# inst_encoder_flat

Fig. 1: inst_encoder_flat, PDN straps and rails
Scale bar: 20 um. Pins as bars on the die edge.
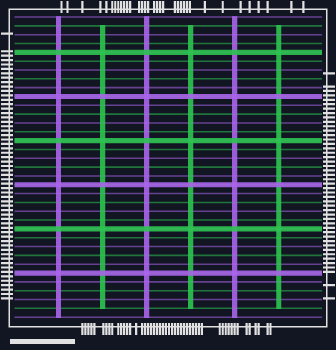
Fig. 2: inst_encoder_flat, cell classes on the final placement
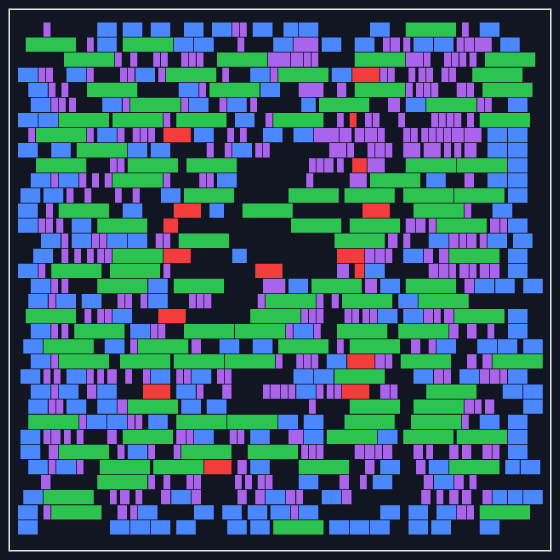
### src/rtl/inst_encoder_if.sv
// Command/FIFO bus for the instruction encoder.
//   master : host + FIFO side (drives the command fields and fifo_full)
//   slave  : encoder side (drives cmd_ready, the FIFO write, count, clip flag)
interface inst_encoder_if #(
    parameter int CNT_W = 16
);
    logic             cmd_valid;
    logic             cmd_ready;
    logic             inst_type;
    logic             vertice_num;
    logic [47:0]      coordinates;
    logic             layer_num;
    logic             fill_type;
    logic [23:0]      color_code;
    logic [1:0]       texture_code;
    logic [3:0]       alpha_val;
    logic             fifo_full;
    logic             fifo_wen;
    logic [81:0]      fifo_wdata;
    logic [CNT_W-1:0] inst_count;
    logic             alpha_clip;

    modport master (
        output cmd_valid, inst_type, vertice_num, coordinates, layer_num,
               fill_type, color_code, texture_code, alpha_val, fifo_full,
        input  cmd_ready, fifo_wen, fifo_wdata, inst_count, alpha_clip
    );

    modport slave (
        input  cmd_valid, inst_type, vertice_num, coordinates, layer_num,
               fill_type, color_code, texture_code, alpha_val, fifo_full,
        output cmd_ready, fifo_wen, fifo_wdata, inst_count, alpha_clip
    );
endinterface

### src/rtl/inst_encoder.sv
// Instruction encoder and FIFO writer for the 2D GPU command path.
// Packs one shape or alpha command per handshake into an 82-bit word, holds
// it, and writes it to the instruction FIFO when fifo_full is low.
// Ports:
//   clk   - system clock
//   n_rst - asynchronous active-low reset
//   bus   - inst_encoder_if.slave: command fields + valid/ready, FIFO
//           write strobe/data/full, issued-word count, sticky alpha clip
//
// state | meaning
// IDLE  | no word pending, ready for a command
// PEND  | hold register contains a word awaiting a FIFO write
module inst_encoder #(
    parameter int CNT_W = 16
) (
    input  logic           clk,
    input  logic           n_rst,
    inst_encoder_if.slave  bus
);
    typedef enum logic {IDLE = 1'b0, PEND = 1'b1} state_t;

    state_t           state_q, state_d;
    logic [81:0]      hold_q, hold_d;
    logic [CNT_W-1:0] count_q, count_d;
    logic             clip_q, clip_d;
    logic [81:0]      enc;
    logic             write;
    logic             accept;

    // Only the fields of the selected format reach the word.
    always_comb begin
        enc = '0;
        if (bus.inst_type) begin
            enc[0]   = 1'b1;
            enc[3:1] = bus.alpha_val[2:0];
        end else begin
            enc[1]     = bus.vertice_num;
            enc[17:2]  = bus.coordinates[47:32];
            enc[33:18] = bus.coordinates[31:16];
            if (bus.vertice_num)
                enc[49:34] = bus.coordinates[15:0];
            enc[50] = bus.layer_num;
            enc[51] = bus.fill_type;
            if (bus.fill_type)
                enc[77:76] = bus.texture_code;
            else
                enc[75:52] = bus.color_code;
            enc[81:78] = bus.alpha_val;
        end
    end

    // Ready/write depend only on state and fifo_full, never on cmd_valid.
    assign write         = (state_q == PEND) && !bus.fifo_full;
    assign bus.fifo_wen  = write;
    assign bus.cmd_ready = (state_q == IDLE) || !bus.fifo_full;
    assign accept        = bus.cmd_valid && bus.cmd_ready;

    always_comb begin
        state_d = state_q;
        hold_d  = hold_q;
        if (accept) begin
            state_d = PEND;
            hold_d  = enc;
        end else if (write) begin
            state_d = IDLE;
        end
        count_d = count_q + {{(CNT_W-1){1'b0}}, write};
        clip_d  = clip_q | (accept && bus.inst_type && bus.alpha_val[3]);
    end

    always_ff @(posedge clk or negedge n_rst) begin
        if (!n_rst) begin
            state_q <= IDLE;
            hold_q  <= '0;
            count_q <= '0;
            clip_q  <= 1'b0;
        end else begin
            state_q <= state_d;
            hold_q  <= hold_d;
            count_q <= count_d;
            clip_q  <= clip_d;
        end
    end

    assign bus.fifo_wdata = hold_q;
    assign bus.inst_count = count_q;
    assign bus.alpha_clip = clip_q;
endmodule

### src/flat_wrapper.sv
// flat-port wrapper written by rule: the top's interface ports become plain ports
module inst_encoder_flat 
#(
    parameter int CNT_W = 16
)
  (clk, n_rst, bus_cmd_valid, bus_inst_type, bus_vertice_num, bus_coordinates, bus_layer_num, bus_fill_type, bus_color_code, bus_texture_code, bus_alpha_val, bus_fifo_full, bus_cmd_ready, bus_fifo_wen, bus_fifo_wdata, bus_inst_count, bus_alpha_clip);
  inst_encoder_if #(.CNT_W(CNT_W)) bus_i ();
  input  logic clk;
  input  logic n_rst;
  input wire logic [$bits(bus_i.cmd_valid)-1:0] bus_cmd_valid;
  input wire logic [$bits(bus_i.inst_type)-1:0] bus_inst_type;
  input wire logic [$bits(bus_i.vertice_num)-1:0] bus_vertice_num;
  input wire logic [$bits(bus_i.coordinates)-1:0] bus_coordinates;
  input wire logic [$bits(bus_i.layer_num)-1:0] bus_layer_num;
  input wire logic [$bits(bus_i.fill_type)-1:0] bus_fill_type;
  input wire logic [$bits(bus_i.color_code)-1:0] bus_color_code;
  input wire logic [$bits(bus_i.texture_code)-1:0] bus_texture_code;
  input wire logic [$bits(bus_i.alpha_val)-1:0] bus_alpha_val;
  input wire logic [$bits(bus_i.fifo_full)-1:0] bus_fifo_full;
  output wire logic [$bits(bus_i.cmd_ready)-1:0] bus_cmd_ready;
  output wire logic [$bits(bus_i.fifo_wen)-1:0] bus_fifo_wen;
  output wire logic [$bits(bus_i.fifo_wdata)-1:0] bus_fifo_wdata;
  output wire logic [$bits(bus_i.inst_count)-1:0] bus_inst_count;
  output wire logic [$bits(bus_i.alpha_clip)-1:0] bus_alpha_clip;
  assign bus_i.cmd_valid = bus_cmd_valid;
  assign bus_i.inst_type = bus_inst_type;
  assign bus_i.vertice_num = bus_vertice_num;
  assign bus_i.coordinates = bus_coordinates;
  assign bus_i.layer_num = bus_layer_num;
  assign bus_i.fill_type = bus_fill_type;
  assign bus_i.color_code = bus_color_code;
  assign bus_i.texture_code = bus_texture_code;
  assign bus_i.alpha_val = bus_alpha_val;
  assign bus_i.fifo_full = bus_fifo_full;
  assign bus_cmd_ready = bus_i.cmd_ready;
  assign bus_fifo_wen = bus_i.fifo_wen;
  assign bus_fifo_wdata = bus_i.fifo_wdata;
  assign bus_inst_count = bus_i.inst_count;
  assign bus_alpha_clip = bus_i.alpha_clip;
  inst_encoder #(.CNT_W(CNT_W)) u_core (.clk(clk), .n_rst(n_rst), .bus(bus_i));
endmodule
### config.mk
export PLATFORM = sky130hd
export DESIGN_NAME = inst_encoder_flat
export DESIGN_NICKNAME = d
export VERILOG_FILES = /design/src/rtl/inst_encoder_if.sv /design/src/rtl/inst_encoder.sv /design/src/flat_wrapper.sv
export SDC_FILE = /design/constraint.sdc
export NUM_CORES = 1
export LEC_CHECK = 0
export ABC_AREA = 1
export CORE_UTILIZATION = 45
export CTS_CLUSTER_SIZE = 10
export DETAILED_ROUTE_END_ITERATION = 8
export PLACE_DENSITY_LB_ADDON = 0.2
export SETUP_SLACK_MARGIN = 0.05
export SYNTH_ARGS = -nofsm -noshare
export SYNTH_HDL_FRONTEND = slang
export SYNTH_SLANG_ARGS = --single-unit
### constraint.sdc
create_clock -name clk -period 4.5 [get_ports clk]
set_input_delay 1.125 -clock clk [delete_from_list [all_inputs] [get_ports clk]]
set_output_delay 1.125 -clock clk [all_outputs]
set_load 0.1 [all_outputs]
==> results.rst <==
Synthesis and place-and-route
=============================

.. list-table::
   :header-rows: 1

   * - Metric
     - Value
   * - Run status
     - completed
   * - Weighted congestion reported at the end of routability-driven placement
     - 0.815
   * - Count of routing violations after the opening detailed-route iteration
     - 108
   * - Share of total power in sequential cells
     - 38.4%
   * - Die Size
     - 9480 um^2
   * - Final setup violating endpoints
     - 0
   * - Layout fillers
     - 706
   * - Via count of the routed design
     - 3,693
   * - Met1 WL
     - 4470 um
   * - Wire length on met2
     - 5090 um
   * - Synth area leader
     - sky130_fd_sc_hd__dfrtp_1
   * - Endpoint arrival time on the critical path
     - 2.11 ns
   * - Worst setup timing slack at the placement stage
     - 1.28 ns
   * - Sink Count
     - 100
   * - Core utilization at floorplan
     - 46.7%
   * - Total power per unit cell area
     - 450 nW/um^2
   * - Power Sequential
     - 1.06 mW
   * - Routed length per placed instance
     - 14.3 um
   * - Combinational Area
     - 1400 um^2
   * - Class of the most critical hold timing path
     - reg2reg
   * - Top-count cell post-synth
     - sky130_fd_sc_hd__nand2_1
   * - Wire length of the first global-routing pass
     - 17,600 um
   * - # port buffers
     - 186
   * - Worst setup skew after layout
     - 0.0125 ns
   * - Clock tree root driver cell
     - sky130_fd_sc_hd__clkbuf_8
   * - Peak per-stage delay on the critical path
     - 0.44 ns
   * - Flop count
     - 100
   * - Flop2flop setup slack
     - 2.57 ns
   * - HPWL Detailed
     - 7700 um
   * - Maximum level of the CTS H-tree
     - 3
   * - Share of final-layout standard cells stronger than drive strength 1
     - 4.23%
   * - Crit Reg-Reg Startpoint
     - u_core.state_q
   * - Non-filler instance count after layout
     - 746
   * - Met1 routing resource usage after global routing
     - 30.2%
   * - Syn_nets
     - 544
   * - Switching Power
     - 1.26 mW
   * - Compound-gate portion of the synthesized area
     - 3.67%
Notes on Fig. 1 above:
Key: purple = VSS; green = VDD
6 straps on met4. 35 met1 rails follow the rows. The core has 34 rows. 6 straps on met5.
core area: 8760 um^2
width of the chip: 97.4 um
Max VDD drop: 0.220 mV

Notes on Fig. 2 above:
Key: red = clock drivers and dummy loads [cells 16]; blue = remaining buffers and delay cells [cells 190]; purple = remaining logic cells [cells 332]; green = registers [cells 100]
standard-cell rows: 34
proportion of cell area occupied by registers: 40.7%
final design instance area without fill: 6160 um^2
core utilization of the finished layout: 70.2%


# bin_stream_loader

$ cat src/rtl/bin_stream_loader.sv
// Streams clause/var-bin words into bin_manager RAMs, launches bin_manager and collects its result.
// Write lands one cycle after each accepted beat; s_ready_o is high only while loading.
module bin_stream_loader #(
  parameter int NUM_CLAUSES_A_BIN = 8,
  parameter int WIDTH_CLAUSES     = 16,
  parameter int WIDTH_VAR         = 12,
  parameter int ADDR_WIDTH        = 9
) (
  input  logic                     clk,
  input  logic                     rst,
  input  logic                     cfg_en_i,
  input  logic [WIDTH_CLAUSES-1:0] cfg_nb_i,
  input  logic [WIDTH_VAR-1:0]     cfg_nv_i,
  input  logic                     s_valid_i,
  output logic                     s_ready_o,
  input  logic [WIDTH_CLAUSES-1:0] s_clause_i,
  input  logic [WIDTH_VAR-1:0]     s_var_i,
  output logic                     apply_ex_o,
  output logic                     ram_we_c_ex_o,
  output logic [WIDTH_CLAUSES-1:0] ram_din_c_ex_o,
  output logic [ADDR_WIDTH-1:0]    ram_addr_c_ex_o,
  output logic                     ram_we_v_ex_o,
  output logic [WIDTH_VAR-1:0]     ram_din_v_ex_o,
  output logic [ADDR_WIDTH-1:0]    ram_addr_v_ex_o,
  output logic                     start_bm_o,
  output logic                     bin_info_en_o,
  output logic [WIDTH_CLAUSES-1:0] nb_all_o,
  output logic [WIDTH_VAR-1:0]     nv_all_o,
  input  logic                     done_bm_i,
  input  logic                     global_sat_i,
  input  logic                     global_unsat_i,
  output logic                     busy_o,
  output logic                     done_o,
  output logic                     sat_o,
  output logic                     unsat_o,
  output logic                     cfg_err_o
);

  localparam int CW = ADDR_WIDTH + 1;
  // Product is kept wide enough that oversize bin counts cannot wrap past the range check.
  localparam int PW = WIDTH_CLAUSES + $clog2(NUM_CLAUSES_A_BIN) + 1;

  typedef enum logic [2:0] {IDLE, LOAD, GAP, LAUNCH, WAIT_BM} state_t;

  state_t          state;
  logic [CW-1:0]   total;
  logic [CW-1:0]   cnt;
  logic [PW-1:0]   prod;
  logic            cfg_bad;

  always_comb begin
    prod    = PW'(cfg_nb_i) * PW'(NUM_CLAUSES_A_BIN);
    cfg_bad = (cfg_nb_i == '0) || (prod > PW'((2 ** ADDR_WIDTH) - 1));
  end

  always_ff @(posedge clk) begin
    if (!rst) begin
      state           <= IDLE;
      total           <= '0;
      cnt             <= '0;
      s_ready_o       <= 1'b0;
      apply_ex_o      <= 1'b0;
      ram_we_c_ex_o   <= 1'b0;
      ram_din_c_ex_o  <= '0;
      ram_addr_c_ex_o <= '0;
      ram_we_v_ex_o   <= 1'b0;
      ram_din_v_ex_o  <= '0;
      ram_addr_v_ex_o <= '0;
      start_bm_o      <= 1'b0;
      bin_info_en_o   <= 1'b0;
      nb_all_o        <= '0;
      nv_all_o        <= '0;
      busy_o          <= 1'b0;
      done_o          <= 1'b0;
      sat_o           <= 1'b0;
      unsat_o         <= 1'b0;
      cfg_err_o       <= 1'b0;
    end else begin
      done_o        <= 1'b0;
      cfg_err_o     <= 1'b0;
      ram_we_c_ex_o <= 1'b0;
      ram_we_v_ex_o <= 1'b0;
      start_bm_o    <= 1'b0;
      bin_info_en_o <= 1'b0;

      case (state)
        IDLE: begin
          if (cfg_en_i) begin
            nb_all_o <= cfg_nb_i;
            nv_all_o <= cfg_nv_i;
            total    <= prod[CW-1:0];
            cnt      <= '0;
            sat_o    <= 1'b0;
            unsat_o  <= 1'b0;
            if (cfg_bad) begin
              cfg_err_o <= 1'b1;
            end else begin
              state      <= LOAD;
              busy_o     <= 1'b1;
              apply_ex_o <= 1'b1;
              s_ready_o  <= 1'b1;
            end
          end
        end

        LOAD: begin
          // Address 0 is reserved by bin_manager, so beat n lands at n+1.
          if (s_valid_i && s_ready_o) begin
            ram_we_c_ex_o   <= 1'b1;
            ram_we_v_ex_o   <= 1'b1;
            ram_addr_c_ex_o <= ADDR_WIDTH'(cnt + CW'(1));
            ram_addr_v_ex_o <= ADDR_WIDTH'(cnt + CW'(1));
            ram_din_c_ex_o  <= s_clause_i;
            ram_din_v_ex_o  <= s_var_i;
            cnt             <= cnt + CW'(1);
            if (cnt == total - CW'(1)) begin
              state     <= GAP;
              s_ready_o <= 1'b0;
            end
          end
        end

        GAP: begin
          apply_ex_o    <= 1'b0;
          start_bm_o    <= 1'b1;
          bin_info_en_o <= 1'b1;
          state         <= LAUNCH;
        end

        LAUNCH: begin
          state <= WAIT_BM;
        end

        WAIT_BM: begin
          if (done_bm_i) begin
            sat_o   <= global_sat_i;
            unsat_o <= global_unsat_i;
            done_o  <= 1'b1;
            busy_o  <= 1'b0;
            state   <= IDLE;
          end
        end

        default: state <= IDLE;
      endcase
    end
  end

endmodule

$ cat config.mk
export PLATFORM = sky130hd
export DESIGN_NAME = bin_stream_loader
export DESIGN_NICKNAME = d
export VERILOG_FILES = /design/src/rtl/bin_stream_loader.sv
export SDC_FILE = /design/constraint.sdc
export NUM_CORES = 1
export LEC_CHECK = 0
export ABC_AREA = 1
export CAP_MARGIN = 20
export CORE_MARGIN = 2
export CORE_UTILIZATION = 35
export DETAILED_ROUTE_END_ITERATION = 7
export PLACE_DENSITY = 0.67
export SYNTH_ARGS = -nofsm -noshare
export SYNTH_HDL_FRONTEND = slang
export SYNTH_SLANG_ARGS = --single-unit
$ cat constraint.sdc
create_clock -name clk -period 2.1 [get_ports clk]
set_input_delay 0.315 -clock clk [delete_from_list [all_inputs] [get_ports clk]]
set_output_delay 0.315 -clock clk [all_outputs]
set_load 0.01 [all_outputs]
Fig. 3: bin_stream_loader, clock wiring as the flow saved it
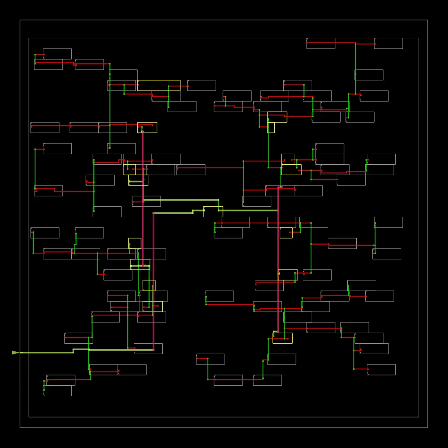
flop count: 87
Inserted Clock Buffers: 9

Fig. 4: bin_stream_loader, routed metal, one colour a layer
Scale bar: 20 um.
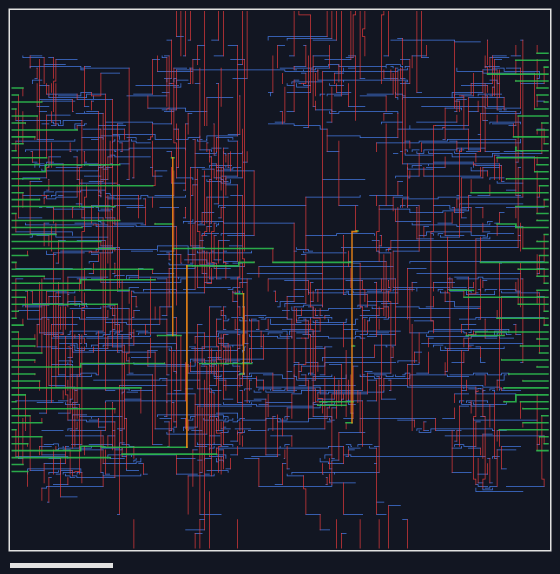
Key: orange = M4 [wire length 124 um]; green = M3 [wire length 909 um]; blue = M1 [wire length 4,330 um]; red = M2 [wire length 4,480 um]

==> results.rst <==
Synthesis and place-and-route
=============================

.. list-table::
   :header-rows: 1

   * - Metric
     - Value
   * - Run status
     - completed
   * - Biggest power consumer among the groups
     - registers
   * - Worst hold slack across all endpoints
     - 0.283 ns
   * - Core utilization of the finished layout
     - 53.9%
   * - Weighted congestion reported at the end of routability-driven placement
     - 0.820
   * - Most instantiated logic cell after routing
     - sky130_fd_sc_hd__clkdlybuf4s50_1
   * - Final setup violating endpoints
     - 0
   * - Start point of the worst hold path
     - rst
   * - Syn Area/Cell
     - 7.39 um^2
   * - Flop2flop setup slack
     - 0.35 ns
   * - Detailed Routing Iterations Pass 1
     - 4
   * - Number of instances resized during post-cts repair
     - 0
   * - Maximum level of the CTS H-tree
     - 3
   * - Number of top-level design ports
     - 148
   * - Worst flop-to-flop path endpoint
     - state[0]
   * - GRT Resource Usage Total
     - 17.7%
   * - Most utilized layer in the global route result
     - met2
   * - Clock latency reported for the late side of the worst-skew pair
     - 0.35 ns
   * - Clock-pin slew on the worst setup and hold paths
     - 0.09 ns
   * - CP top delay family
     - simple AND/OR/NAND/NOR gates
   * - Core area
     - 9860 um^2
   * - Sink Count
     - 87
   * - Crit Reg-Reg Startpoint
     - nb_all_o[0]
   * - Die y size
     - 105 um
   * - First element of the critical path
     - nb_all_o[0]
   * - Non-filler instance count after layout
     - 759
   * - Syn_nets
     - 551
Fig. 5: bin_stream_loader, cell classes on the final placement
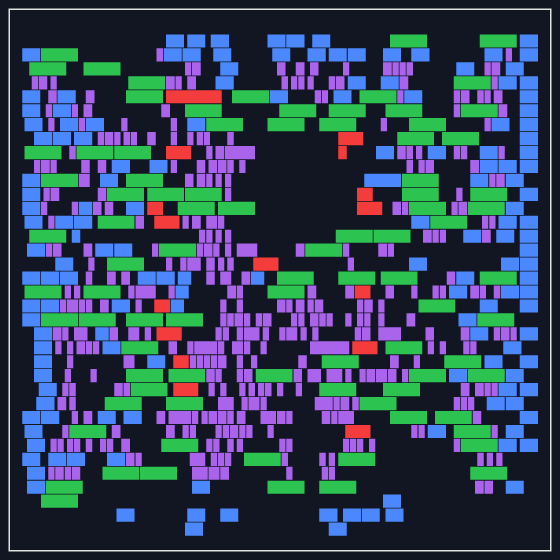
Key: green = registers [cells 87]; red = clock drivers and dummy loads [cells 16]; purple = remaining logic cells [cells 369]; blue = remaining buffers and delay cells [cells 154]


# arith_sched

Fig. 6: arith_sched, PDN straps and rails
Scale bar: 20 um. Pins as bars on the die edge.
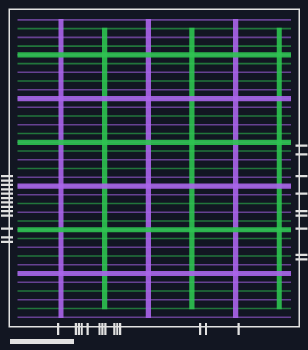
Fig. 7: arith_sched, cell classes on the final placement
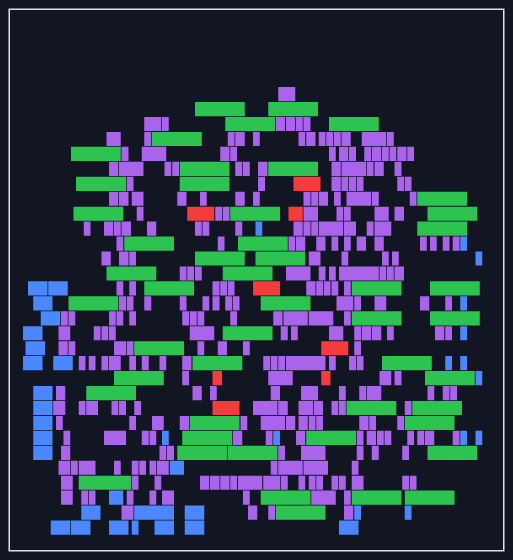
Fig. 8: arith_sched, clock wires, drivers and flops
Scale bar: 20 um.
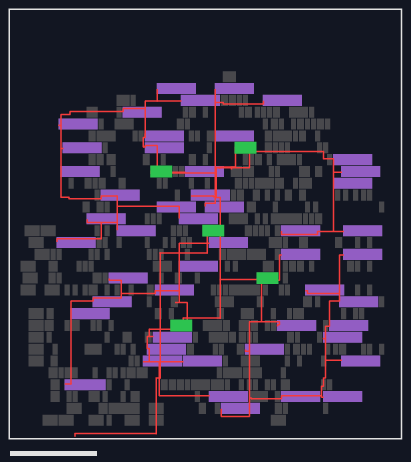
File: config.mk
export PLATFORM = sky130hd
export DESIGN_NAME = arith_sched
export DESIGN_NICKNAME = d
export VERILOG_FILES = /design/src/rtl/arith_pkg.sv /design/src/rtl/arith_seq_mult.sv /design/src/rtl/arith_sched.sv
export SDC_FILE = /design/constraint.sdc
export NUM_CORES = 1
export LEC_CHECK = 0
export ABC_AREA = 1
export ABC_CLOCK_PERIOD_IN_PS = 2700
export CAP_MARGIN = 20
export CORE_ASPECT_RATIO = 1.1
export CORE_MARGIN = 2
export CORE_UTILIZATION = 35
export DETAILED_ROUTE_END_ITERATION = 12
export HOLD_SLACK_MARGIN = 0.12
export PLACE_DENSITY_LB_ADDON = 0.25
export RECOVER_POWER = 100
export SKIP_CTS_REPAIR_TIMING = 1
export SLEW_MARGIN = 40
export SYNTH_ARGS = -nofsm -noshare
export SYNTH_HDL_FRONTEND = slang
export SYNTH_SLANG_ARGS = --single-unit
File: constraint.sdc
create_clock -name clk -period 2.7 [get_ports clk]
set_input_delay 0.675 -clock clk [delete_from_list [all_inputs] [get_ports clk]]
set_output_delay 0.675 -clock clk [all_outputs]
set_load 0.1 [all_outputs]
File: src/rtl/arith_pkg.sv
// arith_pkg
// Shared definitions for the arithmetic scheduler:
//   state_t   - scheduler FSM states (IDLE, ADD, MUL, DONE)
//   OP_ADD    - op code for addition (0)
//   OP_MUL    - op code for multiplication (1)
//   calc_opw  - operand width, max(size_adder, size_mult)
//   calc_rw   - result width, max(size_adder+1, 2*size_mult)
package arith_pkg;

  typedef enum logic [1:0] {
    IDLE = 2'd0,
    ADD  = 2'd1,
    MUL  = 2'd2,
    DONE = 2'd3
  } state_t;

  localparam logic OP_ADD = 1'b0;
  localparam logic OP_MUL = 1'b1;

  function automatic int calc_opw(input int sa, input int sm);
    return (sa > sm) ? sa : sm;
  endfunction

  function automatic int calc_rw(input int sa, input int sm);
    return ((sa + 1) > (2 * sm)) ? (sa + 1) : (2 * sm);
  endfunction

endpackage

File: src/rtl/arith_seq_mult.sv
// arith_seq_mult
// Iterative shift-add multiplier. Operands are loaded on the cycle start is
// high; the product is accumulated over exactly size_mult following cycles,
// one multiplier bit per cycle. done pulses for one cycle once the final
// partial product has been added, and product holds until the next start.
// Ports:
//   clk      in   clock, rising edge
//   rst_n    in   asynchronous active-low reset
//   start    in   load a/b and begin a multiplication
//   a, b     in   size_mult-bit unsigned operands
//   done     out  one-cycle pulse, product valid from this cycle on
//   product  out  2*size_mult-bit unsigned product
module arith_seq_mult
  import arith_pkg::*;
#(
  parameter int size_mult = 4
) (
  input  logic                     clk,
  input  logic                     rst_n,
  input  logic                     start,
  input  logic [size_mult-1:0]     a,
  input  logic [size_mult-1:0]     b,
  output logic                     done,
  output logic [2*size_mult-1:0]   product
);

  localparam int CW = $clog2(size_mult + 1);

  logic [2*size_mult-1:0] mcand_reg;
  logic [2*size_mult-1:0] acc_reg;
  logic [size_mult-1:0]   mplier_reg;
  logic [CW-1:0]          count_reg;
  logic                   busy_reg;
  logic                   done_reg;

  always_ff @(posedge clk or negedge rst_n) begin
    if (!rst_n) begin
      mcand_reg  <= '0;
      acc_reg    <= '0;
      mplier_reg <= '0;
      count_reg  <= '0;
      busy_reg   <= 1'b0;
      done_reg   <= 1'b0;
    end else begin
      done_reg <= 1'b0;
      if (start) begin
        mcand_reg  <= {{size_mult{1'b0}}, a};
        mplier_reg <= b;
        acc_reg    <= '0;
        count_reg  <= CW'(size_mult);
        busy_reg   <= 1'b1;
      end else if (busy_reg) begin
        // Add the shifted multiplicand for each set multiplier bit, LSB first.
        if (mplier_reg[0]) begin
          acc_reg <= acc_reg + mcand_reg;
        end
        mcand_reg  <= mcand_reg << 1;
        mplier_reg <= mplier_reg >> 1;
        count_reg  <= count_reg - CW'(1);
        if (count_reg == CW'(1)) begin
          busy_reg <= 1'b0;
          done_reg <= 1'b1;
        end
      end
    end
  end

  assign done    = done_reg;
  assign product = acc_reg;

endmodule

File: src/rtl/arith_sched.sv
// arith_sched
// Two-requester arithmetic scheduler. One operation (add or multiply) is in
// flight at a time. Requesters are arbitrated round-robin while IDLE; the
// accepted operation's operands are captured so later operand changes have
// no effect. Adds complete in one cycle; multiplies use the iterative
// arith_seq_mult. The result is held in DONE until the consumer accepts it.
// Ports:
//   clk, rst_n            clock and asynchronous active-low reset
//   r0_valid / r1_valid   requester has an operation pending
//   r0_ready / r1_ready   operation accepted (only in IDLE, one at a time)
//   r0_op / r1_op         0 = add, 1 = multiply
//   r0_x,r0_y / r1_x,r1_y operands (OPW bits)
//   rsp_valid / rsp_ready result handshake
//   rsp_id, rsp_op        owner and type of the result
//   rsp_data              result, zero-extended to RW bits
module arith_sched
  import arith_pkg::*;
#(
  parameter  int size_adder = 4,
  parameter  int size_mult  = 4,
  localparam int OPW        = calc_opw(size_adder, size_mult),
  localparam int RW         = calc_rw(size_adder, size_mult)
) (
  input  logic           clk,
  input  logic           rst_n,
  input  logic           r0_valid,
  output logic           r0_ready,
  input  logic           r0_op,
  input  logic [OPW-1:0] r0_x,
  input  logic [OPW-1:0] r0_y,
  input  logic           r1_valid,
  output logic           r1_ready,
  input  logic           r1_op,
  input  logic [OPW-1:0] r1_x,
  input  logic [OPW-1:0] r1_y,
  output logic           rsp_valid,
  input  logic           rsp_ready,
  output logic           rsp_id,
  output logic           rsp_op,
  output logic [RW-1:0]  rsp_data
);

  state_t                state_reg;
  logic                  last_grant_reg;  // 1 when r1 was served last
  logic                  op_reg;
  logic                  id_reg;
  logic [size_adder-1:0] ax_reg;
  logic [size_adder-1:0] ay_reg;
  logic                  rsp_valid_reg;
  logic                  rsp_id_reg;
  logic                  rsp_op_reg;
  logic [RW-1:0]         rsp_data_reg;

  logic                  grant1;
  logic                  handshake;
  logic                  sel_op;
  logic [OPW-1:0]        sel_x;
  logic [OPW-1:0]        sel_y;

  logic                  mult_start;
  logic                  mult_done;
  logic [2*size_mult-1:0] mult_product;

  // Arbitration: r1 wins when it is the only one asking, or when both ask
  // and r0 was served last. The reset value of last_grant_reg makes r0 win
  // the first contested grant.
  always_comb begin
    grant1    = r1_valid && (!r0_valid || !last_grant_reg);
    r0_ready  = (state_reg == IDLE) && r0_valid && !grant1;
    r1_ready  = (state_reg == IDLE) && grant1;
    handshake = r0_ready || r1_ready;
    sel_op    = grant1 ? r1_op : r0_op;
    sel_x     = grant1 ? r1_x  : r0_x;
    sel_y     = grant1 ? r1_y  : r0_y;
  end

  // The multiplier loads straight from the accepted requester on the
  // handshake edge, so its size_mult iterations start the very next cycle.
  assign mult_start = handshake && (sel_op == OP_MUL);

  arith_seq_mult #(
    .size_mult (size_mult)
  ) u_mult (
    .clk     (clk),
    .rst_n   (rst_n),
    .start   (mult_start),
    .a       (sel_x[size_mult-1:0]),
    .b       (sel_y[size_mult-1:0]),
    .done    (mult_done),
    .product (mult_product)
  );

  always_ff @(posedge clk or negedge rst_n) begin
    if (!rst_n) begin
      state_reg      <= IDLE;
      last_grant_reg <= 1'b1;
      op_reg         <= OP_ADD;
      id_reg         <= 1'b0;
      ax_reg         <= '0;
      ay_reg         <= '0;
      rsp_valid_reg  <= 1'b0;
      rsp_id_reg     <= 1'b0;
      rsp_op_reg     <= OP_ADD;
      rsp_data_reg   <= '0;
    end else begin
      case (state_reg)
        IDLE: begin
          if (handshake) begin
            op_reg         <= sel_op;
            id_reg         <= grant1;
            ax_reg         <= sel_x[size_adder-1:0];
            ay_reg         <= sel_y[size_adder-1:0];
            last_grant_reg <= grant1;
            state_reg      <= (sel_op == OP_MUL) ? MUL : ADD;
          end
        end
        ADD: begin
          // Full size_adder+1-bit sum, zero-extended to RW.
          rsp_data_reg  <= RW'(ax_reg) + RW'(ay_reg);
          rsp_id_reg    <= id_reg;
          rsp_op_reg    <= op_reg;
          rsp_valid_reg <= 1'b1;
          state_reg     <= DONE;
        end
        MUL: begin
          if (mult_done) begin
            rsp_data_reg  <= RW'(mult_product);
            rsp_id_reg    <= id_reg;
            rsp_op_reg    <= op_reg;
            rsp_valid_reg <= 1'b1;
            state_reg     <= DONE;
          end
        end
        DONE: begin
          if (rsp_ready) begin
            rsp_valid_reg <= 1'b0;
            state_reg     <= IDLE;
          end
        end
        default: begin
          state_reg <= IDLE;
        end
      endcase
    end
  end

  assign rsp_valid = rsp_valid_reg;
  assign rsp_id    = rsp_id_reg;
  assign rsp_op    = rsp_op_reg;
  assign rsp_data  = rsp_data_reg;

endmodule

==> results.rst <==
Synthesis and place-and-route
=============================

.. list-table::
   :header-rows: 1

   * - Metric
     - Value
   * - Uppermost metal layer occupied by signal nets
     - met4
   * - Post-synth regs
     - 49
   * - Crit Reg-Reg Startpoint
     - state_reg[0]
   * - Worst setup skew after layout
     - 0.00451 ns
   * - Power Sequential
     - 1.33 mW
   * - Maximum number of buffers from clock root to sink
     - 2
   * - Maximum level of the CTS H-tree
     - 2
   * - Highest fanout seen on the critical path
     - 10
   * - Flop count
     - 49
   * - Via count of the routed design
     - 2,292
   * - Layout net count
     - 438
   * - Reg2Reg Depth
     - 11
   * - Count of routing violations after the opening detailed-route iteration
     - 74
   * - Width of the chip
     - 89.7 um
   * - Standard-cell rows
     - 34
   * - CP top delay family
     - buffers and inverters
   * - Synth warnings
     - 0
   * - Most frequent cells after synthesis
     - sky130_fd_sc_hd__nand2_1, sky130_fd_sc_hd__dfrtp_1, sky130_fd_sc_hd__inv_1, sky130_fd_sc_hd__nor2_1
   * - Dpl cells
     - 496
   * - Post-synth tally of flip-flops with integrated enable
     - 0
   * - Non-filler instance count after layout
     - 504
   * - Final routed DRC violation total
     - 0
   * - Met1 routing resource usage after global routing
     - 21.0%
   * - Most common flop cell mapped by yosys
     - sky130_fd_sc_hd__dfrtp_1
   * - HPWL Detailed
     - 4580 um
   * - Chip area line of the yosys report
     - 2830 um^2
   * - Run status
     - completed
   * - Footprint of the flip-flops and latches
     - 1230 um^2
   * - Global Route met3 Usage
     - 2.39%
   * - Sequential cell area fraction in the yosys report
     - 43.4%
   * - Combinational Area
     - 1350 um^2
   * - Vias per cell
     - 4.55
   * - Sum of negative setup slack
     - 0 ns
   * - Syn_nets
     - 400
   * - Worst hold path cell count
     - 2
   * - Worst setup EP type
     - primary output
   * - Highest-delay cell along the critical path
     - sky130_fd_sc_hd__clkdlybuf4s50_1
   * - Global routing usage on met2
     - 24.3%
   * - Wire length on met2
     - 2730 um
   * - Peak per-stage delay on the critical path
     - 0.48 ns
   * - Global route overflow
     - 0
   * - Flop2flop setup slack
     - 0.43 ns
   * - Final Hold Fails
     - 0
   * - Start point of the worst hold path
     - rsp_data[5]
   * - Layout fillers
     - 830
   * - Clock tree buffer count of the final layout
     - 5
   * - Critical path capture point
     - r0_ready
   * - Number of distinct library cell variants in the gate-level netlist after synthesis
     - 29
   * - Switching Fraction
     - 52.2%
   * - Slew of the pin with the lowest slew margin
     - 1.17 ns
   * - Clock tree root driver cell
     - sky130_fd_sc_hd__clkbuf_8
   * - Area of the mapped netlist
     - 2830 um^2
   * - Wire length of the first global-routing pass
     - 10,800 um
   * - Worst setup timing slack at the placement stage
     - 0.257 ns
   * - Final-layout non-clock buffer area share
     - 9.28%
   * - Antenna violations before repair
     - 0
   * - Tapcell Cnt
     - 108
   * - Final setup violating endpoints
     - 0
   * - Inserted Clock Buffers
     - 5
   * - Post-Synth XOR/XNOR Area
     - 1.55%
   * - Sink Count
     - 49
   * - Post-Route WL
     - 6010 um
   * - Number of logic gates
     - 260
   * - Mux area share
     - 0%
## Picture notes: Fig. 6
Key: green = VDD; purple = VSS
6 straps on met5. 6 straps on met4. 35 met1 rails follow the rows. The core has 34 rows. 36 signal pins sit on the boundary.

## Picture notes: Fig. 7
Key: red = clock drivers and dummy loads [cells 8]; green = registers [cells 49]; blue = remaining buffers and delay cells [cells 39]; purple = remaining logic cells [cells 300]
core utilization of the finished layout: 41.3%
core area: 7870 um^2

## Picture notes: Fig. 8
Key: red = clock wires [length 672 um]; purple = flip-flops [count 49]; green = clock-net drivers [count 5]
There are 6 routed clock nets.
clock latency reported for the late side of the worst-skew pair: 0.31 ns
share of power burned in the clock network: 10.7%


# shift_add_mul8

Fig. 9: shift_add_mul8, PDN straps and rails
Scale bar: 20 um. Pins as bars on the die edge.
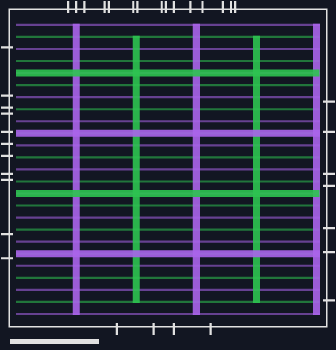
Fig. 10: shift_add_mul8, cell classes on the final placement
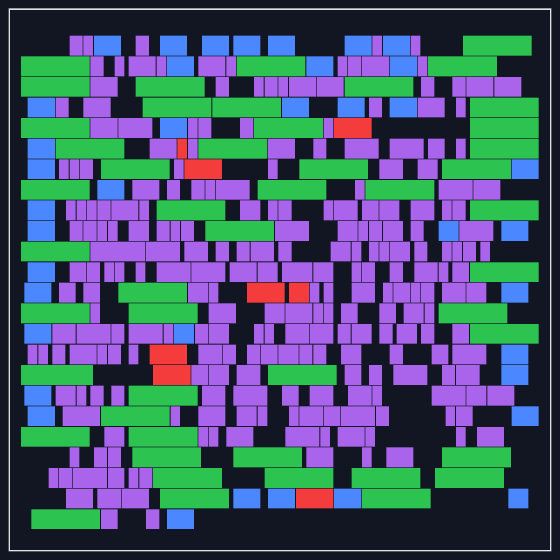
Fig. 11: shift_add_mul8, clock wires, drivers and flops
Scale bar: 20 um.
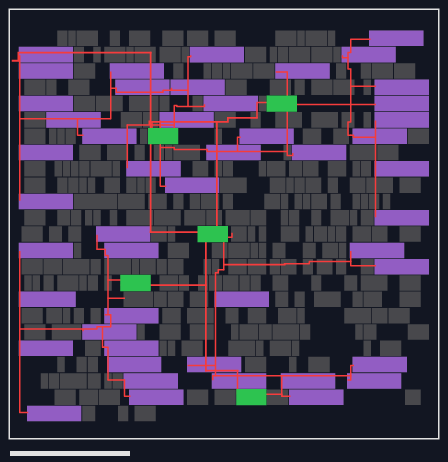
## src/rtl/mul8_pkg.sv

```systemverilog
// Shared definitions for the 8x8 shift-and-add multiplier datapath.
package mul8_pkg;

  localparam int unsigned MUL_N = 8;

  typedef enum logic [1:0] {
    StIdle,
    StCalc,
    StFlush,
    StDone
  } mul_state_e;

endpackage

```

## src/rtl/mul8_ctrl.sv

```systemverilog
// Sequencer for the shift-and-add multiplier: FSM, step counter, done/busy flags,
// and load/step strobes for the datapath held in the parent.
module mul8_ctrl
  import mul8_pkg::*;
#(
  parameter int unsigned N = MUL_N
) (
  input  logic clk,
  input  logic rst,
  input  logic start_i,
  output logic load_o,
  output logic step_o,
  output logic done_o,
  output logic busy_o
);

  localparam int unsigned CntW = $clog2(N) + 1;

  mul_state_e      state_q, state_d;
  logic [CntW-1:0] cnt_q, cnt_d;
  logic            done_q, done_d;
  logic            busy_q, busy_d;

  always_comb begin
    state_d = state_q;
    cnt_d   = cnt_q;
    done_d  = done_q;
    busy_d  = busy_q;
    load_o  = 1'b0;
    step_o  = 1'b0;
    case (state_q)
      StIdle, StDone: begin
        if (start_i) begin
          state_d = StCalc;
          cnt_d   = '0;
          done_d  = 1'b0;
          busy_d  = 1'b1;
          load_o  = 1'b1;
        end
      end
      StCalc: begin
        step_o = 1'b1;
        cnt_d  = cnt_q + 1'b1;
        // Last of the N steps; counter ends at N and never wraps.
        if (cnt_q == CntW'(N - 1)) begin
          state_d = StFlush;
        end
      end
      StFlush: begin
        state_d = StDone;
        done_d  = 1'b1;
        busy_d  = 1'b0;
      end
      default: state_d = StIdle;
    endcase
  end

  always_ff @(posedge clk or negedge rst) begin
    if (!rst) begin
      state_q <= StIdle;
      cnt_q   <= '0;
      done_q  <= 1'b1;
      busy_q  <= 1'b0;
    end else begin
      state_q <= state_d;
      cnt_q   <= cnt_d;
      done_q  <= done_d;
      busy_q  <= busy_d;
    end
  end

  assign done_o = done_q;
  assign busy_o = busy_q;

endmodule

```

## src/rtl/shift_add_mul8.sv

```systemverilog
// Sequential shift-and-add unsigned multiplier; one partial-product add per clock.
// product is the accumulator itself, so partial sums are visible while done is low.
module shift_add_mul8
  import mul8_pkg::*;
#(
  parameter int unsigned N = MUL_N
) (
  input  logic           clk,
  input  logic           rst,
  input  logic           start,
  input  logic [N-1:0]   a,
  input  logic [N-1:0]   b,
  output logic [2*N-1:0] product,
  output logic           done,
  output logic           busy
);

  logic           load, step;
  logic [2*N-1:0] mcand_q, mcand_d;
  logic [N-1:0]   mplr_q, mplr_d;
  logic [2*N-1:0] acc_q, acc_d;

  mul8_ctrl #(
    .N(N)
  ) u_ctrl (
    .clk    (clk),
    .rst    (rst),
    .start_i(start),
    .load_o (load),
    .step_o (step),
    .done_o (done),
    .busy_o (busy)
  );

  always_comb begin
    mcand_d = mcand_q;
    mplr_d  = mplr_q;
    acc_d   = acc_q;
    if (load) begin
      mcand_d = {{N{1'b0}}, a};
      mplr_d  = b;
      acc_d   = '0;
    end else if (step) begin
      if (mplr_q[0]) begin
        acc_d = acc_q + mcand_q;
      end
      mcand_d = mcand_q << 1;
      mplr_d  = mplr_q >> 1;
    end
  end

  always_ff @(posedge clk or negedge rst) begin
    if (!rst) begin
      mcand_q <= '0;
      mplr_q  <= '0;
      acc_q   <= '0;
    end else begin
      mcand_q <= mcand_d;
      mplr_q  <= mplr_d;
      acc_q   <= acc_d;
    end
  end

  assign product = acc_q;

endmodule

```

## config.mk

```make
export PLATFORM = sky130hd
export DESIGN_NAME = shift_add_mul8
export DESIGN_NICKNAME = d
export VERILOG_FILES = /design/src/rtl/mul8_pkg.sv /design/src/rtl/mul8_ctrl.sv /design/src/rtl/shift_add_mul8.sv
export SDC_FILE = /design/constraint.sdc
export NUM_CORES = 1
export LEC_CHECK = 0
export ABC_AREA = 0
export CAP_MARGIN = 20
export CORE_UTILIZATION = 60
export DETAILED_ROUTE_END_ITERATION = 10
export MAX_ROUTING_LAYER = met4
export PLACE_DENSITY = 0.86
export SLEW_MARGIN = 15
export SYNTH_ARGS = -nofsm -noshare
export SYNTH_HDL_FRONTEND = slang
export SYNTH_HIERARCHICAL = 1
export SYNTH_SLANG_ARGS = --single-unit
export TNS_END_PERCENT = 10
```

## constraint.sdc

```tcl
create_clock -name clk -period 5.2 [get_ports clk]
set_clock_uncertainty 0.2 [all_clocks]
set_input_delay 0.78 -clock clk [delete_from_list [all_inputs] [get_ports clk]]
set_output_delay 0.78 -clock clk [all_outputs]
set_load 0.1 [all_outputs]
```

==> results.rst <==
Synthesis and place-and-route
=============================

.. list-table::
   :header-rows: 1

   * - Metric
     - Value
   * - Total power
     - 2.05 mW
   * - Reg2Reg Depth
     - 10
   * - Share of power burned in combinational logic
     - 58.1%
   * - Sum of negative setup slack
     - 0 ns
   * - Top-count cell post-synth
     - sky130_fd_sc_hd__dfrtp_1
   * - Area of the mapped netlist
     - 2890 um^2
   * - Max VDD drop
     - 0.485 mV
   * - Area growth from synthesis to layout
     - 15.4%
   * - Chip area line of the yosys report
     - 2890 um^2
   * - Met3 wire len
     - 243 um
   * - Endpoint arrival time on the critical path
     - 3.21 ns
   * - Mux area share
     - 7.98%
   * - Final setup violating endpoints
     - 0
   * - Run status
     - completed
   * - Count of instantiated cells in the yosys netlist
     - 307
   * - Width of the chip
     - 71.4 um
   * - Most common logic cells in the final layout
     - sky130_fd_sc_hd__dfrtp_1, sky130_fd_sc_hd__nand2_1, sky130_fd_sc_hd__clkdlybuf4s50_1
   * - Wire length on met2
     - 3100 um
   * - Data required time of the worst path
     - 5.18 ns
   * - Power Sequential
     - 0.629 mW
   * - First element of the critical path
     - start
   * - Final Hold Fails
     - 0
   * - Sort of element at the start of the critical path
     - input port
   * - Wire length of the first global-routing pass
     - 10,800 um
   * - Relative area of clock buffers and inverters in the final design
     - 2.82%
   * - Number of maximum-capacitance violations
     - 0
   * - Number of stages on the worst setup path
     - 9
   * - Share of cell area taken by multi-input logic gates
     - 46.9%
   * - Stage-log warning count
     - 27
   * - Syn Area/Cell
     - 9.40 um^2
   * - Clock period minus worst slack
     - 3.23 ns
   * - Remaining antenna violation count after routing
     - 0
   * - Critical path type
     - in2reg
   * - Non-clock buffer instance count of the final layout
     - 38
   * - Inserted Clock Buffers
     - 5
   * - Flop count
     - 48
## Picture notes: Fig. 9
Key: purple = VSS; green = VDD
4 straps on met5. The core has 24 rows. 25 met1 rails follow the rows. 37 signal pins sit on the boundary.

## Picture notes: Fig. 10
Key: green = registers [cells 48]; blue = remaining buffers and delay cells [cells 38]; purple = remaining logic cells [cells 243]; red = clock drivers and dummy loads [cells 8]
final design instance area without fill: 3330 um^2
proportion of cell area occupied by registers: 36.1%
core area: 4470 um^2

## Picture notes: Fig. 11
Key: purple = flip-flops [count 48]; green = clock-net drivers [count 5]; red = clock wires [length 556 um]
There are 6 routed clock nets. Position of the flops: all over the die.


# uart_rx_word_flat

--- src/rtl/uart_rx_pkg.sv ---
// Shared types and constants for the 64-bit word UART receiver.
package uart_rx_pkg;

  localparam logic [7:0] LF_CHAR = 8'h0A;

  typedef enum logic [1:0] {
    BIT_IDLE,
    BIT_START,
    BIT_DATA,
    BIT_STOP
  } bit_state_t;

  typedef enum logic [1:0] {
    WORD_COLLECT,
    WORD_WAIT_LF,
    WORD_RESYNC
  } word_state_t;

  // Cycles from start-bit edge to the start-bit mid-point resample.
  function automatic int unsigned half_bit_cycles(input int unsigned clks_per_bit);
    return clks_per_bit / 2;
  endfunction

endpackage

--- src/rtl/uart_rx_word_if.sv ---
// Word handshake bus between the receiver (master) and the write/command logic (slave).
interface uart_rx_word_if #(
  parameter int unsigned WORD_BYTES = 8
);
  localparam int unsigned DATA_W = 8 * WORD_BYTES;

  logic [DATA_W-1:0] wrdata;
  logic              wrvalid;
  logic              wrack;

  modport master (output wrdata, output wrvalid, input wrack);
  modport slave  (input wrdata, input wrvalid, output wrack);
endinterface

--- src/rtl/uart_rx_byte.sv ---
// 8N1 byte receiver: rxd synchronizer, bit FSM, byte strobe and framing error.
module uart_rx_byte
  import uart_rx_pkg::*;
#(
  parameter int unsigned CLKS_PER_BIT = 10416
) (
  input  logic       uartclk,
  input  logic       rst,
  input  logic       rxd,
  output logic [7:0] rxbyte,
  output logic       rxstb,
  output logic       frmerr,
  output logic       rxbusy
);

  localparam int unsigned CNT_W = $clog2(CLKS_PER_BIT);
  localparam logic [CNT_W-1:0] BIT_LAST  = CNT_W'(CLKS_PER_BIT - 1);
  localparam logic [CNT_W-1:0] HALF_LAST = CNT_W'(half_bit_cycles(CLKS_PER_BIT) - 1);

  logic rxd_meta, rxd_s, rxd_d;

  bit_state_t       state, state_nxt;
  logic [CNT_W-1:0] cnt, cnt_nxt;
  logic [2:0]       bit_idx, bit_idx_nxt;
  logic [7:0]       shreg, shreg_nxt;
  logic             frm_hold, frm_hold_nxt;
  logic [7:0]       rxbyte_nxt;
  logic             rxstb_nxt, frmerr_nxt, rxbusy_nxt;

  // Two-flop synchronizer plus one delay flop for falling-edge detection.
  always_ff @(posedge uartclk or posedge rst) begin
    if (rst) begin
      rxd_meta <= 1'b1;
      rxd_s    <= 1'b1;
      rxd_d    <= 1'b1;
    end else begin
      rxd_meta <= rxd;
      rxd_s    <= rxd_meta;
      rxd_d    <= rxd_s;
    end
  end

  // Bit FSM state and registered outputs.
  always_ff @(posedge uartclk or posedge rst) begin
    if (rst) begin
      state    <= BIT_IDLE;
      cnt      <= '0;
      bit_idx  <= '0;
      shreg    <= '0;
      frm_hold <= 1'b0;
      rxbyte   <= '0;
      rxstb    <= 1'b0;
      frmerr   <= 1'b0;
      rxbusy   <= 1'b0;
    end else begin
      state    <= state_nxt;
      cnt      <= cnt_nxt;
      bit_idx  <= bit_idx_nxt;
      shreg    <= shreg_nxt;
      frm_hold <= frm_hold_nxt;
      rxbyte   <= rxbyte_nxt;
      rxstb    <= rxstb_nxt;
      frmerr   <= frmerr_nxt;
      rxbusy   <= rxbusy_nxt;
    end
  end

  // Next-state: start detect, mid-bit sampling, stop check; a framing error holds in STOP until rxd idles high.
  always_comb begin
    state_nxt    = state;
    cnt_nxt      = cnt;
    bit_idx_nxt  = bit_idx;
    shreg_nxt    = shreg;
    frm_hold_nxt = frm_hold;
    rxbyte_nxt   = rxbyte;
    rxstb_nxt    = 1'b0;
    frmerr_nxt   = 1'b0;
    rxbusy_nxt   = rxbusy;
    case (state)
      BIT_IDLE: begin
        if (rxd_d && !rxd_s) begin
          state_nxt  = BIT_START;
          cnt_nxt    = '0;
          rxbusy_nxt = 1'b1;
        end
      end
      BIT_START: begin
        if (cnt == HALF_LAST) begin
          cnt_nxt = '0;
          if (!rxd_s) begin
            state_nxt   = BIT_DATA;
            bit_idx_nxt = '0;
          end else begin
            state_nxt  = BIT_IDLE;
            rxbusy_nxt = 1'b0;
          end
        end else begin
          cnt_nxt = cnt + CNT_W'(1);
        end
      end
      BIT_DATA: begin
        if (cnt == BIT_LAST) begin
          cnt_nxt     = '0;
          shreg_nxt   = {rxd_s, shreg[7:1]};
          bit_idx_nxt = bit_idx + 3'd1;
          if (bit_idx == 3'd7) state_nxt = BIT_STOP;
        end else begin
          cnt_nxt = cnt + CNT_W'(1);
        end
      end
      BIT_STOP: begin
        if (frm_hold) begin
          if (rxd_s) begin
            frm_hold_nxt = 1'b0;
            state_nxt    = BIT_IDLE;
          end
        end else if (cnt == BIT_LAST) begin
          cnt_nxt    = '0;
          rxbusy_nxt = 1'b0;
          if (rxd_s) begin
            rxbyte_nxt = shreg;
            rxstb_nxt  = 1'b1;
            state_nxt  = BIT_IDLE;
          end else begin
            frmerr_nxt   = 1'b1;
            frm_hold_nxt = 1'b1;
          end
        end else begin
          cnt_nxt = cnt + CNT_W'(1);
        end
      end
      default: state_nxt = BIT_IDLE;
    endcase
  end

endmodule

--- src/rtl/uart_rx_word.sv ---
// UART word receiver: LF-terminated 8-byte words, MSB byte first, presented with valid/ack.
// Optional inter-byte timeout enabled by defining RXWORD_TIMEOUT_EN.
module uart_rx_word
  import uart_rx_pkg::*;
#(
  parameter int unsigned CLKS_PER_BIT = 10416,
  parameter int unsigned WORD_BYTES   = 8,
  parameter int unsigned TIMEOUT_BITS = 40
) (
  input  logic           uartclk,
  input  logic           rst,
  input  logic           rxd,
  uart_rx_word_if.master wr,
  output logic           rxbusy,
  output logic           rxerr
);

  localparam int unsigned DATA_W = 8 * WORD_BYTES;
  localparam int unsigned BCNT_W = $clog2(WORD_BYTES + 1);

  logic [7:0] rxbyte;
  logic       rxstb, frmerr;

  word_state_t       wstate, wstate_nxt;
  logic [BCNT_W-1:0] bcnt, bcnt_nxt;
  logic [DATA_W-1:0] shadow, shadow_nxt;
  logic [DATA_W-1:0] wrdata_q, wrdata_nxt;
  logic              wrvalid_q, wrvalid_nxt;
  logic              rxerr_nxt;
  logic              word_done;

`ifdef RXWORD_TIMEOUT_EN
  localparam int unsigned TMO_CYCLES = TIMEOUT_BITS * CLKS_PER_BIT;
  localparam int unsigned TMO_W      = $clog2(TMO_CYCLES + 1);
  localparam logic [TMO_W-1:0] TMO_LAST = TMO_W'(TMO_CYCLES - 1);
  logic [TMO_W-1:0] tmo_cnt, tmo_cnt_nxt;
  logic             tmo_run;
`endif

  uart_rx_byte #(
    .CLKS_PER_BIT(CLKS_PER_BIT)
  ) u_byte (
    .uartclk(uartclk),
    .rst    (rst),
    .rxd    (rxd),
    .rxbyte (rxbyte),
    .rxstb  (rxstb),
    .frmerr (frmerr),
    .rxbusy (rxbusy)
  );

  assign wr.wrdata  = wrdata_q;
  assign wr.wrvalid = wrvalid_q;

  // Word FSM state, shadow word and registered handshake/error outputs.
  always_ff @(posedge uartclk or posedge rst) begin
    if (rst) begin
      wstate    <= WORD_COLLECT;
      bcnt      <= '0;
      shadow    <= '0;
      wrdata_q  <= '0;
      wrvalid_q <= 1'b0;
      rxerr     <= 1'b0;
    end else begin
      wstate    <= wstate_nxt;
      bcnt      <= bcnt_nxt;
      shadow    <= shadow_nxt;
      wrdata_q  <= wrdata_nxt;
      wrvalid_q <= wrvalid_nxt;
      rxerr     <= rxerr_nxt;
    end
  end

`ifdef RXWORD_TIMEOUT_EN
  // Inter-byte timeout counter.
  always_ff @(posedge uartclk or posedge rst) begin
    if (rst) tmo_cnt <= '0;
    else     tmo_cnt <= tmo_cnt_nxt;
  end

  // Timeout only runs while a word is partially received or being resynchronised.
  assign tmo_run = (wstate != WORD_COLLECT) || (bcnt != '0);
`endif

  // Next-state: byte framing into words, publish/overrun, optional timeout.
  always_comb begin
    wstate_nxt  = wstate;
    bcnt_nxt    = bcnt;
    shadow_nxt  = shadow;
    wrdata_nxt  = wrdata_q;
    wrvalid_nxt = wrvalid_q & ~wr.wrack;
    rxerr_nxt   = frmerr;
    word_done   = 1'b0;
    if (rxstb) begin
      case (wstate)
        WORD_COLLECT: begin
          if (rxbyte == LF_CHAR) begin
            // Empty-word LF is the transmitter's trailing second LF.
            if (bcnt != '0) rxerr_nxt = 1'b1;
            bcnt_nxt = '0;
          end else begin
            shadow_nxt = {shadow[DATA_W-9:0], rxbyte};
            bcnt_nxt   = bcnt + BCNT_W'(1);
            if (bcnt == BCNT_W'(WORD_BYTES - 1)) wstate_nxt = WORD_WAIT_LF;
          end
        end
        WORD_WAIT_LF: begin
          bcnt_nxt = '0;
          if (rxbyte == LF_CHAR) begin
            word_done  = 1'b1;
            wstate_nxt = WORD_COLLECT;
          end else begin
            rxerr_nxt  = 1'b1;
            wstate_nxt = WORD_RESYNC;
          end
        end
        WORD_RESYNC: begin
          if (rxbyte == LF_CHAR) wstate_nxt = WORD_COLLECT;
        end
        default: wstate_nxt = WORD_COLLECT;
      endcase
    end
`ifdef RXWORD_TIMEOUT_EN
    tmo_cnt_nxt = '0;
    if (!rxstb && tmo_run) begin
      if (tmo_cnt == TMO_LAST) begin
        rxerr_nxt  = 1'b1;
        wstate_nxt = WORD_COLLECT;
        bcnt_nxt   = '0;
      end else begin
        tmo_cnt_nxt = tmo_cnt + TMO_W'(1);
      end
    end
`endif
    // A same-cycle ack frees the output register for the new word.
    if (word_done) begin
      if (wrvalid_q && !wr.wrack) begin
        rxerr_nxt = 1'b1;
      end else begin
        wrdata_nxt  = shadow;
        wrvalid_nxt = 1'b1;
      end
    end
  end

endmodule

--- src/flat_wrapper.sv ---
// flat-port wrapper written by rule: the top's interface ports become plain ports
module uart_rx_word_flat import uart_rx_pkg::*;
#(
  parameter int unsigned CLKS_PER_BIT = 10416,
  parameter int unsigned WORD_BYTES   = 8,
  parameter int unsigned TIMEOUT_BITS = 40
)
  (uartclk, rst, rxd, rxbusy, rxerr, wr_wrdata, wr_wrvalid, wr_wrack);
  uart_rx_word_if #(.WORD_BYTES(WORD_BYTES)) wr_i ();
  input  logic uartclk;
  input  logic rst;
  input  logic rxd;
  output logic rxbusy;
  output logic rxerr;
  output wire logic [$bits(wr_i.wrdata)-1:0] wr_wrdata;
  output wire logic [$bits(wr_i.wrvalid)-1:0] wr_wrvalid;
  input wire logic [$bits(wr_i.wrack)-1:0] wr_wrack;
  assign wr_wrdata = wr_i.wrdata;
  assign wr_wrvalid = wr_i.wrvalid;
  assign wr_i.wrack = wr_wrack;
  uart_rx_word #(.CLKS_PER_BIT(CLKS_PER_BIT), .WORD_BYTES(WORD_BYTES), .TIMEOUT_BITS(TIMEOUT_BITS)) u_core (.uartclk(uartclk), .rst(rst), .rxd(rxd), .wr(wr_i), .rxbusy(rxbusy), .rxerr(rxerr));
endmodule
--- config.mk ---
export PLATFORM = sky130hd
export DESIGN_NAME = uart_rx_word_flat
export DESIGN_NICKNAME = d
export VERILOG_FILES = /design/src/rtl/uart_rx_pkg.sv /design/src/rtl/uart_rx_word_if.sv /design/src/rtl/uart_rx_byte.sv /design/src/rtl/uart_rx_word.sv /design/src/flat_wrapper.sv
export SDC_FILE = /design/constraint.sdc
export NUM_CORES = 1
export LEC_CHECK = 0
export CAP_MARGIN = 20
export CORE_MARGIN = 5
export CORE_UTILIZATION = 40
export CTS_CLUSTER_DIAMETER = 60
export CTS_CLUSTER_SIZE = 16
export DETAILED_ROUTE_END_ITERATION = 12
export HOLD_SLACK_MARGIN = 0.08
export PLACE_DENSITY = 0.62
export SLEW_MARGIN = 20
export SYNTH_ARGS = -nofsm -noshare
export SYNTH_HDL_FRONTEND = slang
export SYNTH_SLANG_ARGS = --single-unit
--- constraint.sdc ---
create_clock -name uartclk -period 5.9 [get_ports uartclk]
set_input_delay 0.59 -clock uartclk [delete_from_list [all_inputs] [get_ports uartclk]]
set_output_delay 0.59 -clock uartclk [all_outputs]
set_load 0.03 [all_outputs]
==> results.rst <==
Synthesis and place-and-route
=============================

.. list-table::
   :header-rows: 1

   * - Metric
     - Value
   * - Non-filler instance count after layout
     - 807
   * - Capture endpoint of the worst hold path
     - u_core.u_byte.rxd_s
   * - Post-Route WL
     - 13,200 um
   * - Worst setup timing slack at the placement stage
     - 3.07 ns
   * - Synth area leader
     - sky130_fd_sc_hd__dfrtp_1
   * - Instance area at placement
     - 8110 um^2
   * - Sequential cell area fraction in the yosys report
     - 62.1%
   * - Syn_nets
     - 500
   * - Uppermost metal layer occupied by signal nets
     - met4
   * - Post-synth regs
     - 178
   * - Power Sequential
     - 1.30 mW
   * - Synth Area in Simple Gates
     - 7.16%
   * - Wire length on met2
     - 6310 um
   * - Hold-fix buffers at CTS
     - 0
   * - Flop count
     - 178
   * - Antenna violations before repair
     - 0
   * - Ys async rst share
     - 100%
   * - Run status
     - completed
   * - Sum of negative setup slack
     - 0 ns
   * - Worst hold slack across all endpoints
     - 0.362 ns
   * - Critical Path, Cell by Cell
     - nor4b_2, and2_2, nor3_4, buf_6, buf_4, mux2_2
   * - Number of stages on the worst setup path
     - 6
   * - Global route overflow
     - 0
   * - Largest combinational cell category by area
     - multiplexers
   * - Total power
     - 2.59 mW
   * - ANT cells
     - 0
   * - Core utilization of the finished layout
     - 48.9%
   * - Critical path buffers and inverters
     - 2
Fig. 12: uart_rx_word_flat, PDN straps and rails
Scale bar: 50 um. Pins as bars on the die edge.
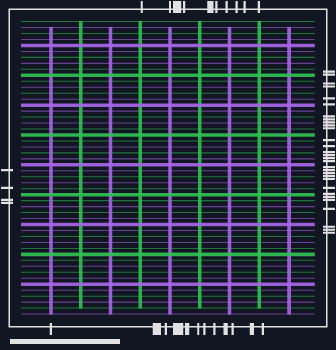
Key: green = VDD; purple = VSS
50 met1 rails follow the rows. 9 straps on met4.
die y size: 144 um
width of the chip: 144 um

Fig. 13: uart_rx_word_flat, cell classes on the final placement
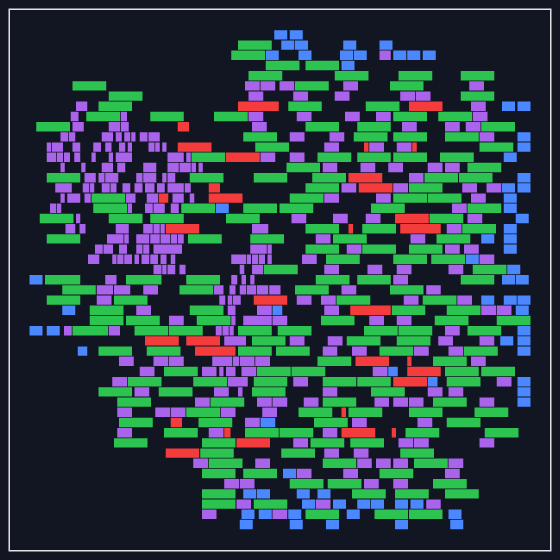
Key: blue = remaining buffers and delay cells [cells 75]; red = clock drivers and dummy loads [cells 32]; green = registers [cells 178]; purple = remaining logic cells [cells 293]


# note_player

Fig. 14: note_player, clock wiring as the flow saved it
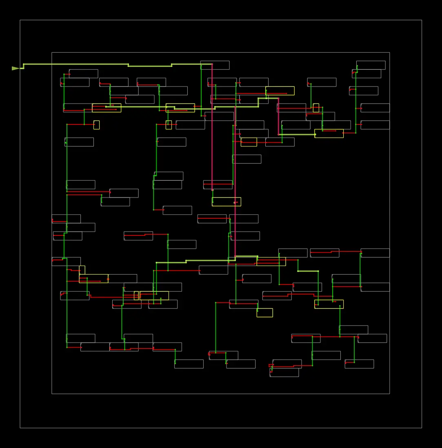
Fig. 15: note_player, PDN straps and rails
Scale bar: 50 um. Pins as bars on the die edge.
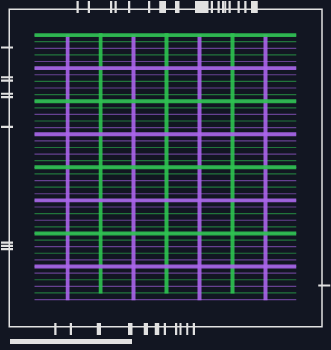
Fig. 16: note_player, routed metal, one colour a layer
Scale bar: 50 um.
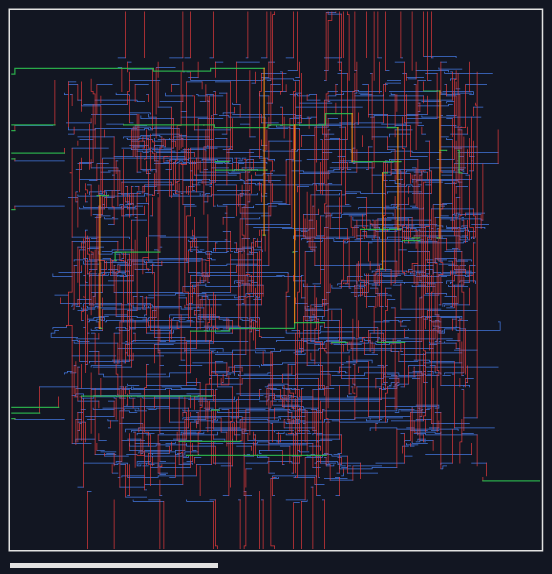
**src/rtl/note_player.sv**
```systemverilog
// Square-wave note player: accepts (half_period, duration) commands and drives
// a speaker toggle for duration milliseconds, with stop and completion pulse.
module note_player #(
    parameter int PERIOD_W = 16,
    parameter int DUR_W    = 12
) (
    input  logic                clk,
    input  logic                rst_n,
    input  logic [PERIOD_W-1:0] ticks_per_milli,
    input  logic                note_valid,
    output logic                note_ready,
    input  logic [PERIOD_W-1:0] note_half_period,
    input  logic [DUR_W-1:0]    note_duration_ms,
    input  logic                stop,
    output logic                sound,
    output logic                busy,
    output logic                note_done
);

    typedef enum logic {IDLE, PLAY} state_t;

    state_t              state, state_nx;
    logic [PERIOD_W-1:0] half_q, half_nx;
    logic [PERIOD_W-1:0] tick_q, tick_nx;
    logic [PERIOD_W-1:0] tone_cnt, tone_nx;
    logic [PERIOD_W-1:0] ms_cnt, ms_nx;
    logic [DUR_W-1:0]    remain, remain_nx;
    logic                sound_nx, done_nx;
    logic                ms_wrap, tone_wrap;

    assign note_ready = (state == IDLE);
    assign busy       = (state == PLAY);
    assign ms_wrap    = (ms_cnt == tick_q - PERIOD_W'(1));
    assign tone_wrap  = (tone_cnt == half_q - PERIOD_W'(1));

    always_comb begin
        state_nx  = state;
        half_nx   = half_q;
        tick_nx   = tick_q;
        tone_nx   = tone_cnt;
        ms_nx     = ms_cnt;
        remain_nx = remain;
        sound_nx  = sound;
        done_nx   = 1'b0;
        case (state)
            IDLE: begin
                if (note_valid) begin
                    state_nx  = PLAY;
                    half_nx   = note_half_period;
                    // a zero tick rate would never wrap; run it as one cycle per ms
                    tick_nx   = (ticks_per_milli == '0) ? PERIOD_W'(1) : ticks_per_milli;
                    tone_nx   = '0;
                    ms_nx     = '0;
                    remain_nx = note_duration_ms;
                    sound_nx  = 1'b0;
                end
            end
            PLAY: begin
                if (stop || remain == '0 || (ms_wrap && remain == DUR_W'(1))) begin
                    state_nx  = IDLE;
                    tone_nx   = '0;
                    ms_nx     = '0;
                    remain_nx = '0;
                    sound_nx  = 1'b0;
                    done_nx   = !stop;
                end else begin
                    if (half_q == '0) begin
                        sound_nx = 1'b0;
                    end else if (tone_wrap) begin
                        tone_nx  = '0;
                        sound_nx = !sound;
                    end else begin
                        tone_nx = tone_cnt + PERIOD_W'(1);
                    end
                    if (ms_wrap) begin
                        ms_nx     = '0;
                        remain_nx = remain - DUR_W'(1);
                    end else begin
                        ms_nx = ms_cnt + PERIOD_W'(1);
                    end
                end
            end
            default: state_nx = IDLE;
        endcase
    end

    always_ff @(posedge clk or negedge rst_n) begin
        if (!rst_n) begin
            state     <= IDLE;
            half_q    <= '0;
            tick_q    <= '0;
            tone_cnt  <= '0;
            ms_cnt    <= '0;
            remain    <= '0;
            sound     <= 1'b0;
            note_done <= 1'b0;
        end else begin
            state     <= state_nx;
            half_q    <= half_nx;
            tick_q    <= tick_nx;
            tone_cnt  <= tone_nx;
            ms_cnt    <= ms_nx;
            remain    <= remain_nx;
            sound     <= sound_nx;
            note_done <= done_nx;
        end
    end

endmodule

```
**config.mk**
```make
export PLATFORM = sky130hd
export DESIGN_NAME = note_player
export DESIGN_NICKNAME = d
export VERILOG_FILES = /design/src/rtl/note_player.sv
export SDC_FILE = /design/constraint.sdc
export NUM_CORES = 1
export LEC_CHECK = 0
export CAP_MARGIN = 20
export CELL_PAD_IN_SITES_DETAIL_PLACEMENT = 0
export CELL_PAD_IN_SITES_GLOBAL_PLACEMENT = 1
export CORE_AREA = 10 10 118 120
export DETAILED_ROUTE_END_ITERATION = 8
export DIE_AREA = 0 0 128 130
export GPL_TIMING_DRIVEN = 0
export PLACE_DENSITY_LB_ADDON = 0.1
export SLEW_MARGIN = 0
export SYNTH_ARGS = -nofsm -noshare
export SYNTH_HDL_FRONTEND = slang
export SYNTH_SLANG_ARGS = --single-unit
```
**constraint.sdc**
```tcl
create_clock -name clk -period 5.3 [get_ports clk]
set_input_delay 1.06 -clock clk [delete_from_list [all_inputs] [get_ports clk]]
set_output_delay 1.06 -clock clk [all_outputs]
set_load 0.01 [all_outputs]
```
==> results.rst <==
Synthesis and place-and-route
=============================

.. list-table::
   :header-rows: 1

   * - Metric
     - Value
   * - Fa+ha+maj area frac
     - 1.47%
   * - Area growth from synthesis to layout
     - 19.5%
   * - First element of the critical path
     - tick_q[0]
   * - Dpl cells
     - 745
   * - Die Size
     - 16,600 um^2
   * - Flop2flop setup slack
     - 1.88 ns
   * - Via count of the first global-routing pass
     - 4,468
   * - Final design instance area without fill
     - 6100 um^2
   * - Non-filler instance count after layout
     - 761
   * - Layout net count
     - 663
   * - Core utilization of the finished layout
     - 52.1%
   * - Share of total power in sequential cells
     - 41.7%
   * - Share of final-layout standard cells stronger than drive strength 1
     - 11.1%
   * - Internal power
     - 1.31 mW
   * - Clock tree buffer count of the final layout
     - 12
   * - Worst hold path cell count
     - 1
   * - Mux area share
     - 7.36%
   * - Final routed DRC violation total
     - 0
   * - Global routing usage on met2
     - 29.0%
   * - Footprint of the flip-flops and latches
     - 1980 um^2
   * - Share of power burned in the clock network
     - 29.6%
   * - Post-Route WL
     - 13,400 um
   * - Tapcell Cnt
     - 147
   * - Number of top-level design ports
     - 52
   * - Clock-pin slew on the worst setup and hold paths
     - 0.06 ns
   * - Post-CTS Setup Repair Bufs
     - 0
   * - Flop count
     - 79
   * - Wire length of the first global-routing pass
     - 22,500 um
   * - Switching Fraction
     - 34.0%
   * - Clock tree root driver cell
     - sky130_fd_sc_hd__clkbuf_16
   * - Slew HR
     - 29.7%
   * - Synth area leaders
     - sky130_fd_sc_hd__dfrtp_1, sky130_fd_sc_hd__mux2_2, sky130_fd_sc_hd__xnor2_1
   * - Run status
     - completed
   * - Data required time of the worst path
     - 5.51 ns
   * - Clock period minus worst slack
     - 3.42 ns
   * - Comb pwr
     - 0.568 mW
   * - Syn_nets
     - 600
   * - Hold-fix buffers at CTS
     - 0
   * - Combinational Area
     - 2920 um^2
   * - ANT cells
     - 0
   * - Leading cell kind
     - logic gates
   * - Power Sequential
     - 0.824 mW
   * - Post-synth tally of flip-flops with integrated enable
     - 0
   * - Most common flop cell mapped by yosys
     - sky130_fd_sc_hd__dfrtp_1
   * - Critical path buffers and inverters
     - 4
   * - Uppermost metal layer occupied by signal nets
     - met4
   * - Maximum number of pins on one net before global-route repair
     - 66
   * - Critical path capture point
     - remain[0]
Notes on Fig. 14 above:
clock latency reported for the late side of the worst-skew pair: 0.35 ns
reported clock group power: 0.585 mW
worst setup skew after layout: 0.00882 ns

Notes on Fig. 15 above:
Key: green = VDD; purple = VSS
The core has 40 rows. 41 met1 rails follow the rows.
core area: 11,700 um^2
Max VDD drop: 0.225 mV
width of the chip: 128 um

Notes on Fig. 16 above:
Key: blue = M1 [wire length 5,960 um]; green = M3 [wire length 381 um]; orange = M4 [wire length 214 um]; red = M2 [wire length 6,840 um]
routed length per placed instance: 17.6 um
GRT Resource Usage Total: 16.6%
via count of the routed design: 4,352


# collision_scanner

Fig. 17: collision_scanner, PDN straps and rails
Scale bar: 100 um. Pins as bars on the die edge.
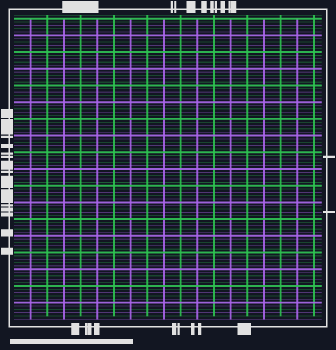
Fig. 18: collision_scanner, cell classes on the final placement
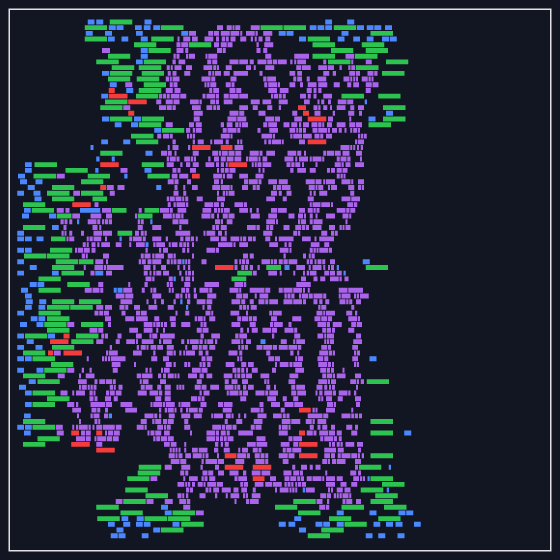
===== src/rtl/collision_pkg.sv =====
// Shared types and collision-box ROMs for the runner-game collision scanner.
package collision_pkg;
  localparam int BOX_W = 12;

  typedef enum logic [1:0] {
    KIND_CACTUS_SMALL = 2'd0,
    KIND_CACTUS_LARGE = 2'd1,
    KIND_PTERODACTYL  = 2'd2,
    KIND_NONE         = 2'd3
  } obs_kind_e;

  typedef enum logic [1:0] {ST_IDLE, ST_OUTER, ST_INNER, ST_FINISH} scan_state_e;

  typedef struct packed {
    logic signed [BOX_W-1:0] x;
    logic signed [BOX_W-1:0] y;
    logic signed [BOX_W-1:0] w;
    logic signed [BOX_W-1:0] h;
  } collision_box_t;

  localparam int TREX_N   = 6;
  localparam int CACTUS_N = 3;
  localparam int PTERO_N  = 5;

  localparam logic signed [BOX_W-1:0] B_ONE = BOX_W'(1);
  localparam logic signed [BOX_W-1:0] B_TWO = BOX_W'(2);

  function automatic collision_box_t mk_box(input int x, input int y, input int w, input int h);
    return '{x: BOX_W'(x), y: BOX_W'(y), w: BOX_W'(w), h: BOX_W'(h)};
  endfunction

  localparam collision_box_t TREX [TREX_N] = '{
    mk_box(22, 0, 17, 16), mk_box(1, 18, 30, 9), mk_box(10, 35, 14, 8),
    mk_box(1, 24, 29, 5),  mk_box(5, 30, 21, 4), mk_box(9, 34, 15, 4)};
  localparam collision_box_t TREX_DUCK = mk_box(1, 18, 55, 25);
  localparam collision_box_t CACTUS_SMALL [CACTUS_N] = '{
    mk_box(0, 7, 5, 27), mk_box(4, 0, 6, 34), mk_box(10, 4, 7, 14)};
  localparam collision_box_t CACTUS_LARGE [CACTUS_N] = '{
    mk_box(0, 12, 7, 38), mk_box(8, 0, 7, 49), mk_box(13, 10, 10, 38)};
  localparam collision_box_t PTERODACTYL [PTERO_N] = '{
    mk_box(15, 15, 16, 5), mk_box(18, 21, 24, 6), mk_box(2, 14, 4, 3),
    mk_box(6, 10, 4, 7),   mk_box(10, 8, 6, 9)};

  function automatic collision_box_t trex_box(input logic duck, input logic [2:0] idx);
    collision_box_t b;
    b = '0;
    if (duck) b = TREX_DUCK;
    else if (idx < 3'(TREX_N)) b = TREX[idx];
    return b;
  endfunction

  function automatic collision_box_t obs_box(input obs_kind_e kind, input logic [2:0] idx);
    collision_box_t b;
    b = '0;
    case (kind)
      KIND_CACTUS_SMALL: if (idx < 3'd3) b = CACTUS_SMALL[idx[1:0]];
      KIND_CACTUS_LARGE: if (idx < 3'd3) b = CACTUS_LARGE[idx[1:0]];
      KIND_PTERODACTYL:  if (idx < 3'd5) b = PTERODACTYL[idx];
      default:           b = '0;
    endcase
    return b;
  endfunction

  function automatic logic [2:0] obs_box_count(input obs_kind_e kind);
    case (kind)
      KIND_CACTUS_SMALL, KIND_CACTUS_LARGE: return 3'd3;
      KIND_PTERODACTYL:                     return 3'd5;
      default:                              return 3'd0;
    endcase
  endfunction

  // Unit-cactus width of box i, used to stretch grouped cacti.
  function automatic logic signed [BOX_W-1:0] cactus_w(input obs_kind_e kind, input logic [1:0] i);
    return (kind == KIND_CACTUS_LARGE) ? CACTUS_LARGE[i].w : CACTUS_SMALL[i].w;
  endfunction
endpackage


===== src/rtl/collision_scanner_box_overlap.sv =====
// Combinational strict-overlap test of two boxes; touching edges do not collide.
module box_overlap
  import collision_pkg::*;
(
  input  collision_box_t a,
  input  collision_box_t b,
  output logic           overlap
);
  // One guard bit so origin+size never wraps.
  function automatic logic signed [BOX_W:0] sx(input logic signed [BOX_W-1:0] v);
    return {v[BOX_W-1], v};
  endfunction

  logic signed [BOX_W:0] ax, ay, aw, ah, bx, by, bw, bh;

  always_comb begin
    ax = sx(a.x); ay = sx(a.y); aw = sx(a.w); ah = sx(a.h);
    bx = sx(b.x); by = sx(b.y); bw = sx(b.w); bh = sx(b.h);
    overlap = (ax < bx + bw) && (bx < ax + aw) && (ay < by + bh) && (by < ay + ah);
  end
endmodule


===== src/rtl/collision_scanner.sv =====
// Per-frame collision engine: snapshots T-rex and obstacles on start, runs a
// cheap outer-box pass per slot, then a box-pair scan only where outer boxes meet.
//   state  | meaning
//   IDLE   | waiting for start
//   OUTER  | outer-box test of slot k
//   INNER  | detailed pair (t,o) of slot k
//   FINISH | one-cycle done pulse
module collision_scanner
  import collision_pkg::*;
#(
  parameter int MAX_OBSTACLES = 2,
  parameter int TREX_BOXES    = 6,
  parameter int OBS_BOXES     = 5,
  parameter int COORD_W       = 11,
  localparam int IW = (MAX_OBSTACLES > 1) ? $clog2(MAX_OBSTACLES) : 1
) (
  input  logic                                 clk,
  input  logic                                 rst,
  input  logic                                 start,
  input  logic                                 ducking,
  input  logic [9:0]                           trex_x,
  input  logic [9:0]                           trex_y,
  input  logic [9:0]                           trex_w,
  input  logic [9:0]                           trex_h,
  input  logic [MAX_OBSTACLES-1:0]             obs_valid,
  input  logic [MAX_OBSTACLES-1:0][1:0]        obs_kind,
  input  logic [MAX_OBSTACLES-1:0][COORD_W-1:0] obs_x,
  input  logic [MAX_OBSTACLES-1:0][9:0]        obs_y,
  input  logic [MAX_OBSTACLES-1:0][9:0]        obs_w,
  input  logic [MAX_OBSTACLES-1:0][9:0]        obs_h,
  input  logic [MAX_OBSTACLES-1:0][1:0]        obs_size,
  output logic                                 busy,
  output logic                                 done,
  output logic                                 hit,
  output logic [IW-1:0]                        hit_index
);
  scan_state_e state, state_n;
  logic [IW-1:0] k, k_n, hit_index_n;
  logic [2:0] t, t_n, o, o_n, t_last, o_last, o_cnt;
  logic hit_n, load, k_last, valid_k, outer_hit, inner_hit;

  logic duck_s;
  logic [9:0] tx_s, ty_s, tw_s, th_s;
  logic [MAX_OBSTACLES-1:0] valid_s;
  logic [MAX_OBSTACLES-1:0][1:0] kind_s, size_s;
  logic [MAX_OBSTACLES-1:0][COORD_W-1:0] x_s;
  logic [MAX_OBSTACLES-1:0][9:0] y_s, w_s, h_s;

  obs_kind_e kind_k;
  logic signed [BOX_W-1:0] tx, ty, ox, oy, wtot;
  collision_box_t outer_a, outer_b, inner_a, inner_b, tb, ob;

  always_ff @(posedge clk) begin
    if (load) begin
      duck_s <= ducking;
      tx_s <= trex_x; ty_s <= trex_y; tw_s <= trex_w; th_s <= trex_h;
      valid_s <= obs_valid; kind_s <= obs_kind; size_s <= obs_size;
      x_s <= obs_x; y_s <= obs_y; w_s <= obs_w; h_s <= obs_h;
    end
  end

  assign kind_k  = obs_kind_e'(kind_s[k]);
  assign valid_k = valid_s[k] && (kind_k != KIND_NONE);
  assign k_last  = (k == IW'(MAX_OBSTACLES - 1));
  assign tx      = $signed(BOX_W'(tx_s));
  assign ty      = $signed(BOX_W'(ty_s));
  assign ox      = BOX_W'($signed(x_s[k]));
  assign oy      = $signed(BOX_W'(y_s[k]));
  assign wtot    = $signed(BOX_W'(w_s[k]) * BOX_W'(size_s[k]));
  assign t_last  = duck_s ? 3'd0 : 3'(TREX_BOXES - 1);

  always_comb begin
    o_cnt = obs_box_count(kind_k);
    if (o_cnt > 3'(OBS_BOXES)) o_cnt = 3'(OBS_BOXES);
    o_last = o_cnt - 3'd1;

    outer_a = '{x: tx + B_ONE, y: ty + B_ONE,
                w: $signed(BOX_W'(tw_s)) - B_TWO, h: $signed(BOX_W'(th_s)) - B_TWO};
    outer_b = '{x: ox + B_ONE, y: oy + B_ONE,
                w: wtot - B_TWO, h: $signed(BOX_W'(h_s[k])) - B_TWO};

    tb = trex_box(duck_s, t);
    ob = obs_box(kind_k, o);
    // Grouped cacti: middle box stretches, last box moves to the right edge.
    if ((kind_k == KIND_CACTUS_SMALL || kind_k == KIND_CACTUS_LARGE) && size_s[k] > 2'd1) begin
      if (o == 3'd1) ob.w = wtot - cactus_w(kind_k, 2'd0) - cactus_w(kind_k, 2'd2);
      if (o == 3'd2) ob.x = wtot - cactus_w(kind_k, 2'd2);
    end
    inner_a = tb;
    inner_a.x = tx + tb.x;
    inner_a.y = ty + tb.y;
    inner_b = ob;
    inner_b.x = ox + ob.x;
    inner_b.y = oy + ob.y;
  end

  box_overlap u_outer (.a(outer_a), .b(outer_b), .overlap(outer_hit));
  box_overlap u_inner (.a(inner_a), .b(inner_b), .overlap(inner_hit));

  always_comb begin
    state_n     = state;
    k_n         = k;
    t_n         = t;
    o_n         = o;
    hit_n       = hit;
    hit_index_n = hit_index;
    load        = 1'b0;
    case (state)
      ST_IDLE: if (start) begin
        load        = 1'b1;
        hit_n       = 1'b0;
        hit_index_n = '0;
        k_n         = '0;
        state_n     = ST_OUTER;
      end
      ST_OUTER: begin
        if (valid_k && outer_hit) begin
          t_n     = 3'd0;
          o_n     = 3'd0;
          state_n = ST_INNER;
        end else if (k_last) state_n = ST_FINISH;
        else k_n = k + 1'b1;
      end
      ST_INNER: begin
        if (inner_hit) begin
          hit_n       = 1'b1;
          hit_index_n = k;
          state_n     = ST_FINISH;
        end else if (o == o_last) begin
          o_n = 3'd0;
          if (t == t_last) begin
            if (k_last) state_n = ST_FINISH;
            else begin
              k_n     = k + 1'b1;
              state_n = ST_OUTER;
            end
          end else t_n = t + 3'd1;
        end else o_n = o + 3'd1;
      end
      ST_FINISH: state_n = ST_IDLE;
      default:   state_n = ST_IDLE;
    endcase
  end

  always_ff @(posedge clk) begin
    if (rst) begin
      state <= ST_IDLE;
      k <= '0; t <= 3'd0; o <= 3'd0;
      hit <= 1'b0; hit_index <= '0;
    end else begin
      state <= state_n;
      k <= k_n; t <= t_n; o <= o_n;
      hit <= hit_n; hit_index <= hit_index_n;
    end
  end

  assign busy = (state == ST_OUTER) || (state == ST_INNER);
  assign done = (state == ST_FINISH);
endmodule


===== config.mk =====
export PLATFORM = sky130hd
export DESIGN_NAME = collision_scanner
export DESIGN_NICKNAME = d
export VERILOG_FILES = /design/src/rtl/collision_pkg.sv /design/src/rtl/collision_scanner_box_overlap.sv /design/src/rtl/collision_scanner.sv
export SDC_FILE = /design/constraint.sdc
export NUM_CORES = 1
export LEC_CHECK = 0
export CORE_MARGIN = 3
export CORE_UTILIZATION = 25
export CTS_BUF_LIST = sky130_fd_sc_hd__clkbuf_16
export CTS_CLUSTER_DIAMETER = 60
export CTS_CLUSTER_SIZE = 16
export DETAILED_ROUTE_END_ITERATION = 6
export GPL_ROUTABILITY_DRIVEN = 0
export GPL_TIMING_DRIVEN = 0
export HOLD_SLACK_MARGIN = 0.15
export PLACE_DENSITY = 0.5
export SLEW_MARGIN = 20
export SYNTH_ARGS = -nofsm -noshare
export SYNTH_HDL_FRONTEND = slang
export SYNTH_HIERARCHICAL = 1
export SYNTH_SLANG_ARGS = --single-unit

===== constraint.sdc =====
create_clock -name clk -period 15.4 [get_ports clk]
set_clock_uncertainty 0.2 [all_clocks]
set_input_delay 2.31 -clock clk [delete_from_list [all_inputs] [get_ports clk]]
set_output_delay 2.31 -clock clk [all_outputs]
set_load 0.1 [all_outputs]

==> results.rst <==
Synthesis and place-and-route
=============================

.. list-table::
   :header-rows: 1

   * - Metric
     - Value
   * - Top-count cell post-synth
     - sky130_fd_sc_hd__ha_1
   * - Sink Count
     - 144
   * - Worst hold slack across all endpoints
     - 0.338 ns
   * - Post-Route WL
     - 44,100 um
   * - Met3 wire len
     - 1220 um
   * - Global Route met3 Usage
     - 1.69%
   * - Most instantiated logic cell after routing
     - sky130_fd_sc_hd__ha_1
   * - Clock-pin slew on the worst setup and hold paths
     - 0.09 ns
   * - GRT Resource Usage Total
     - 13.2%
   * - Slew of the pin with the lowest slew margin
     - 0.987 ns
   * - Most frequent cells after synthesis
     - sky130_fd_sc_hd__ha_1, sky130_fd_sc_hd__nor2_1, sky130_fd_sc_hd__edfxtp_1, sky130_fd_sc_hd__a21oi_1, sky130_fd_sc_hd__nand2_1
   * - Sequential cell area fraction in the yosys report
     - 26.7%
   * - Compound-gate portion of the synthesized area
     - 17.8%
   * - Worst hold path cell count
     - 2
   * - Minimum setup slack in the final design
     - 5.54 ns
   * - Critical path capture point
     - t[2]
   * - Flop count
     - 144
   * - Synth area leader
     - sky130_fd_sc_hd__edfxtp_1
   * - Post-Synth XOR/XNOR Area
     - 11.2%
   * - Area of the mapped netlist
     - 15,800 um^2
   * - Synth Area in Simple Gates
     - 15.3%
   * - Clock period minus worst slack
     - 9.86 ns
   * - Flop2flop setup slack
     - 5.54 ns
   * - Post-synth regs
     - 144
   * - Global route overflow
     - 0
   * - Met1 WL
     - 21,300 um
   * - Footprint of the flip-flops and latches
     - 4210 um^2
   * - Start point of the worst hold path
     - hit
   * - Endpoint arrival time on the critical path
     - 9.99 ns
   * - Most common flop cell mapped by yosys
     - sky130_fd_sc_hd__edfxtp_1
   * - Hold-fix buffers at CTS
     - 0
   * - Antenna violations before repair
     - 0
   * - Vias per cell
     - 4.70
   * - Most common logic cells in the final layout
     - sky130_fd_sc_hd__ha_1, sky130_fd_sc_hd__nor2_1, sky130_fd_sc_hd__clkdlybuf4s50_1
   * - Layout fillers
     - 6,414
   * - Clock latency reported for the late side of the worst-skew pair
     - 0.47 ns
   * - Global routing usage on met2
     - 22.5%
   * - Clock tree root driver cell
     - sky130_fd_sc_hd__clkbuf_16
   * - Wire length on met2
     - 20,700 um
   * - Core utilization at floorplan
     - 25.4%
   * - Post-CTS Setup Repair Bufs
     - 0
   * - First element of the critical path
     - k
   * - Worst flop-to-flop path endpoint
     - t[2]
   * - Non-filler instance count after layout
     - 2,751
   * - Number of top-level design ports
     - 140
   * - Run status
     - completed
   * - Sort of element at the start of the critical path
     - register
   * - Mux area share
     - 3.01%
   * - Critical path buffers and inverters
     - 7
Notes on Fig. 17 above:
Key: green = VDD; purple = VSS
18 straps on met4. 18 straps on met5. 92 met1 rails follow the rows.
width of the chip: 257 um

Notes on Fig. 18 above:
Key: green = registers [cells 144]; red = clock drivers and dummy loads [cells 32]; blue = remaining buffers and delay cells [cells 167]; purple = remaining logic cells [cells 1,571]
core area: 62,100 um^2
core utilization of the finished layout: 30.6%
final design instance area without fill: 19,000 um^2


# alu_issue_stage

Fig. 19: alu_issue_stage, PDN straps and rails
Scale bar: 50 um. Pins as bars on the die edge.
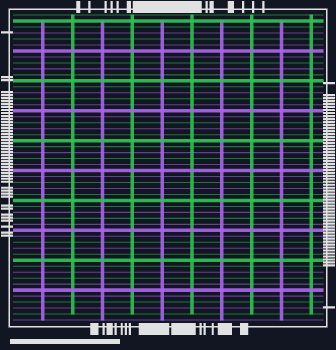
Fig. 20: alu_issue_stage, cell classes on the final placement
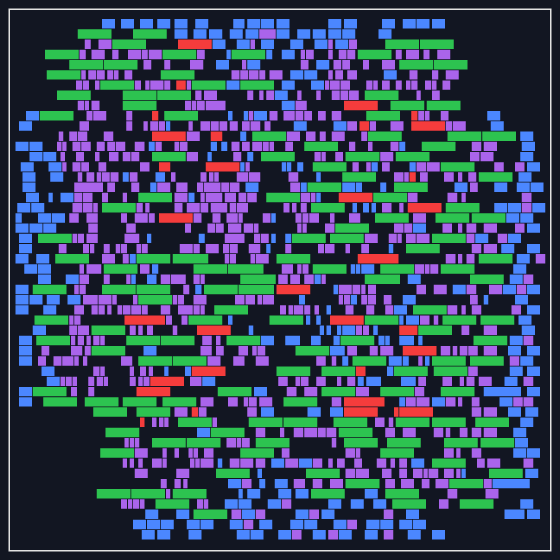
`src/rtl/alu_issue_stage.sv`:
```
// RV32I issue stage: decodes OP / OP-IMM / LUI / AUIPC into ALU operands and function code,
// then buffers the result in a head + skid register pair with valid/ready on both sides.
module alu_issue_stage #(
  parameter int XLEN = 32
) (
  input  logic            clk,
  input  logic            rst_n,
  input  logic            flush,
  input  logic            inst_valid,
  output logic            inst_ready,
  input  logic [31:0]     inst,
  input  logic [XLEN-1:0] pc,
  input  logic [XLEN-1:0] rs1_data,
  input  logic [XLEN-1:0] rs2_data,
  output logic            alu_valid,
  input  logic            alu_ready,
  output logic [3:0]      ALU_func,
  output logic [XLEN-1:0] op1,
  output logic [XLEN-1:0] op2,
  output logic [4:0]      rd,
  output logic            reg_write,
  output logic            illegal
);

  localparam logic [3:0] F_SLL  = 4'd0;
  localparam logic [3:0] F_SRL  = 4'd1;
  localparam logic [3:0] F_SRA  = 4'd2;
  localparam logic [3:0] F_ADD  = 4'd3;
  localparam logic [3:0] F_SUB  = 4'd4;
  localparam logic [3:0] F_XOR  = 4'd5;
  localparam logic [3:0] F_OR   = 4'd6;
  localparam logic [3:0] F_AND  = 4'd7;
  localparam logic [3:0] F_SLT  = 4'd8;
  localparam logic [3:0] F_SLTU = 4'd9;
  localparam logic [3:0] F_LUI  = 4'd10;

  typedef struct packed {
    logic [3:0]      func;
    logic [XLEN-1:0] op1;
    logic [XLEN-1:0] op2;
    logic [4:0]      rd;
    logic            reg_write;
    logic            illegal;
  } entry_t;

  localparam entry_t RESET_ENTRY = '{F_ADD, {XLEN{1'b0}}, {XLEN{1'b0}}, 5'd0, 1'b0, 1'b0};

  logic [6:0]      opcode_s;
  logic [2:0]      funct3_s;
  logic [6:0]      funct7_s;
  logic [3:0]      func_s;
  logic [XLEN-1:0] op1_s;
  logic [XLEN-1:0] op2_s;
  logic            ill_s;
  logic            alt_s;
  logic            unused_s;
  entry_t          dec_s;

  entry_t          head_r;
  entry_t          skid_r;
  logic            head_valid_r;
  logic            skid_valid_r;
  logic            inst_ready_r;
  logic            accept_s;
  logic            leave_s;

  assign opcode_s = inst[6:0];
  assign funct3_s = inst[14:12];
  assign funct7_s = inst[31:25];
  assign alt_s    = (funct7_s == 7'b0100000);
  assign unused_s = ^inst[19:15];

  // Instruction decode into function code and raw operands
  always_comb begin
    func_s = F_ADD;
    op1_s  = {XLEN{1'b0}};
    op2_s  = {XLEN{1'b0}};
    ill_s  = 1'b0;
    case (funct3_s)
      3'b000:  func_s = F_ADD;
      3'b001:  func_s = F_SLL;
      3'b010:  func_s = F_SLT;
      3'b011:  func_s = F_SLTU;
      3'b100:  func_s = F_XOR;
      3'b101:  func_s = F_SRL;
      3'b110:  func_s = F_OR;
      3'b111:  func_s = F_AND;
      default: func_s = F_ADD;
    endcase
    case (opcode_s)
      7'b0110011: begin
        op1_s = rs1_data;
        op2_s = rs2_data;
        if (funct7_s == 7'b0000000) begin
          ill_s = 1'b0;
        end else if (alt_s && (funct3_s == 3'b000)) begin
          func_s = F_SUB;
        end else if (alt_s && (funct3_s == 3'b101)) begin
          func_s = F_SRA;
        end else begin
          ill_s = 1'b1;
        end
      end
      7'b0010011: begin
        op1_s = rs1_data;
        if ((funct3_s == 3'b001) || (funct3_s == 3'b101)) begin
          // shift-immediates carry a 5-bit shamt; inst[31:25] selects SRAI or must be zero
          op2_s = {27'd0, inst[24:20]};
          if (funct7_s == 7'b0000000) begin
            ill_s = 1'b0;
          end else if (alt_s && (funct3_s == 3'b101)) begin
            func_s = F_SRA;
          end else begin
            ill_s = 1'b1;
          end
        end else begin
          op2_s = {{20{inst[31]}}, inst[31:20]};
        end
      end
      7'b0110111: begin
        func_s = F_LUI;
        op2_s  = {inst[31:12], 12'd0};
      end
      7'b0010111: begin
        func_s = F_ADD;
        op1_s  = pc;
        op2_s  = {inst[31:12], 12'd0};
      end
      default: ill_s = 1'b1;
    endcase
  end

  // Any decode failure collapses to a harmless ADD 0,0 with no write-back
  assign dec_s.func      = ill_s ? F_ADD : func_s;
  assign dec_s.op1       = ill_s ? {XLEN{1'b0}} : op1_s;
  assign dec_s.op2       = ill_s ? {XLEN{1'b0}} : op2_s;
  assign dec_s.rd        = inst[11:7];
  assign dec_s.illegal   = ill_s;
  assign dec_s.reg_write = !ill_s && (inst[11:7] != 5'd0);

  assign accept_s = inst_valid && inst_ready_r;
  assign leave_s  = head_valid_r && alu_ready;

  // Head/skid buffer; ready tracks the skid slot and is itself registered
  always_ff @(posedge clk or negedge rst_n) begin
    if (!rst_n) begin
      head_valid_r <= 1'b0;
      skid_valid_r <= 1'b0;
      inst_ready_r <= 1'b1;
      head_r       <= RESET_ENTRY;
      skid_r       <= RESET_ENTRY;
    end else if (flush) begin
      head_valid_r <= 1'b0;
      skid_valid_r <= 1'b0;
      inst_ready_r <= 1'b1;
    end else if (!head_valid_r || leave_s) begin
      if (skid_valid_r) begin
        head_r       <= skid_r;
        head_valid_r <= 1'b1;
        skid_valid_r <= 1'b0;
        inst_ready_r <= 1'b1;
      end else if (accept_s) begin
        head_r       <= dec_s;
        head_valid_r <= 1'b1;
      end else begin
        head_valid_r <= 1'b0;
      end
    end else if (accept_s) begin
      skid_r       <= dec_s;
      skid_valid_r <= 1'b1;
      inst_ready_r <= 1'b0;
    end
  end

  assign inst_ready = inst_ready_r;
  assign alu_valid  = head_valid_r;
  assign ALU_func   = head_r.func;
  assign op1        = head_r.op1;
  assign op2        = head_r.op2;
  assign rd         = head_r.rd;
  assign reg_write  = head_r.reg_write;
  assign illegal    = head_r.illegal;

endmodule
```
`config.mk`:
```
export PLATFORM = sky130hd
export DESIGN_NAME = alu_issue_stage
export DESIGN_NICKNAME = d
export VERILOG_FILES = /design/src/rtl/alu_issue_stage.sv
export SDC_FILE = /design/constraint.sdc
export NUM_CORES = 1
export LEC_CHECK = 0
export CAP_MARGIN = 20
export CORE_UTILIZATION = 40
export DETAILED_ROUTE_END_ITERATION = 6
export GPL_TIMING_DRIVEN = 0
export PLACE_DENSITY_LB_ADDON = 0.15
export SLEW_MARGIN = 25
export SYNTH_ARGS = -nofsm -noshare
export SYNTH_HDL_FRONTEND = slang
export SYNTH_SLANG_ARGS = --single-unit
```
`constraint.sdc`:
```
create_clock -name clk -period 2.4 [get_ports clk]
set_clock_uncertainty 0.1 [all_clocks]
set_input_delay 0.36 -clock clk [delete_from_list [all_inputs] [get_ports clk]]
set_output_delay 0.36 -clock clk [all_outputs]
set_load 0.03 [all_outputs]
```
==> results.rst <==
Synthesis and place-and-route
=============================

.. list-table::
   :header-rows: 1

   * - Metric
     - Value
   * - Syn Area/Cell
     - 9.58 um^2
   * - Capture endpoint of the worst hold path
     - alu_valid
   * - Area growth from synthesis to layout
     - 38.7%
   * - Post-synth tally of flip-flops with integrated enable
     - 0
   * - Chip area line of the yosys report
     - 8040 um^2
   * - Run status
     - completed
   * - First element of the critical path
     - inst[12]
   * - Slew HR
     - 45.0%
   * - Worst flop-to-flop path endpoint
     - skid_r[14]
   * - Post-Synth XOR/XNOR Area
     - 0%
   * - Synth area leaders
     - sky130_fd_sc_hd__dfrtp_1, sky130_fd_sc_hd__mux2i_1, sky130_fd_sc_hd__o31ai_1
   * - Synth warnings
     - 0
   * - Global route overflow
     - 0
   * - Tapcell Cnt
     - 265
   * - Number of distinct library cell variants in the gate-level netlist after synthesis
     - 52
   * - Clock period minus worst slack
     - 2.29 ns
   * - Core utilization at floorplan
     - 41.0%
   * - Biggest power consumer among the groups
     - registers
   * - Class of the most critical hold timing path
     - in2reg
   * - Most utilized layer in the global route result
     - met2
   * - Period Utilization, post-route
     - 95.4%
   * - Crit Reg-Reg Startpoint
     - inst_ready
   * - Die y size
     - 144 um
   * - Data required time of the worst path
     - 2.59 ns
   * - Wire length on met2
     - 11,600 um
   * - Met3 wire len
     - 1310 um
   * - Clock latency reported for the late side of the worst-skew pair
     - 0.43 ns
   * - Setup repair after global routing missed its margin
     - yes
   * - Global Route met3 Usage
     - 4.97%
   * - Count of instantiated cells in the yosys netlist
     - 839
   * - Comb pwr
     - 1.14 mW
   * - Slew of the pin with the lowest slew margin
     - 0.820 ns
   * - Die Size
     - 20,700 um^2
   * - Maximum number of pins on one net before global-route repair
     - 58
About Fig. 19:
Key: purple = VSS; green = VDD
210 signal pins sit on the boundary. 10 straps on met5. 52 met1 rails follow the rows. The core has 51 rows. 10 straps on met4.

About Fig. 20:
Key: green = registers [cells 153]; purple = remaining logic cells [cells 602]; blue = remaining buffers and delay cells [cells 293]; red = clock drivers and dummy loads [cells 32]


# forward_ctrl

Fig. 21: forward_ctrl, PDN straps and rails
Scale bar: 20 um. Pins as bars on the die edge.
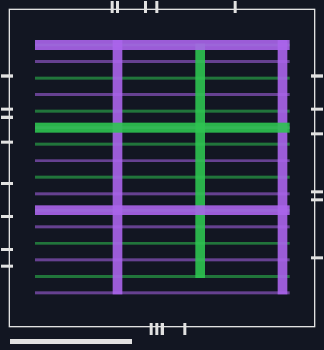
### src/rtl/forward_ctrl_pkg.sv
// Shared types and constants for the EX-stage operand forwarding controller.
//   REG_AW        : register-address width (8 general registers)
//   FWD_*         : select codes understood by the EX forwarding mux
//   hist_entry_t  : one destination-write history slot {v, addr, load}
package forward_ctrl_pkg;

  localparam int unsigned REG_AW = 3;

  typedef logic [1:0] fwd_sel_t;

  localparam fwd_sel_t FWD_REG     = 2'b00;
  localparam fwd_sel_t FWD_BEFORE1 = 2'b10;
  localparam fwd_sel_t FWD_BEFORE2 = 2'b01;

  typedef struct packed {
    logic              v;
    logic [REG_AW-1:0] addr;
    logic              load;
  } hist_entry_t;

endpackage

### src/rtl/forward_ctrl_compare.sv
// Combinational source-vs-history comparator producing one forwarding select.
//   src_i  : source register address
//   use_i  : source is read and the instruction issues this edge
//   h1_i   : history entry of the instruction in EX (one ahead)
//   h2_i   : history entry of the instruction in MEM (two ahead)
//   sel_c  : forwarding select (never 2'b11)
module forward_ctrl_compare
  import forward_ctrl_pkg::*;
(
  input  logic [REG_AW-1:0] src_i,
  input  logic              use_i,
  input  hist_entry_t       h1_i,
  input  hist_entry_t       h2_i,
  output fwd_sel_t          sel_c
);

  // Load flags only matter to the hazard logic in the top.
  logic unused_load;
  assign unused_load = h1_i.load ^ h2_i.load;

  // Younger result (h1) takes priority over the older one (h2).
  always_comb begin
    sel_c = FWD_REG;
    if (use_i) begin
      if (h1_i.v && (src_i == h1_i.addr)) begin
        sel_c = FWD_BEFORE1;
      end else if (h2_i.v && (src_i == h2_i.addr)) begin
        sel_c = FWD_BEFORE2;
      end
    end
  end

endmodule

### src/rtl/forward_ctrl.sv
// Forwarding/hazard controller: tracks the last two issued destination writes,
// registers EX-stage operand forwarding selects and stalls ID one cycle on a
// load-use hazard.
//   clk, rst_n              : clock, async active-low reset
//   id_valid, id_flush      : ID holds an instruction / kill it
//   id_rs, id_rt            : source addresses; id_use_rs/id_use_rt: read flags
//   id_wr_en, id_wr_addr    : destination write; id_is_load: load instruction
//   fwd_sel_a, fwd_sel_b    : registered forwarding selects for EX
//   stall, issue            : combinational ID hold / advance
module forward_ctrl
  import forward_ctrl_pkg::*;
(
  input  logic              clk,
  input  logic              rst_n,
  input  logic              id_valid,
  input  logic              id_flush,
  input  logic [REG_AW-1:0] id_rs,
  input  logic [REG_AW-1:0] id_rt,
  input  logic              id_use_rs,
  input  logic              id_use_rt,
  input  logic              id_wr_en,
  input  logic [REG_AW-1:0] id_wr_addr,
  input  logic              id_is_load,
  output fwd_sel_t          fwd_sel_a,
  output fwd_sel_t          fwd_sel_b,
  output logic              stall,
  output logic              issue
);

  hist_entry_t h1_q, h1_d;
  hist_entry_t h2_q;
  fwd_sel_t    sel_a_q, sel_b_q;
  fwd_sel_t    sel_a_c, sel_b_c;
  logic        hit_rs_c, hit_rt_c;

  // Load-use hazard against the instruction now in EX; flush suppresses it.
  always_comb begin
    hit_rs_c = id_use_rs && (id_rs == h1_q.addr);
    hit_rt_c = id_use_rt && (id_rt == h1_q.addr);
    stall    = id_valid && !id_flush && h1_q.v && h1_q.load && (hit_rs_c || hit_rt_c);
    issue    = id_valid && !id_flush && !stall;
  end

  // Non-issuing slots (stall, flush, idle) enter the pipe as bubbles.
  always_comb begin
    h1_d = '0;
    if (issue) begin
      h1_d.v    = id_wr_en;
      h1_d.addr = id_wr_addr;
      h1_d.load = id_is_load;
    end
  end

  forward_ctrl_compare u_cmp_a (
    .src_i (id_rs),
    .use_i (issue && id_use_rs),
    .h1_i  (h1_q),
    .h2_i  (h2_q),
    .sel_c (sel_a_c)
  );

  forward_ctrl_compare u_cmp_b (
    .src_i (id_rt),
    .use_i (issue && id_use_rt),
    .h1_i  (h1_q),
    .h2_i  (h2_q),
    .sel_c (sel_b_c)
  );

  // History shift and select registers.
  always_ff @(posedge clk or negedge rst_n) begin
    if (!rst_n) begin
      h1_q    <= '0;
      h2_q    <= '0;
      sel_a_q <= FWD_REG;
      sel_b_q <= FWD_REG;
    end else begin
      h1_q    <= h1_d;
      h2_q    <= h1_q;
      sel_a_q <= sel_a_c;
      sel_b_q <= sel_b_c;
    end
  end

  assign fwd_sel_a = sel_a_q;
  assign fwd_sel_b = sel_b_q;

endmodule

### config.mk
export PLATFORM = sky130hd
export DESIGN_NAME = forward_ctrl
export DESIGN_NICKNAME = d
export VERILOG_FILES = /design/src/rtl/forward_ctrl_pkg.sv /design/src/rtl/forward_ctrl_compare.sv /design/src/rtl/forward_ctrl.sv
export SDC_FILE = /design/constraint.sdc
export NUM_CORES = 1
export LEC_CHECK = 0
export ABC_AREA = 1
export CAP_MARGIN = 5
export CORE_AREA = 4 4 46 48
export CTS_CLUSTER_SIZE = 12
export DETAILED_ROUTE_END_ITERATION = 8
export DIE_AREA = 0 0 50 52
export GPL_TIMING_DRIVEN = 0
export PLACE_DENSITY_LB_ADDON = 0.05
export SLEW_MARGIN = 20
export SYNTH_ARGS = -nofsm -noshare
export SYNTH_HDL_FRONTEND = slang
export SYNTH_SLANG_ARGS = --single-unit
### constraint.sdc
create_clock -name clk -period 1.1 [get_ports clk]
set_input_delay 0.22 -clock clk [delete_from_list [all_inputs] [get_ports clk]]
set_output_delay 0.22 -clock clk [all_outputs]
set_load 0.005 [all_outputs]
==> results.rst <==
Synthesis and place-and-route
=============================

.. list-table::
   :header-rows: 1

   * - Metric
     - Value
   * - Share of power burned in the clock network
     - 29.7%
   * - Instance area at placement
     - 872 um^2
   * - Data required time of the worst path
     - 0.88 ns
   * - Crit Reg-Reg Startpoint
     - h1_q[1]
   * - Dpl cells
     - 120
   * - Sum of negative setup slack
     - -2.88 ns
   * - Flop2flop setup slack
     - -0.24 ns
   * - Share of power burned in combinational logic
     - 17.2%
   * - Worst setup timing slack at the placement stage
     - -0.926 ns
   * - Worst setup EP type
     - primary output
   * - Post-CTS Setup Repair Bufs
     - 2
   * - Run status
     - finished, violations left
   * - Final-layout non-clock buffer area share
     - 25.9%
   * - Final setup violating endpoints
     - 11
   * - Biggest power consumer among the groups
     - registers
   * - Number of top-level design ports
     - 23
   * - Antenna violations before repair
     - 0
   * - Mux area share
     - 0%
   * - Synthesized instance count
     - 73
   * - Failing checks
     - setup timing
   * - Largest register by flop count
     - h1_q
   * - Total power
     - 0.947 mW
   * - Met3 wire len
     - 81 um
   * - Non-clock buffer instance count of the final layout
     - 27
   * - CP top delay family
     - buffers and inverters
   * - Share of cell area taken by multi-input logic gates
     - 28.0%
   * - Inverter tally of the final layout excluding the clock network
     - 15
   * - Weighted congestion reported at the end of routability-driven placement
     - 0.782
   * - Sink Count
     - 13
   * - Minimum setup slack in the final design
     - -0.517 ns
About Fig. 21:
Key: purple = VSS; green = VDD
16 met1 rails follow the rows. 3 straps on met4. 23 signal pins sit on the boundary.
Max VDD drop: 0.779 mV
core area: 1710 um^2
width of the chip: 50 um


# draw_map

==> src/rtl/draw_map.sv <==
// Tile-map renderer: walks a COLS x ROWS cell map in row-major order and
// issues one 4x4 square request per drawn cell to a downstream square drawer.
module draw_map #(
  parameter int COLS = 16,
  parameter int ROWS = 16
) (
  input  logic       clk_i,
  input  logic       rst_i,
  input  logic       start_i,
  input  logic [8:0] x_origin_i,
  input  logic [7:0] y_origin_i,
  input  logic [2:0] wall_colour_i,
  input  logic [2:0] floor_colour_i,
  input  logic       draw_floor_i,
  output logic       busy_o,
  output logic       done_o,
  output logic [7:0] map_addr_o,
  input  logic       map_data_i,
  output logic       sq_start_o,
  input  logic       sq_done_i,
  output logic [8:0] sq_x_o,
  output logic [7:0] sq_y_o,
  output logic [2:0] sq_colour_o
);

  localparam int CW = (COLS > 1) ? $clog2(COLS) : 1;
  localparam int RW = (ROWS > 1) ? $clog2(ROWS) : 1;
  localparam logic [CW-1:0] COL_LAST = CW'(COLS - 1);
  localparam logic [RW-1:0] ROW_LAST = RW'(ROWS - 1);

  typedef enum logic [2:0] {
    IDLE, FETCH, WAIT_DATA, ISSUE, WAIT_SQ, NEXT, DONE
  } state_e;

  state_e        state_q, state_d;
  logic [CW-1:0] col_q, col_d;
  logic [RW-1:0] row_q, row_d;
  logic [8:0]    x_org_q, x_org_d;
  logic [7:0]    y_org_q, y_org_d;
  logic [2:0]    wall_q, wall_d;
  logic [2:0]    floor_q, floor_d;
  logic          dfl_q, dfl_d;
  logic [8:0]    sq_x_q, sq_x_d;
  logic [7:0]    sq_y_q, sq_y_d;
  logic [2:0]    sq_col_q, sq_col_d;

  always_comb begin
    state_d  = state_q;
    col_d    = col_q;
    row_d    = row_q;
    x_org_d  = x_org_q;
    y_org_d  = y_org_q;
    wall_d   = wall_q;
    floor_d  = floor_q;
    dfl_d    = dfl_q;
    sq_x_d   = sq_x_q;
    sq_y_d   = sq_y_q;
    sq_col_d = sq_col_q;
    case (state_q)
      IDLE: begin
        if (start_i) begin
          state_d = FETCH;
          col_d   = '0;
          row_d   = '0;
          x_org_d = x_origin_i;
          y_org_d = y_origin_i;
          wall_d  = wall_colour_i;
          floor_d = floor_colour_i;
          dfl_d   = draw_floor_i;
        end
      end
      FETCH: state_d = WAIT_DATA;
      WAIT_DATA: begin
        // Cell pitch is 4 pixels; sums wrap at the screen width/height.
        sq_x_d   = x_org_q + 9'({col_q, 2'b00});
        sq_y_d   = y_org_q + 8'({row_q, 2'b00});
        sq_col_d = map_data_i ? wall_q : floor_q;
        state_d  = (map_data_i || dfl_q) ? ISSUE : NEXT;
      end
      ISSUE: state_d = WAIT_SQ;
      WAIT_SQ: begin
        if (sq_done_i) state_d = NEXT;
      end
      NEXT: begin
        if (row_q == ROW_LAST && col_q == COL_LAST) begin
          state_d = DONE;
        end else begin
          state_d = FETCH;
          if (col_q == COL_LAST) begin
            col_d = '0;
            row_d = row_q + 1'b1;
          end else begin
            col_d = col_q + 1'b1;
          end
        end
      end
      DONE:    state_d = IDLE;
      default: state_d = IDLE;
    endcase
  end

  always_ff @(posedge clk_i or posedge rst_i) begin
    if (rst_i) begin
      state_q  <= IDLE;
      col_q    <= '0;
      row_q    <= '0;
      x_org_q  <= '0;
      y_org_q  <= '0;
      wall_q   <= '0;
      floor_q  <= '0;
      dfl_q    <= 1'b0;
      sq_x_q   <= '0;
      sq_y_q   <= '0;
      sq_col_q <= '0;
    end else begin
      state_q  <= state_d;
      col_q    <= col_d;
      row_q    <= row_d;
      x_org_q  <= x_org_d;
      y_org_q  <= y_org_d;
      wall_q   <= wall_d;
      floor_q  <= floor_d;
      dfl_q    <= dfl_d;
      sq_x_q   <= sq_x_d;
      sq_y_q   <= sq_y_d;
      sq_col_q <= sq_col_d;
    end
  end

  // Counters only move in NEXT, so the address is stable through FETCH and WAIT_DATA.
  assign map_addr_o  = 8'(row_q) * 8'(COLS) + 8'(col_q);
  assign busy_o      = (state_q != IDLE);
  assign done_o      = (state_q == DONE);
  assign sq_start_o  = (state_q == ISSUE);
  assign sq_x_o      = sq_x_q;
  assign sq_y_o      = sq_y_q;
  assign sq_colour_o = sq_col_q;

endmodule

==> config.mk <==
export PLATFORM = sky130hd
export DESIGN_NAME = draw_map
export DESIGN_NICKNAME = d
export VERILOG_FILES = /design/src/rtl/draw_map.sv
export SDC_FILE = /design/constraint.sdc
export NUM_CORES = 1
export LEC_CHECK = 0
export CAP_MARGIN = 25
export CORE_UTILIZATION = 30
export CTS_CLUSTER_SIZE = 8
export DETAILED_ROUTE_END_ITERATION = 6
export GPL_TIMING_DRIVEN = 0
export HOLD_SLACK_MARGIN = 0.05
export PLACE_DENSITY = 0.61
export SYNTH_ARGS = -nofsm -noshare
export SYNTH_HDL_FRONTEND = slang
export SYNTH_SLANG_ARGS = --single-unit
==> constraint.sdc <==
create_clock -name clk_i -period 2.3 [get_ports clk_i]
set_input_delay 0.46 -clock clk_i [delete_from_list [all_inputs] [get_ports clk_i]]
set_output_delay 0.46 -clock clk_i [all_outputs]
set_load 0.01 [all_outputs]
Fig. 22: draw_map, PDN straps and rails
Scale bar: 20 um. Pins as bars on the die edge.
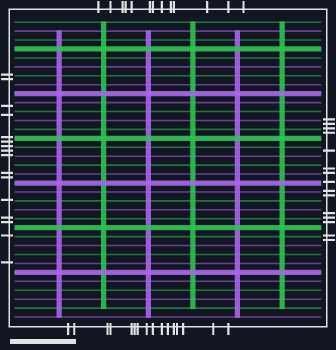
Key: green = VDD; purple = VSS
6 straps on met5. The core has 33 rows. 6 straps on met4.

==> results.rst <==
Synthesis and place-and-route
=============================

.. list-table::
   :header-rows: 1

   * - Metric
     - Value
   * - Width of the chip
     - 96.2 um
   * - Clock-pin slew on the worst setup and hold paths
     - 0.10 ns
   * - Worst setup skew after layout
     - 0.00488 ns
   * - Share of total power in sequential cells
     - 40.6%
   * - Count of routing violations after the opening detailed-route iteration
     - 89
   * - Non-clock buffer instance count of the final layout
     - 72
   * - Worst hold slack across all endpoints
     - 0.475 ns
   * - Footprint of the flip-flops and latches
     - 1380 um^2
   * - Met3 wire len
     - 272 um
   * - Number of stages on the worst setup path
     - 4
   * - Post-Synth XOR/XNOR Area
     - 1.65%
   * - Global Route met3 Usage
     - 3.24%
   * - Maximum level of the CTS H-tree
     - 2
   * - Number of maximum-capacitance violations
     - 0
   * - Worst flop-to-flop path endpoint
     - sq_x_o[8]
   * - Global route overflow
     - 0
   * - Class of the most critical hold timing path
     - reg2reg
   * - Number of top-level design ports
     - 60
   * - Worst hold path cell count
     - 2
   * - GRT Resource Usage Total
     - 14.9%
   * - Via count of the routed design
     - 2,202
   * - Post-CTS Setup Repair Bufs
     - 0
   * - Dpl cells
     - 459
   * - Endpoint arrival time on the critical path
     - 1.70 ns
   * - Area growth from synthesis to layout
     - 32.3%
   * - Largest combinational cell category by area
     - simple AND/OR/NAND/NOR gates
   * - Run status
     - completed
Fig. 23: draw_map, cell classes on the final placement
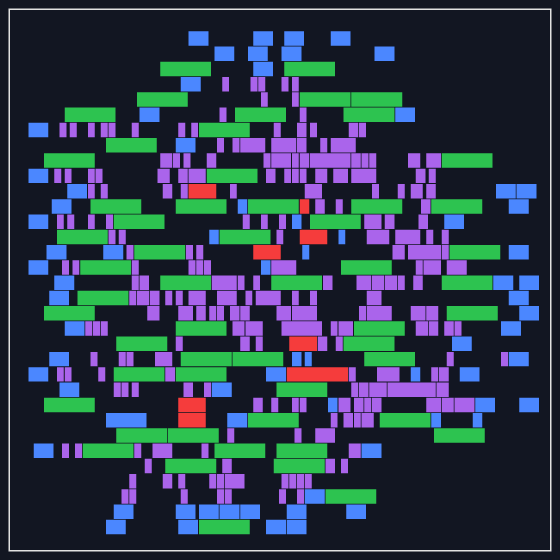
Key: purple = remaining logic cells [cells 227]; blue = remaining buffers and delay cells [cells 72]; red = clock drivers and dummy loads [cells 8]; green = registers [cells 55]
proportion of cell area occupied by registers: 39.1%
core area: 8380 um^2


# id_ex_stage_reg

[src/rtl/id_ex_stage_reg.sv]
// ID/EX pipeline register for the MIPS core: registers decoded control, operands and
// instruction fields, with valid/hold/flush handling and a load-use hazard stall counter.
module id_ex_stage_reg #(
    parameter int LEN_DATA       = 32,
    parameter int NUM_BITS       = 5,
    parameter int LEN_EXEC_BUS   = 11,
    parameter int LEN_MEM_BUS    = 9,
    parameter int LEN_WB_BUS     = 2,
    parameter int MEM_READ_BIT   = 1,
    parameter int JUMP_BIT       = 5,
    parameter int JR_BIT         = 4,
    parameter int LOAD_USE_STALL = 1
) (
    input  logic                    clk,
    input  logic                    reset,
    input  logic                    in_valid,
    input  logic [LEN_DATA-1:0]     in_pc_branch,
    input  logic [LEN_DATA-1:0]     in_instruccion,
    input  logic [LEN_DATA-1:0]     in_reg1,
    input  logic [LEN_DATA-1:0]     in_reg2,
    input  logic [LEN_EXEC_BUS-1:0] in_exec_bus,
    input  logic [LEN_MEM_BUS-1:0]  in_mem_bus,
    input  logic [LEN_WB_BUS-1:0]   in_wb_bus,
    input  logic                    hold,
    input  logic                    flush,
    input  logic                    halt_flag_d,
    output logic                    out_valid,
    output logic [LEN_DATA-1:0]     out_pc_branch,
    output logic [LEN_DATA-1:0]     out_reg1,
    output logic [LEN_DATA-1:0]     out_reg2,
    output logic [LEN_DATA-1:0]     out_sign_extend,
    output logic [NUM_BITS-1:0]     out_rs,
    output logic [NUM_BITS-1:0]     out_rt,
    output logic [NUM_BITS-1:0]     out_rd,
    output logic [NUM_BITS-1:0]     out_shamt,
    output logic [LEN_EXEC_BUS-1:0] execute_bus,
    output logic [LEN_MEM_BUS-1:0]  memory_bus,
    output logic [LEN_WB_BUS-1:0]   writeBack_bus,
    output logic                    out_halt_flag_d,
    output logic [LEN_DATA-1:0]     out_pc_jump,
    output logic                    flag_jump,
    output logic                    flag_jump_register,
    output logic                    stall_flag
);

    typedef struct packed {
        logic                    valid;
        logic [LEN_DATA-1:0]     pc_branch;
        logic [LEN_DATA-1:0]     reg1;
        logic [LEN_DATA-1:0]     reg2;
        logic [LEN_DATA-1:0]     sign_extend;
        logic [NUM_BITS-1:0]     rs;
        logic [NUM_BITS-1:0]     rt;
        logic [NUM_BITS-1:0]     rd;
        logic [NUM_BITS-1:0]     shamt;
        logic [LEN_EXEC_BUS-1:0] exec;
        logic [LEN_MEM_BUS-1:0]  mem;
        logic [LEN_WB_BUS-1:0]   wb;
    } stage_t;

    localparam logic [2:0] STALL_RELOAD = 3'(LOAD_USE_STALL - 1);

    stage_t              r_stage;
    stage_t              w_stage_next;
    stage_t              w_load;
    logic [2:0]          r_cnt;
    logic [2:0]          w_cnt_next;
    logic                r_halt;
    logic [NUM_BITS-1:0] w_dec_rs;
    logic [NUM_BITS-1:0] w_dec_rt;
    logic                w_hazard;
    logic                w_cnt_busy;
    logic                w_stall;
    logic                w_jump_ok;
    logic                w_unused_opcode;

    assign w_dec_rs        = NUM_BITS'(in_instruccion[25:21]);
    assign w_dec_rt        = NUM_BITS'(in_instruccion[20:16]);
    assign w_unused_opcode = ^in_instruccion[31:26];

    always_comb begin
        w_load.valid       = in_valid;
        w_load.pc_branch   = in_pc_branch;
        w_load.reg1        = in_reg1;
        w_load.reg2        = in_reg2;
        w_load.sign_extend = {{(LEN_DATA-16){in_instruccion[15]}}, in_instruccion[15:0]};
        w_load.rs          = w_dec_rs;
        w_load.rt          = w_dec_rt;
        w_load.rd          = NUM_BITS'(in_instruccion[15:11]);
        w_load.shamt       = NUM_BITS'(in_instruccion[10:6]);
        w_load.exec        = in_exec_bus;
        w_load.mem         = in_mem_bus;
        w_load.wb          = in_wb_bus;
    end

    // A load in EX whose destination feeds the instruction now in decode; $0 never conflicts.
    assign w_hazard   = r_stage.valid & r_stage.mem[MEM_READ_BIT] & in_valid &
                        (r_stage.rt != '0) &
                        ((r_stage.rt == w_dec_rs) | (r_stage.rt == w_dec_rt));
    assign w_cnt_busy = (r_cnt != 3'd0);
    assign w_stall    = ~flush & (w_hazard | w_cnt_busy);

    always_comb begin
        // NOTE: defaults first so every path assigns every output and no latch is inferred.
        w_stage_next = r_stage;
        w_cnt_next   = r_cnt;
        if (flush) begin
            w_stage_next = '0;
            w_cnt_next   = 3'd0;
        end else if (!hold) begin
            if (w_hazard && !w_cnt_busy) begin
                w_stage_next = '0;
                w_cnt_next   = STALL_RELOAD;
            end else if (w_cnt_busy) begin
                w_stage_next = '0;
                w_cnt_next   = r_cnt - 3'd1;
            end else begin
                w_stage_next = w_load;
            end
        end
    end

    // NOTE: non-blocking assignments for all state so every register samples pre-edge values.
    always_ff @(posedge clk or negedge reset) begin
        if (!reset) begin
            r_stage <= '0;
            r_cnt   <= 3'd0;
            r_halt  <= 1'b0;
        end else begin
            r_stage <= w_stage_next;
            r_cnt   <= w_cnt_next;
            r_halt  <= halt_flag_d;
        end
    end

    // Jump redirects are suppressed while the decode slot is squashed or stalled.
    assign w_jump_ok          = ~flush & ~w_stall;
    assign out_pc_jump        = w_jump_ok ?
                                {in_pc_branch[LEN_DATA-1:28], in_instruccion[25:0], 2'b00} : '0;
    assign flag_jump          = w_jump_ok & in_exec_bus[JUMP_BIT];
    assign flag_jump_register = w_jump_ok & in_exec_bus[JR_BIT];
    assign stall_flag         = w_stall;

    assign out_valid       = r_stage.valid;
    assign out_pc_branch   = r_stage.pc_branch;
    assign out_reg1        = r_stage.reg1;
    assign out_reg2        = r_stage.reg2;
    assign out_sign_extend = r_stage.sign_extend;
    assign out_rs          = r_stage.rs;
    assign out_rt          = r_stage.rt;
    assign out_rd          = r_stage.rd;
    assign out_shamt       = r_stage.shamt;
    assign execute_bus     = r_stage.exec;
    assign memory_bus      = r_stage.mem;
    assign writeBack_bus   = r_stage.wb;
    assign out_halt_flag_d = r_halt;

endmodule
[config.mk]
export PLATFORM = sky130hd
export DESIGN_NAME = id_ex_stage_reg
export DESIGN_NICKNAME = d
export VERILOG_FILES = /design/src/rtl/id_ex_stage_reg.sv
export SDC_FILE = /design/constraint.sdc
export NUM_CORES = 1
export LEC_CHECK = 0
export ABC_AREA = 1
export CORE_MARGIN = 10
export CORE_UTILIZATION = 40
export CTS_BUF_LIST = sky130_fd_sc_hd__clkbuf_4
export CTS_CLUSTER_DIAMETER = 120
export DETAILED_ROUTE_END_ITERATION = 6
export HOLD_SLACK_MARGIN = 0.08
export PLACE_DENSITY_LB_ADDON = 0.3
export SLEW_MARGIN = 30
export SYNTH_ARGS = -nofsm -noshare
export SYNTH_HDL_FRONTEND = slang
export SYNTH_SLANG_ARGS = --single-unit
[constraint.sdc]
create_clock -name clk -period 2.5 [get_ports clk]
set_clock_uncertainty 0.1 [all_clocks]
set_input_delay 0.625 -clock clk [delete_from_list [all_inputs] [get_ports clk]]
set_output_delay 0.625 -clock clk [all_outputs]
set_load 0.01 [all_outputs]
==> results.rst <==
Synthesis and place-and-route
=============================

.. list-table::
   :header-rows: 1

   * - Metric
     - Value
   * - Run status
     - finished, violations left
   * - Failing checks
     - setup timing
   * - Total power per unit cell area
     - 772 nW/um^2
   * - Share of power burned in the clock network
     - 17.5%
   * - Die y size
     - 149 um
   * - Ys async rst share
     - 100%
   * - Minimum setup slack in the final design
     - -0.332 ns
   * - Biggest power consumer among the groups
     - combinational logic
   * - Reg2Reg Depth
     - 11
   * - Synthesized instance count
     - 801
   * - Via count of the routed design
     - 6,625
   * - Proportion of cell area occupied by registers
     - 34.7%
   * - Number of maximum-capacitance violations
     - 0
   * - Die Size
     - 22,200 um^2
   * - Combinational Area
     - 2300 um^2
   * - Highest fanout seen on the critical path
     - 7
   * - Final setup violating endpoints
     - 33
Fig. 24: id_ex_stage_reg, routed metal, one colour a layer
Scale bar: 50 um.
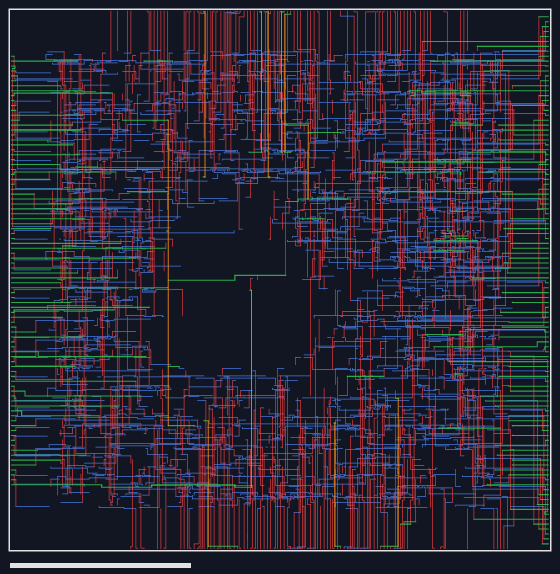
Key: red = M2 [wire length 12,100 um]; orange = M4 [wire length 475 um]; green = M3 [wire length 2,530 um]; blue = M1 [wire length 9,530 um]

Fig. 25: id_ex_stage_reg, cell classes on the final placement
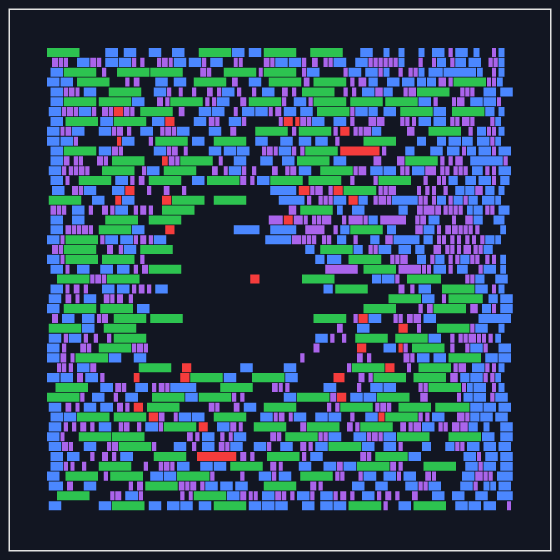
Key: blue = remaining buffers and delay cells [cells 418]; green = registers [cells 149]; red = clock drivers and dummy loads [cells 32]; purple = remaining logic cells [cells 571]



==> gallery <==
Clock wires, drivers and flops.
panel A
Scale bar: 20 um.
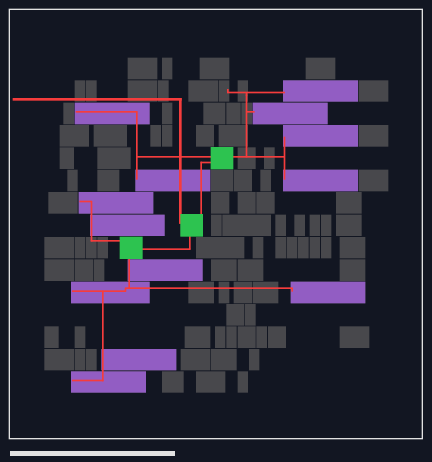
panel B
Scale bar: 50 um.
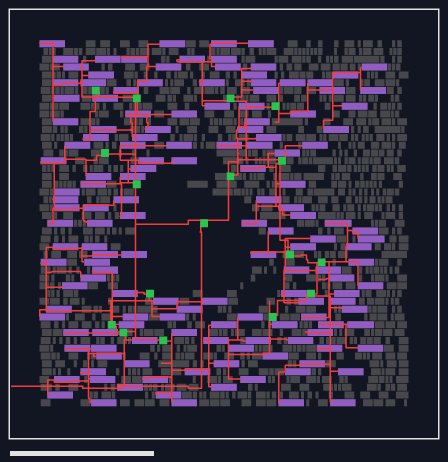
panel C
Scale bar: 20 um.
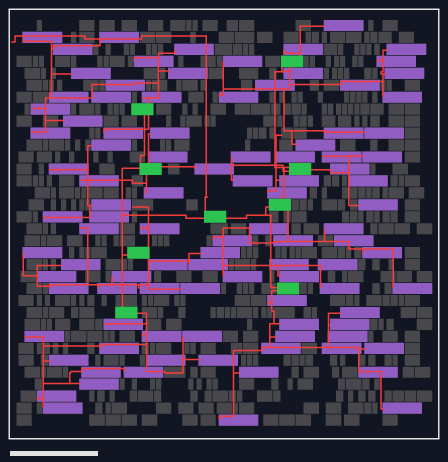
panel D
Scale bar: 50 um.
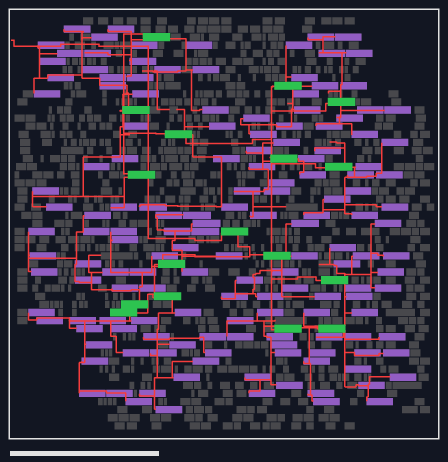
panel E
Scale bar: 50 um.
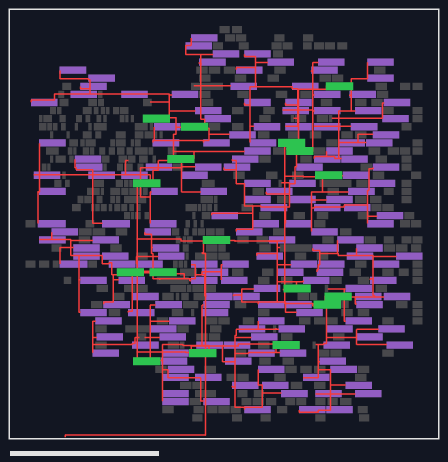
panel F
Scale bar: 20 um.
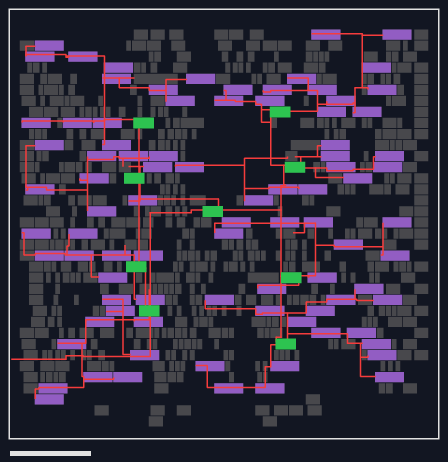
Of these, smallest die: panel A
Of these, fewest sequential cells: panel A
Panel D is alu_issue_stage.
Panel C is inst_encoder_flat.
Panel B is id_ex_stage_reg.
Panel F is bin_stream_loader.
Panel E is uart_rx_word_flat.
Panel A is forward_ctrl.


==> layout pictures side by side <==
Routed metal, one colour a layer.
(a)
Scale bar: 20 um.
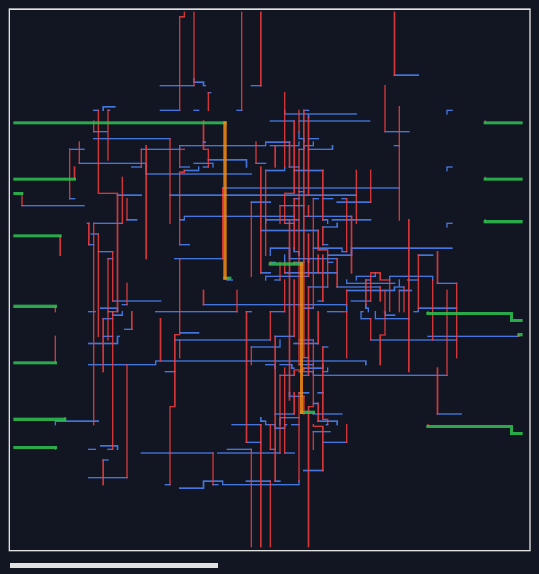
(b)
Scale bar: 20 um.
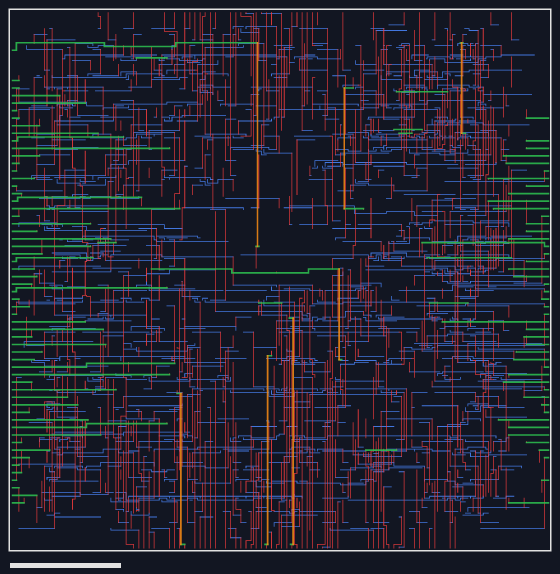
(c)
Scale bar: 20 um.
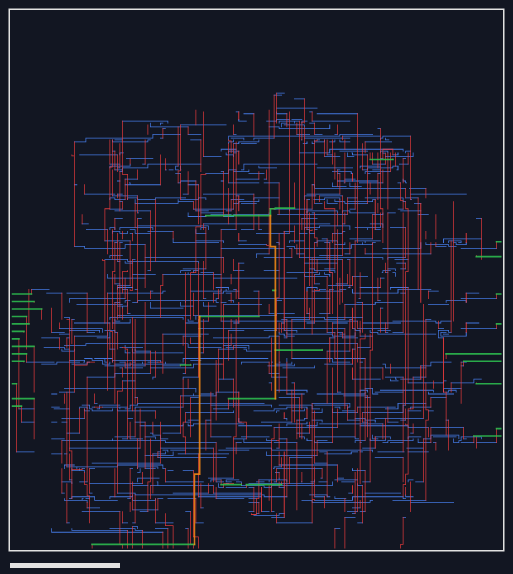
(d)
Scale bar: 20 um.
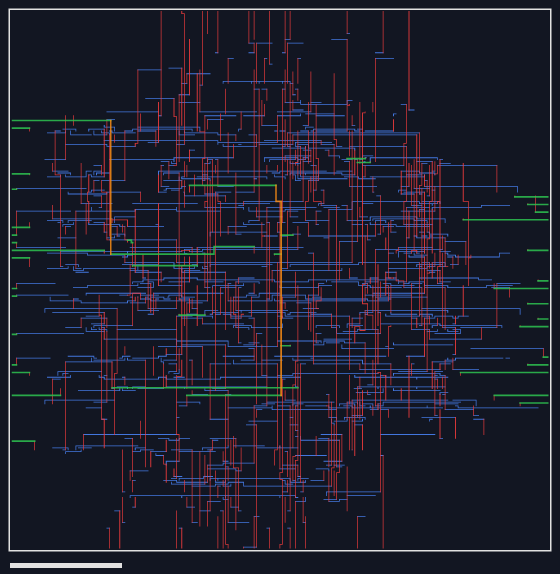
(e)
Scale bar: 100 um.
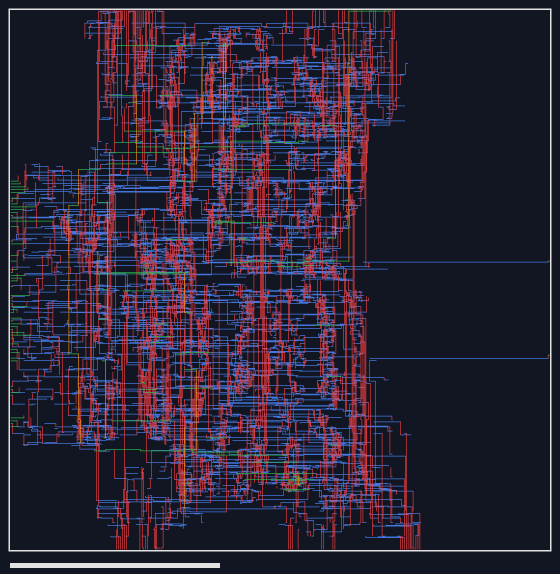
(f)
Scale bar: 20 um.
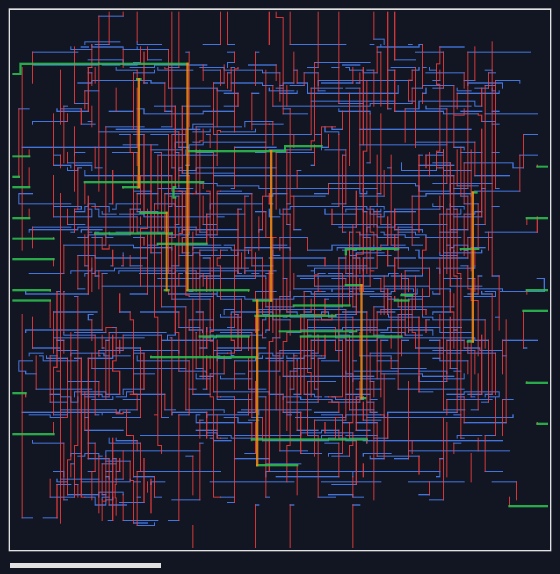
- (f) = shift_add_mul8
- (b) = inst_encoder_flat
- (a) = forward_ctrl
- (c) = arith_sched
- (d) = draw_map
- (e) = collision_scanner

Key to (d):
Key: red = M2 [wire length 2,910 um]; green = M3 [wire length 272 um]; blue = M1 [wire length 3,130 um]; orange = M4 [wire length 62.1 um]

No activity file was given, so power comes from the tool's default toggle rates.
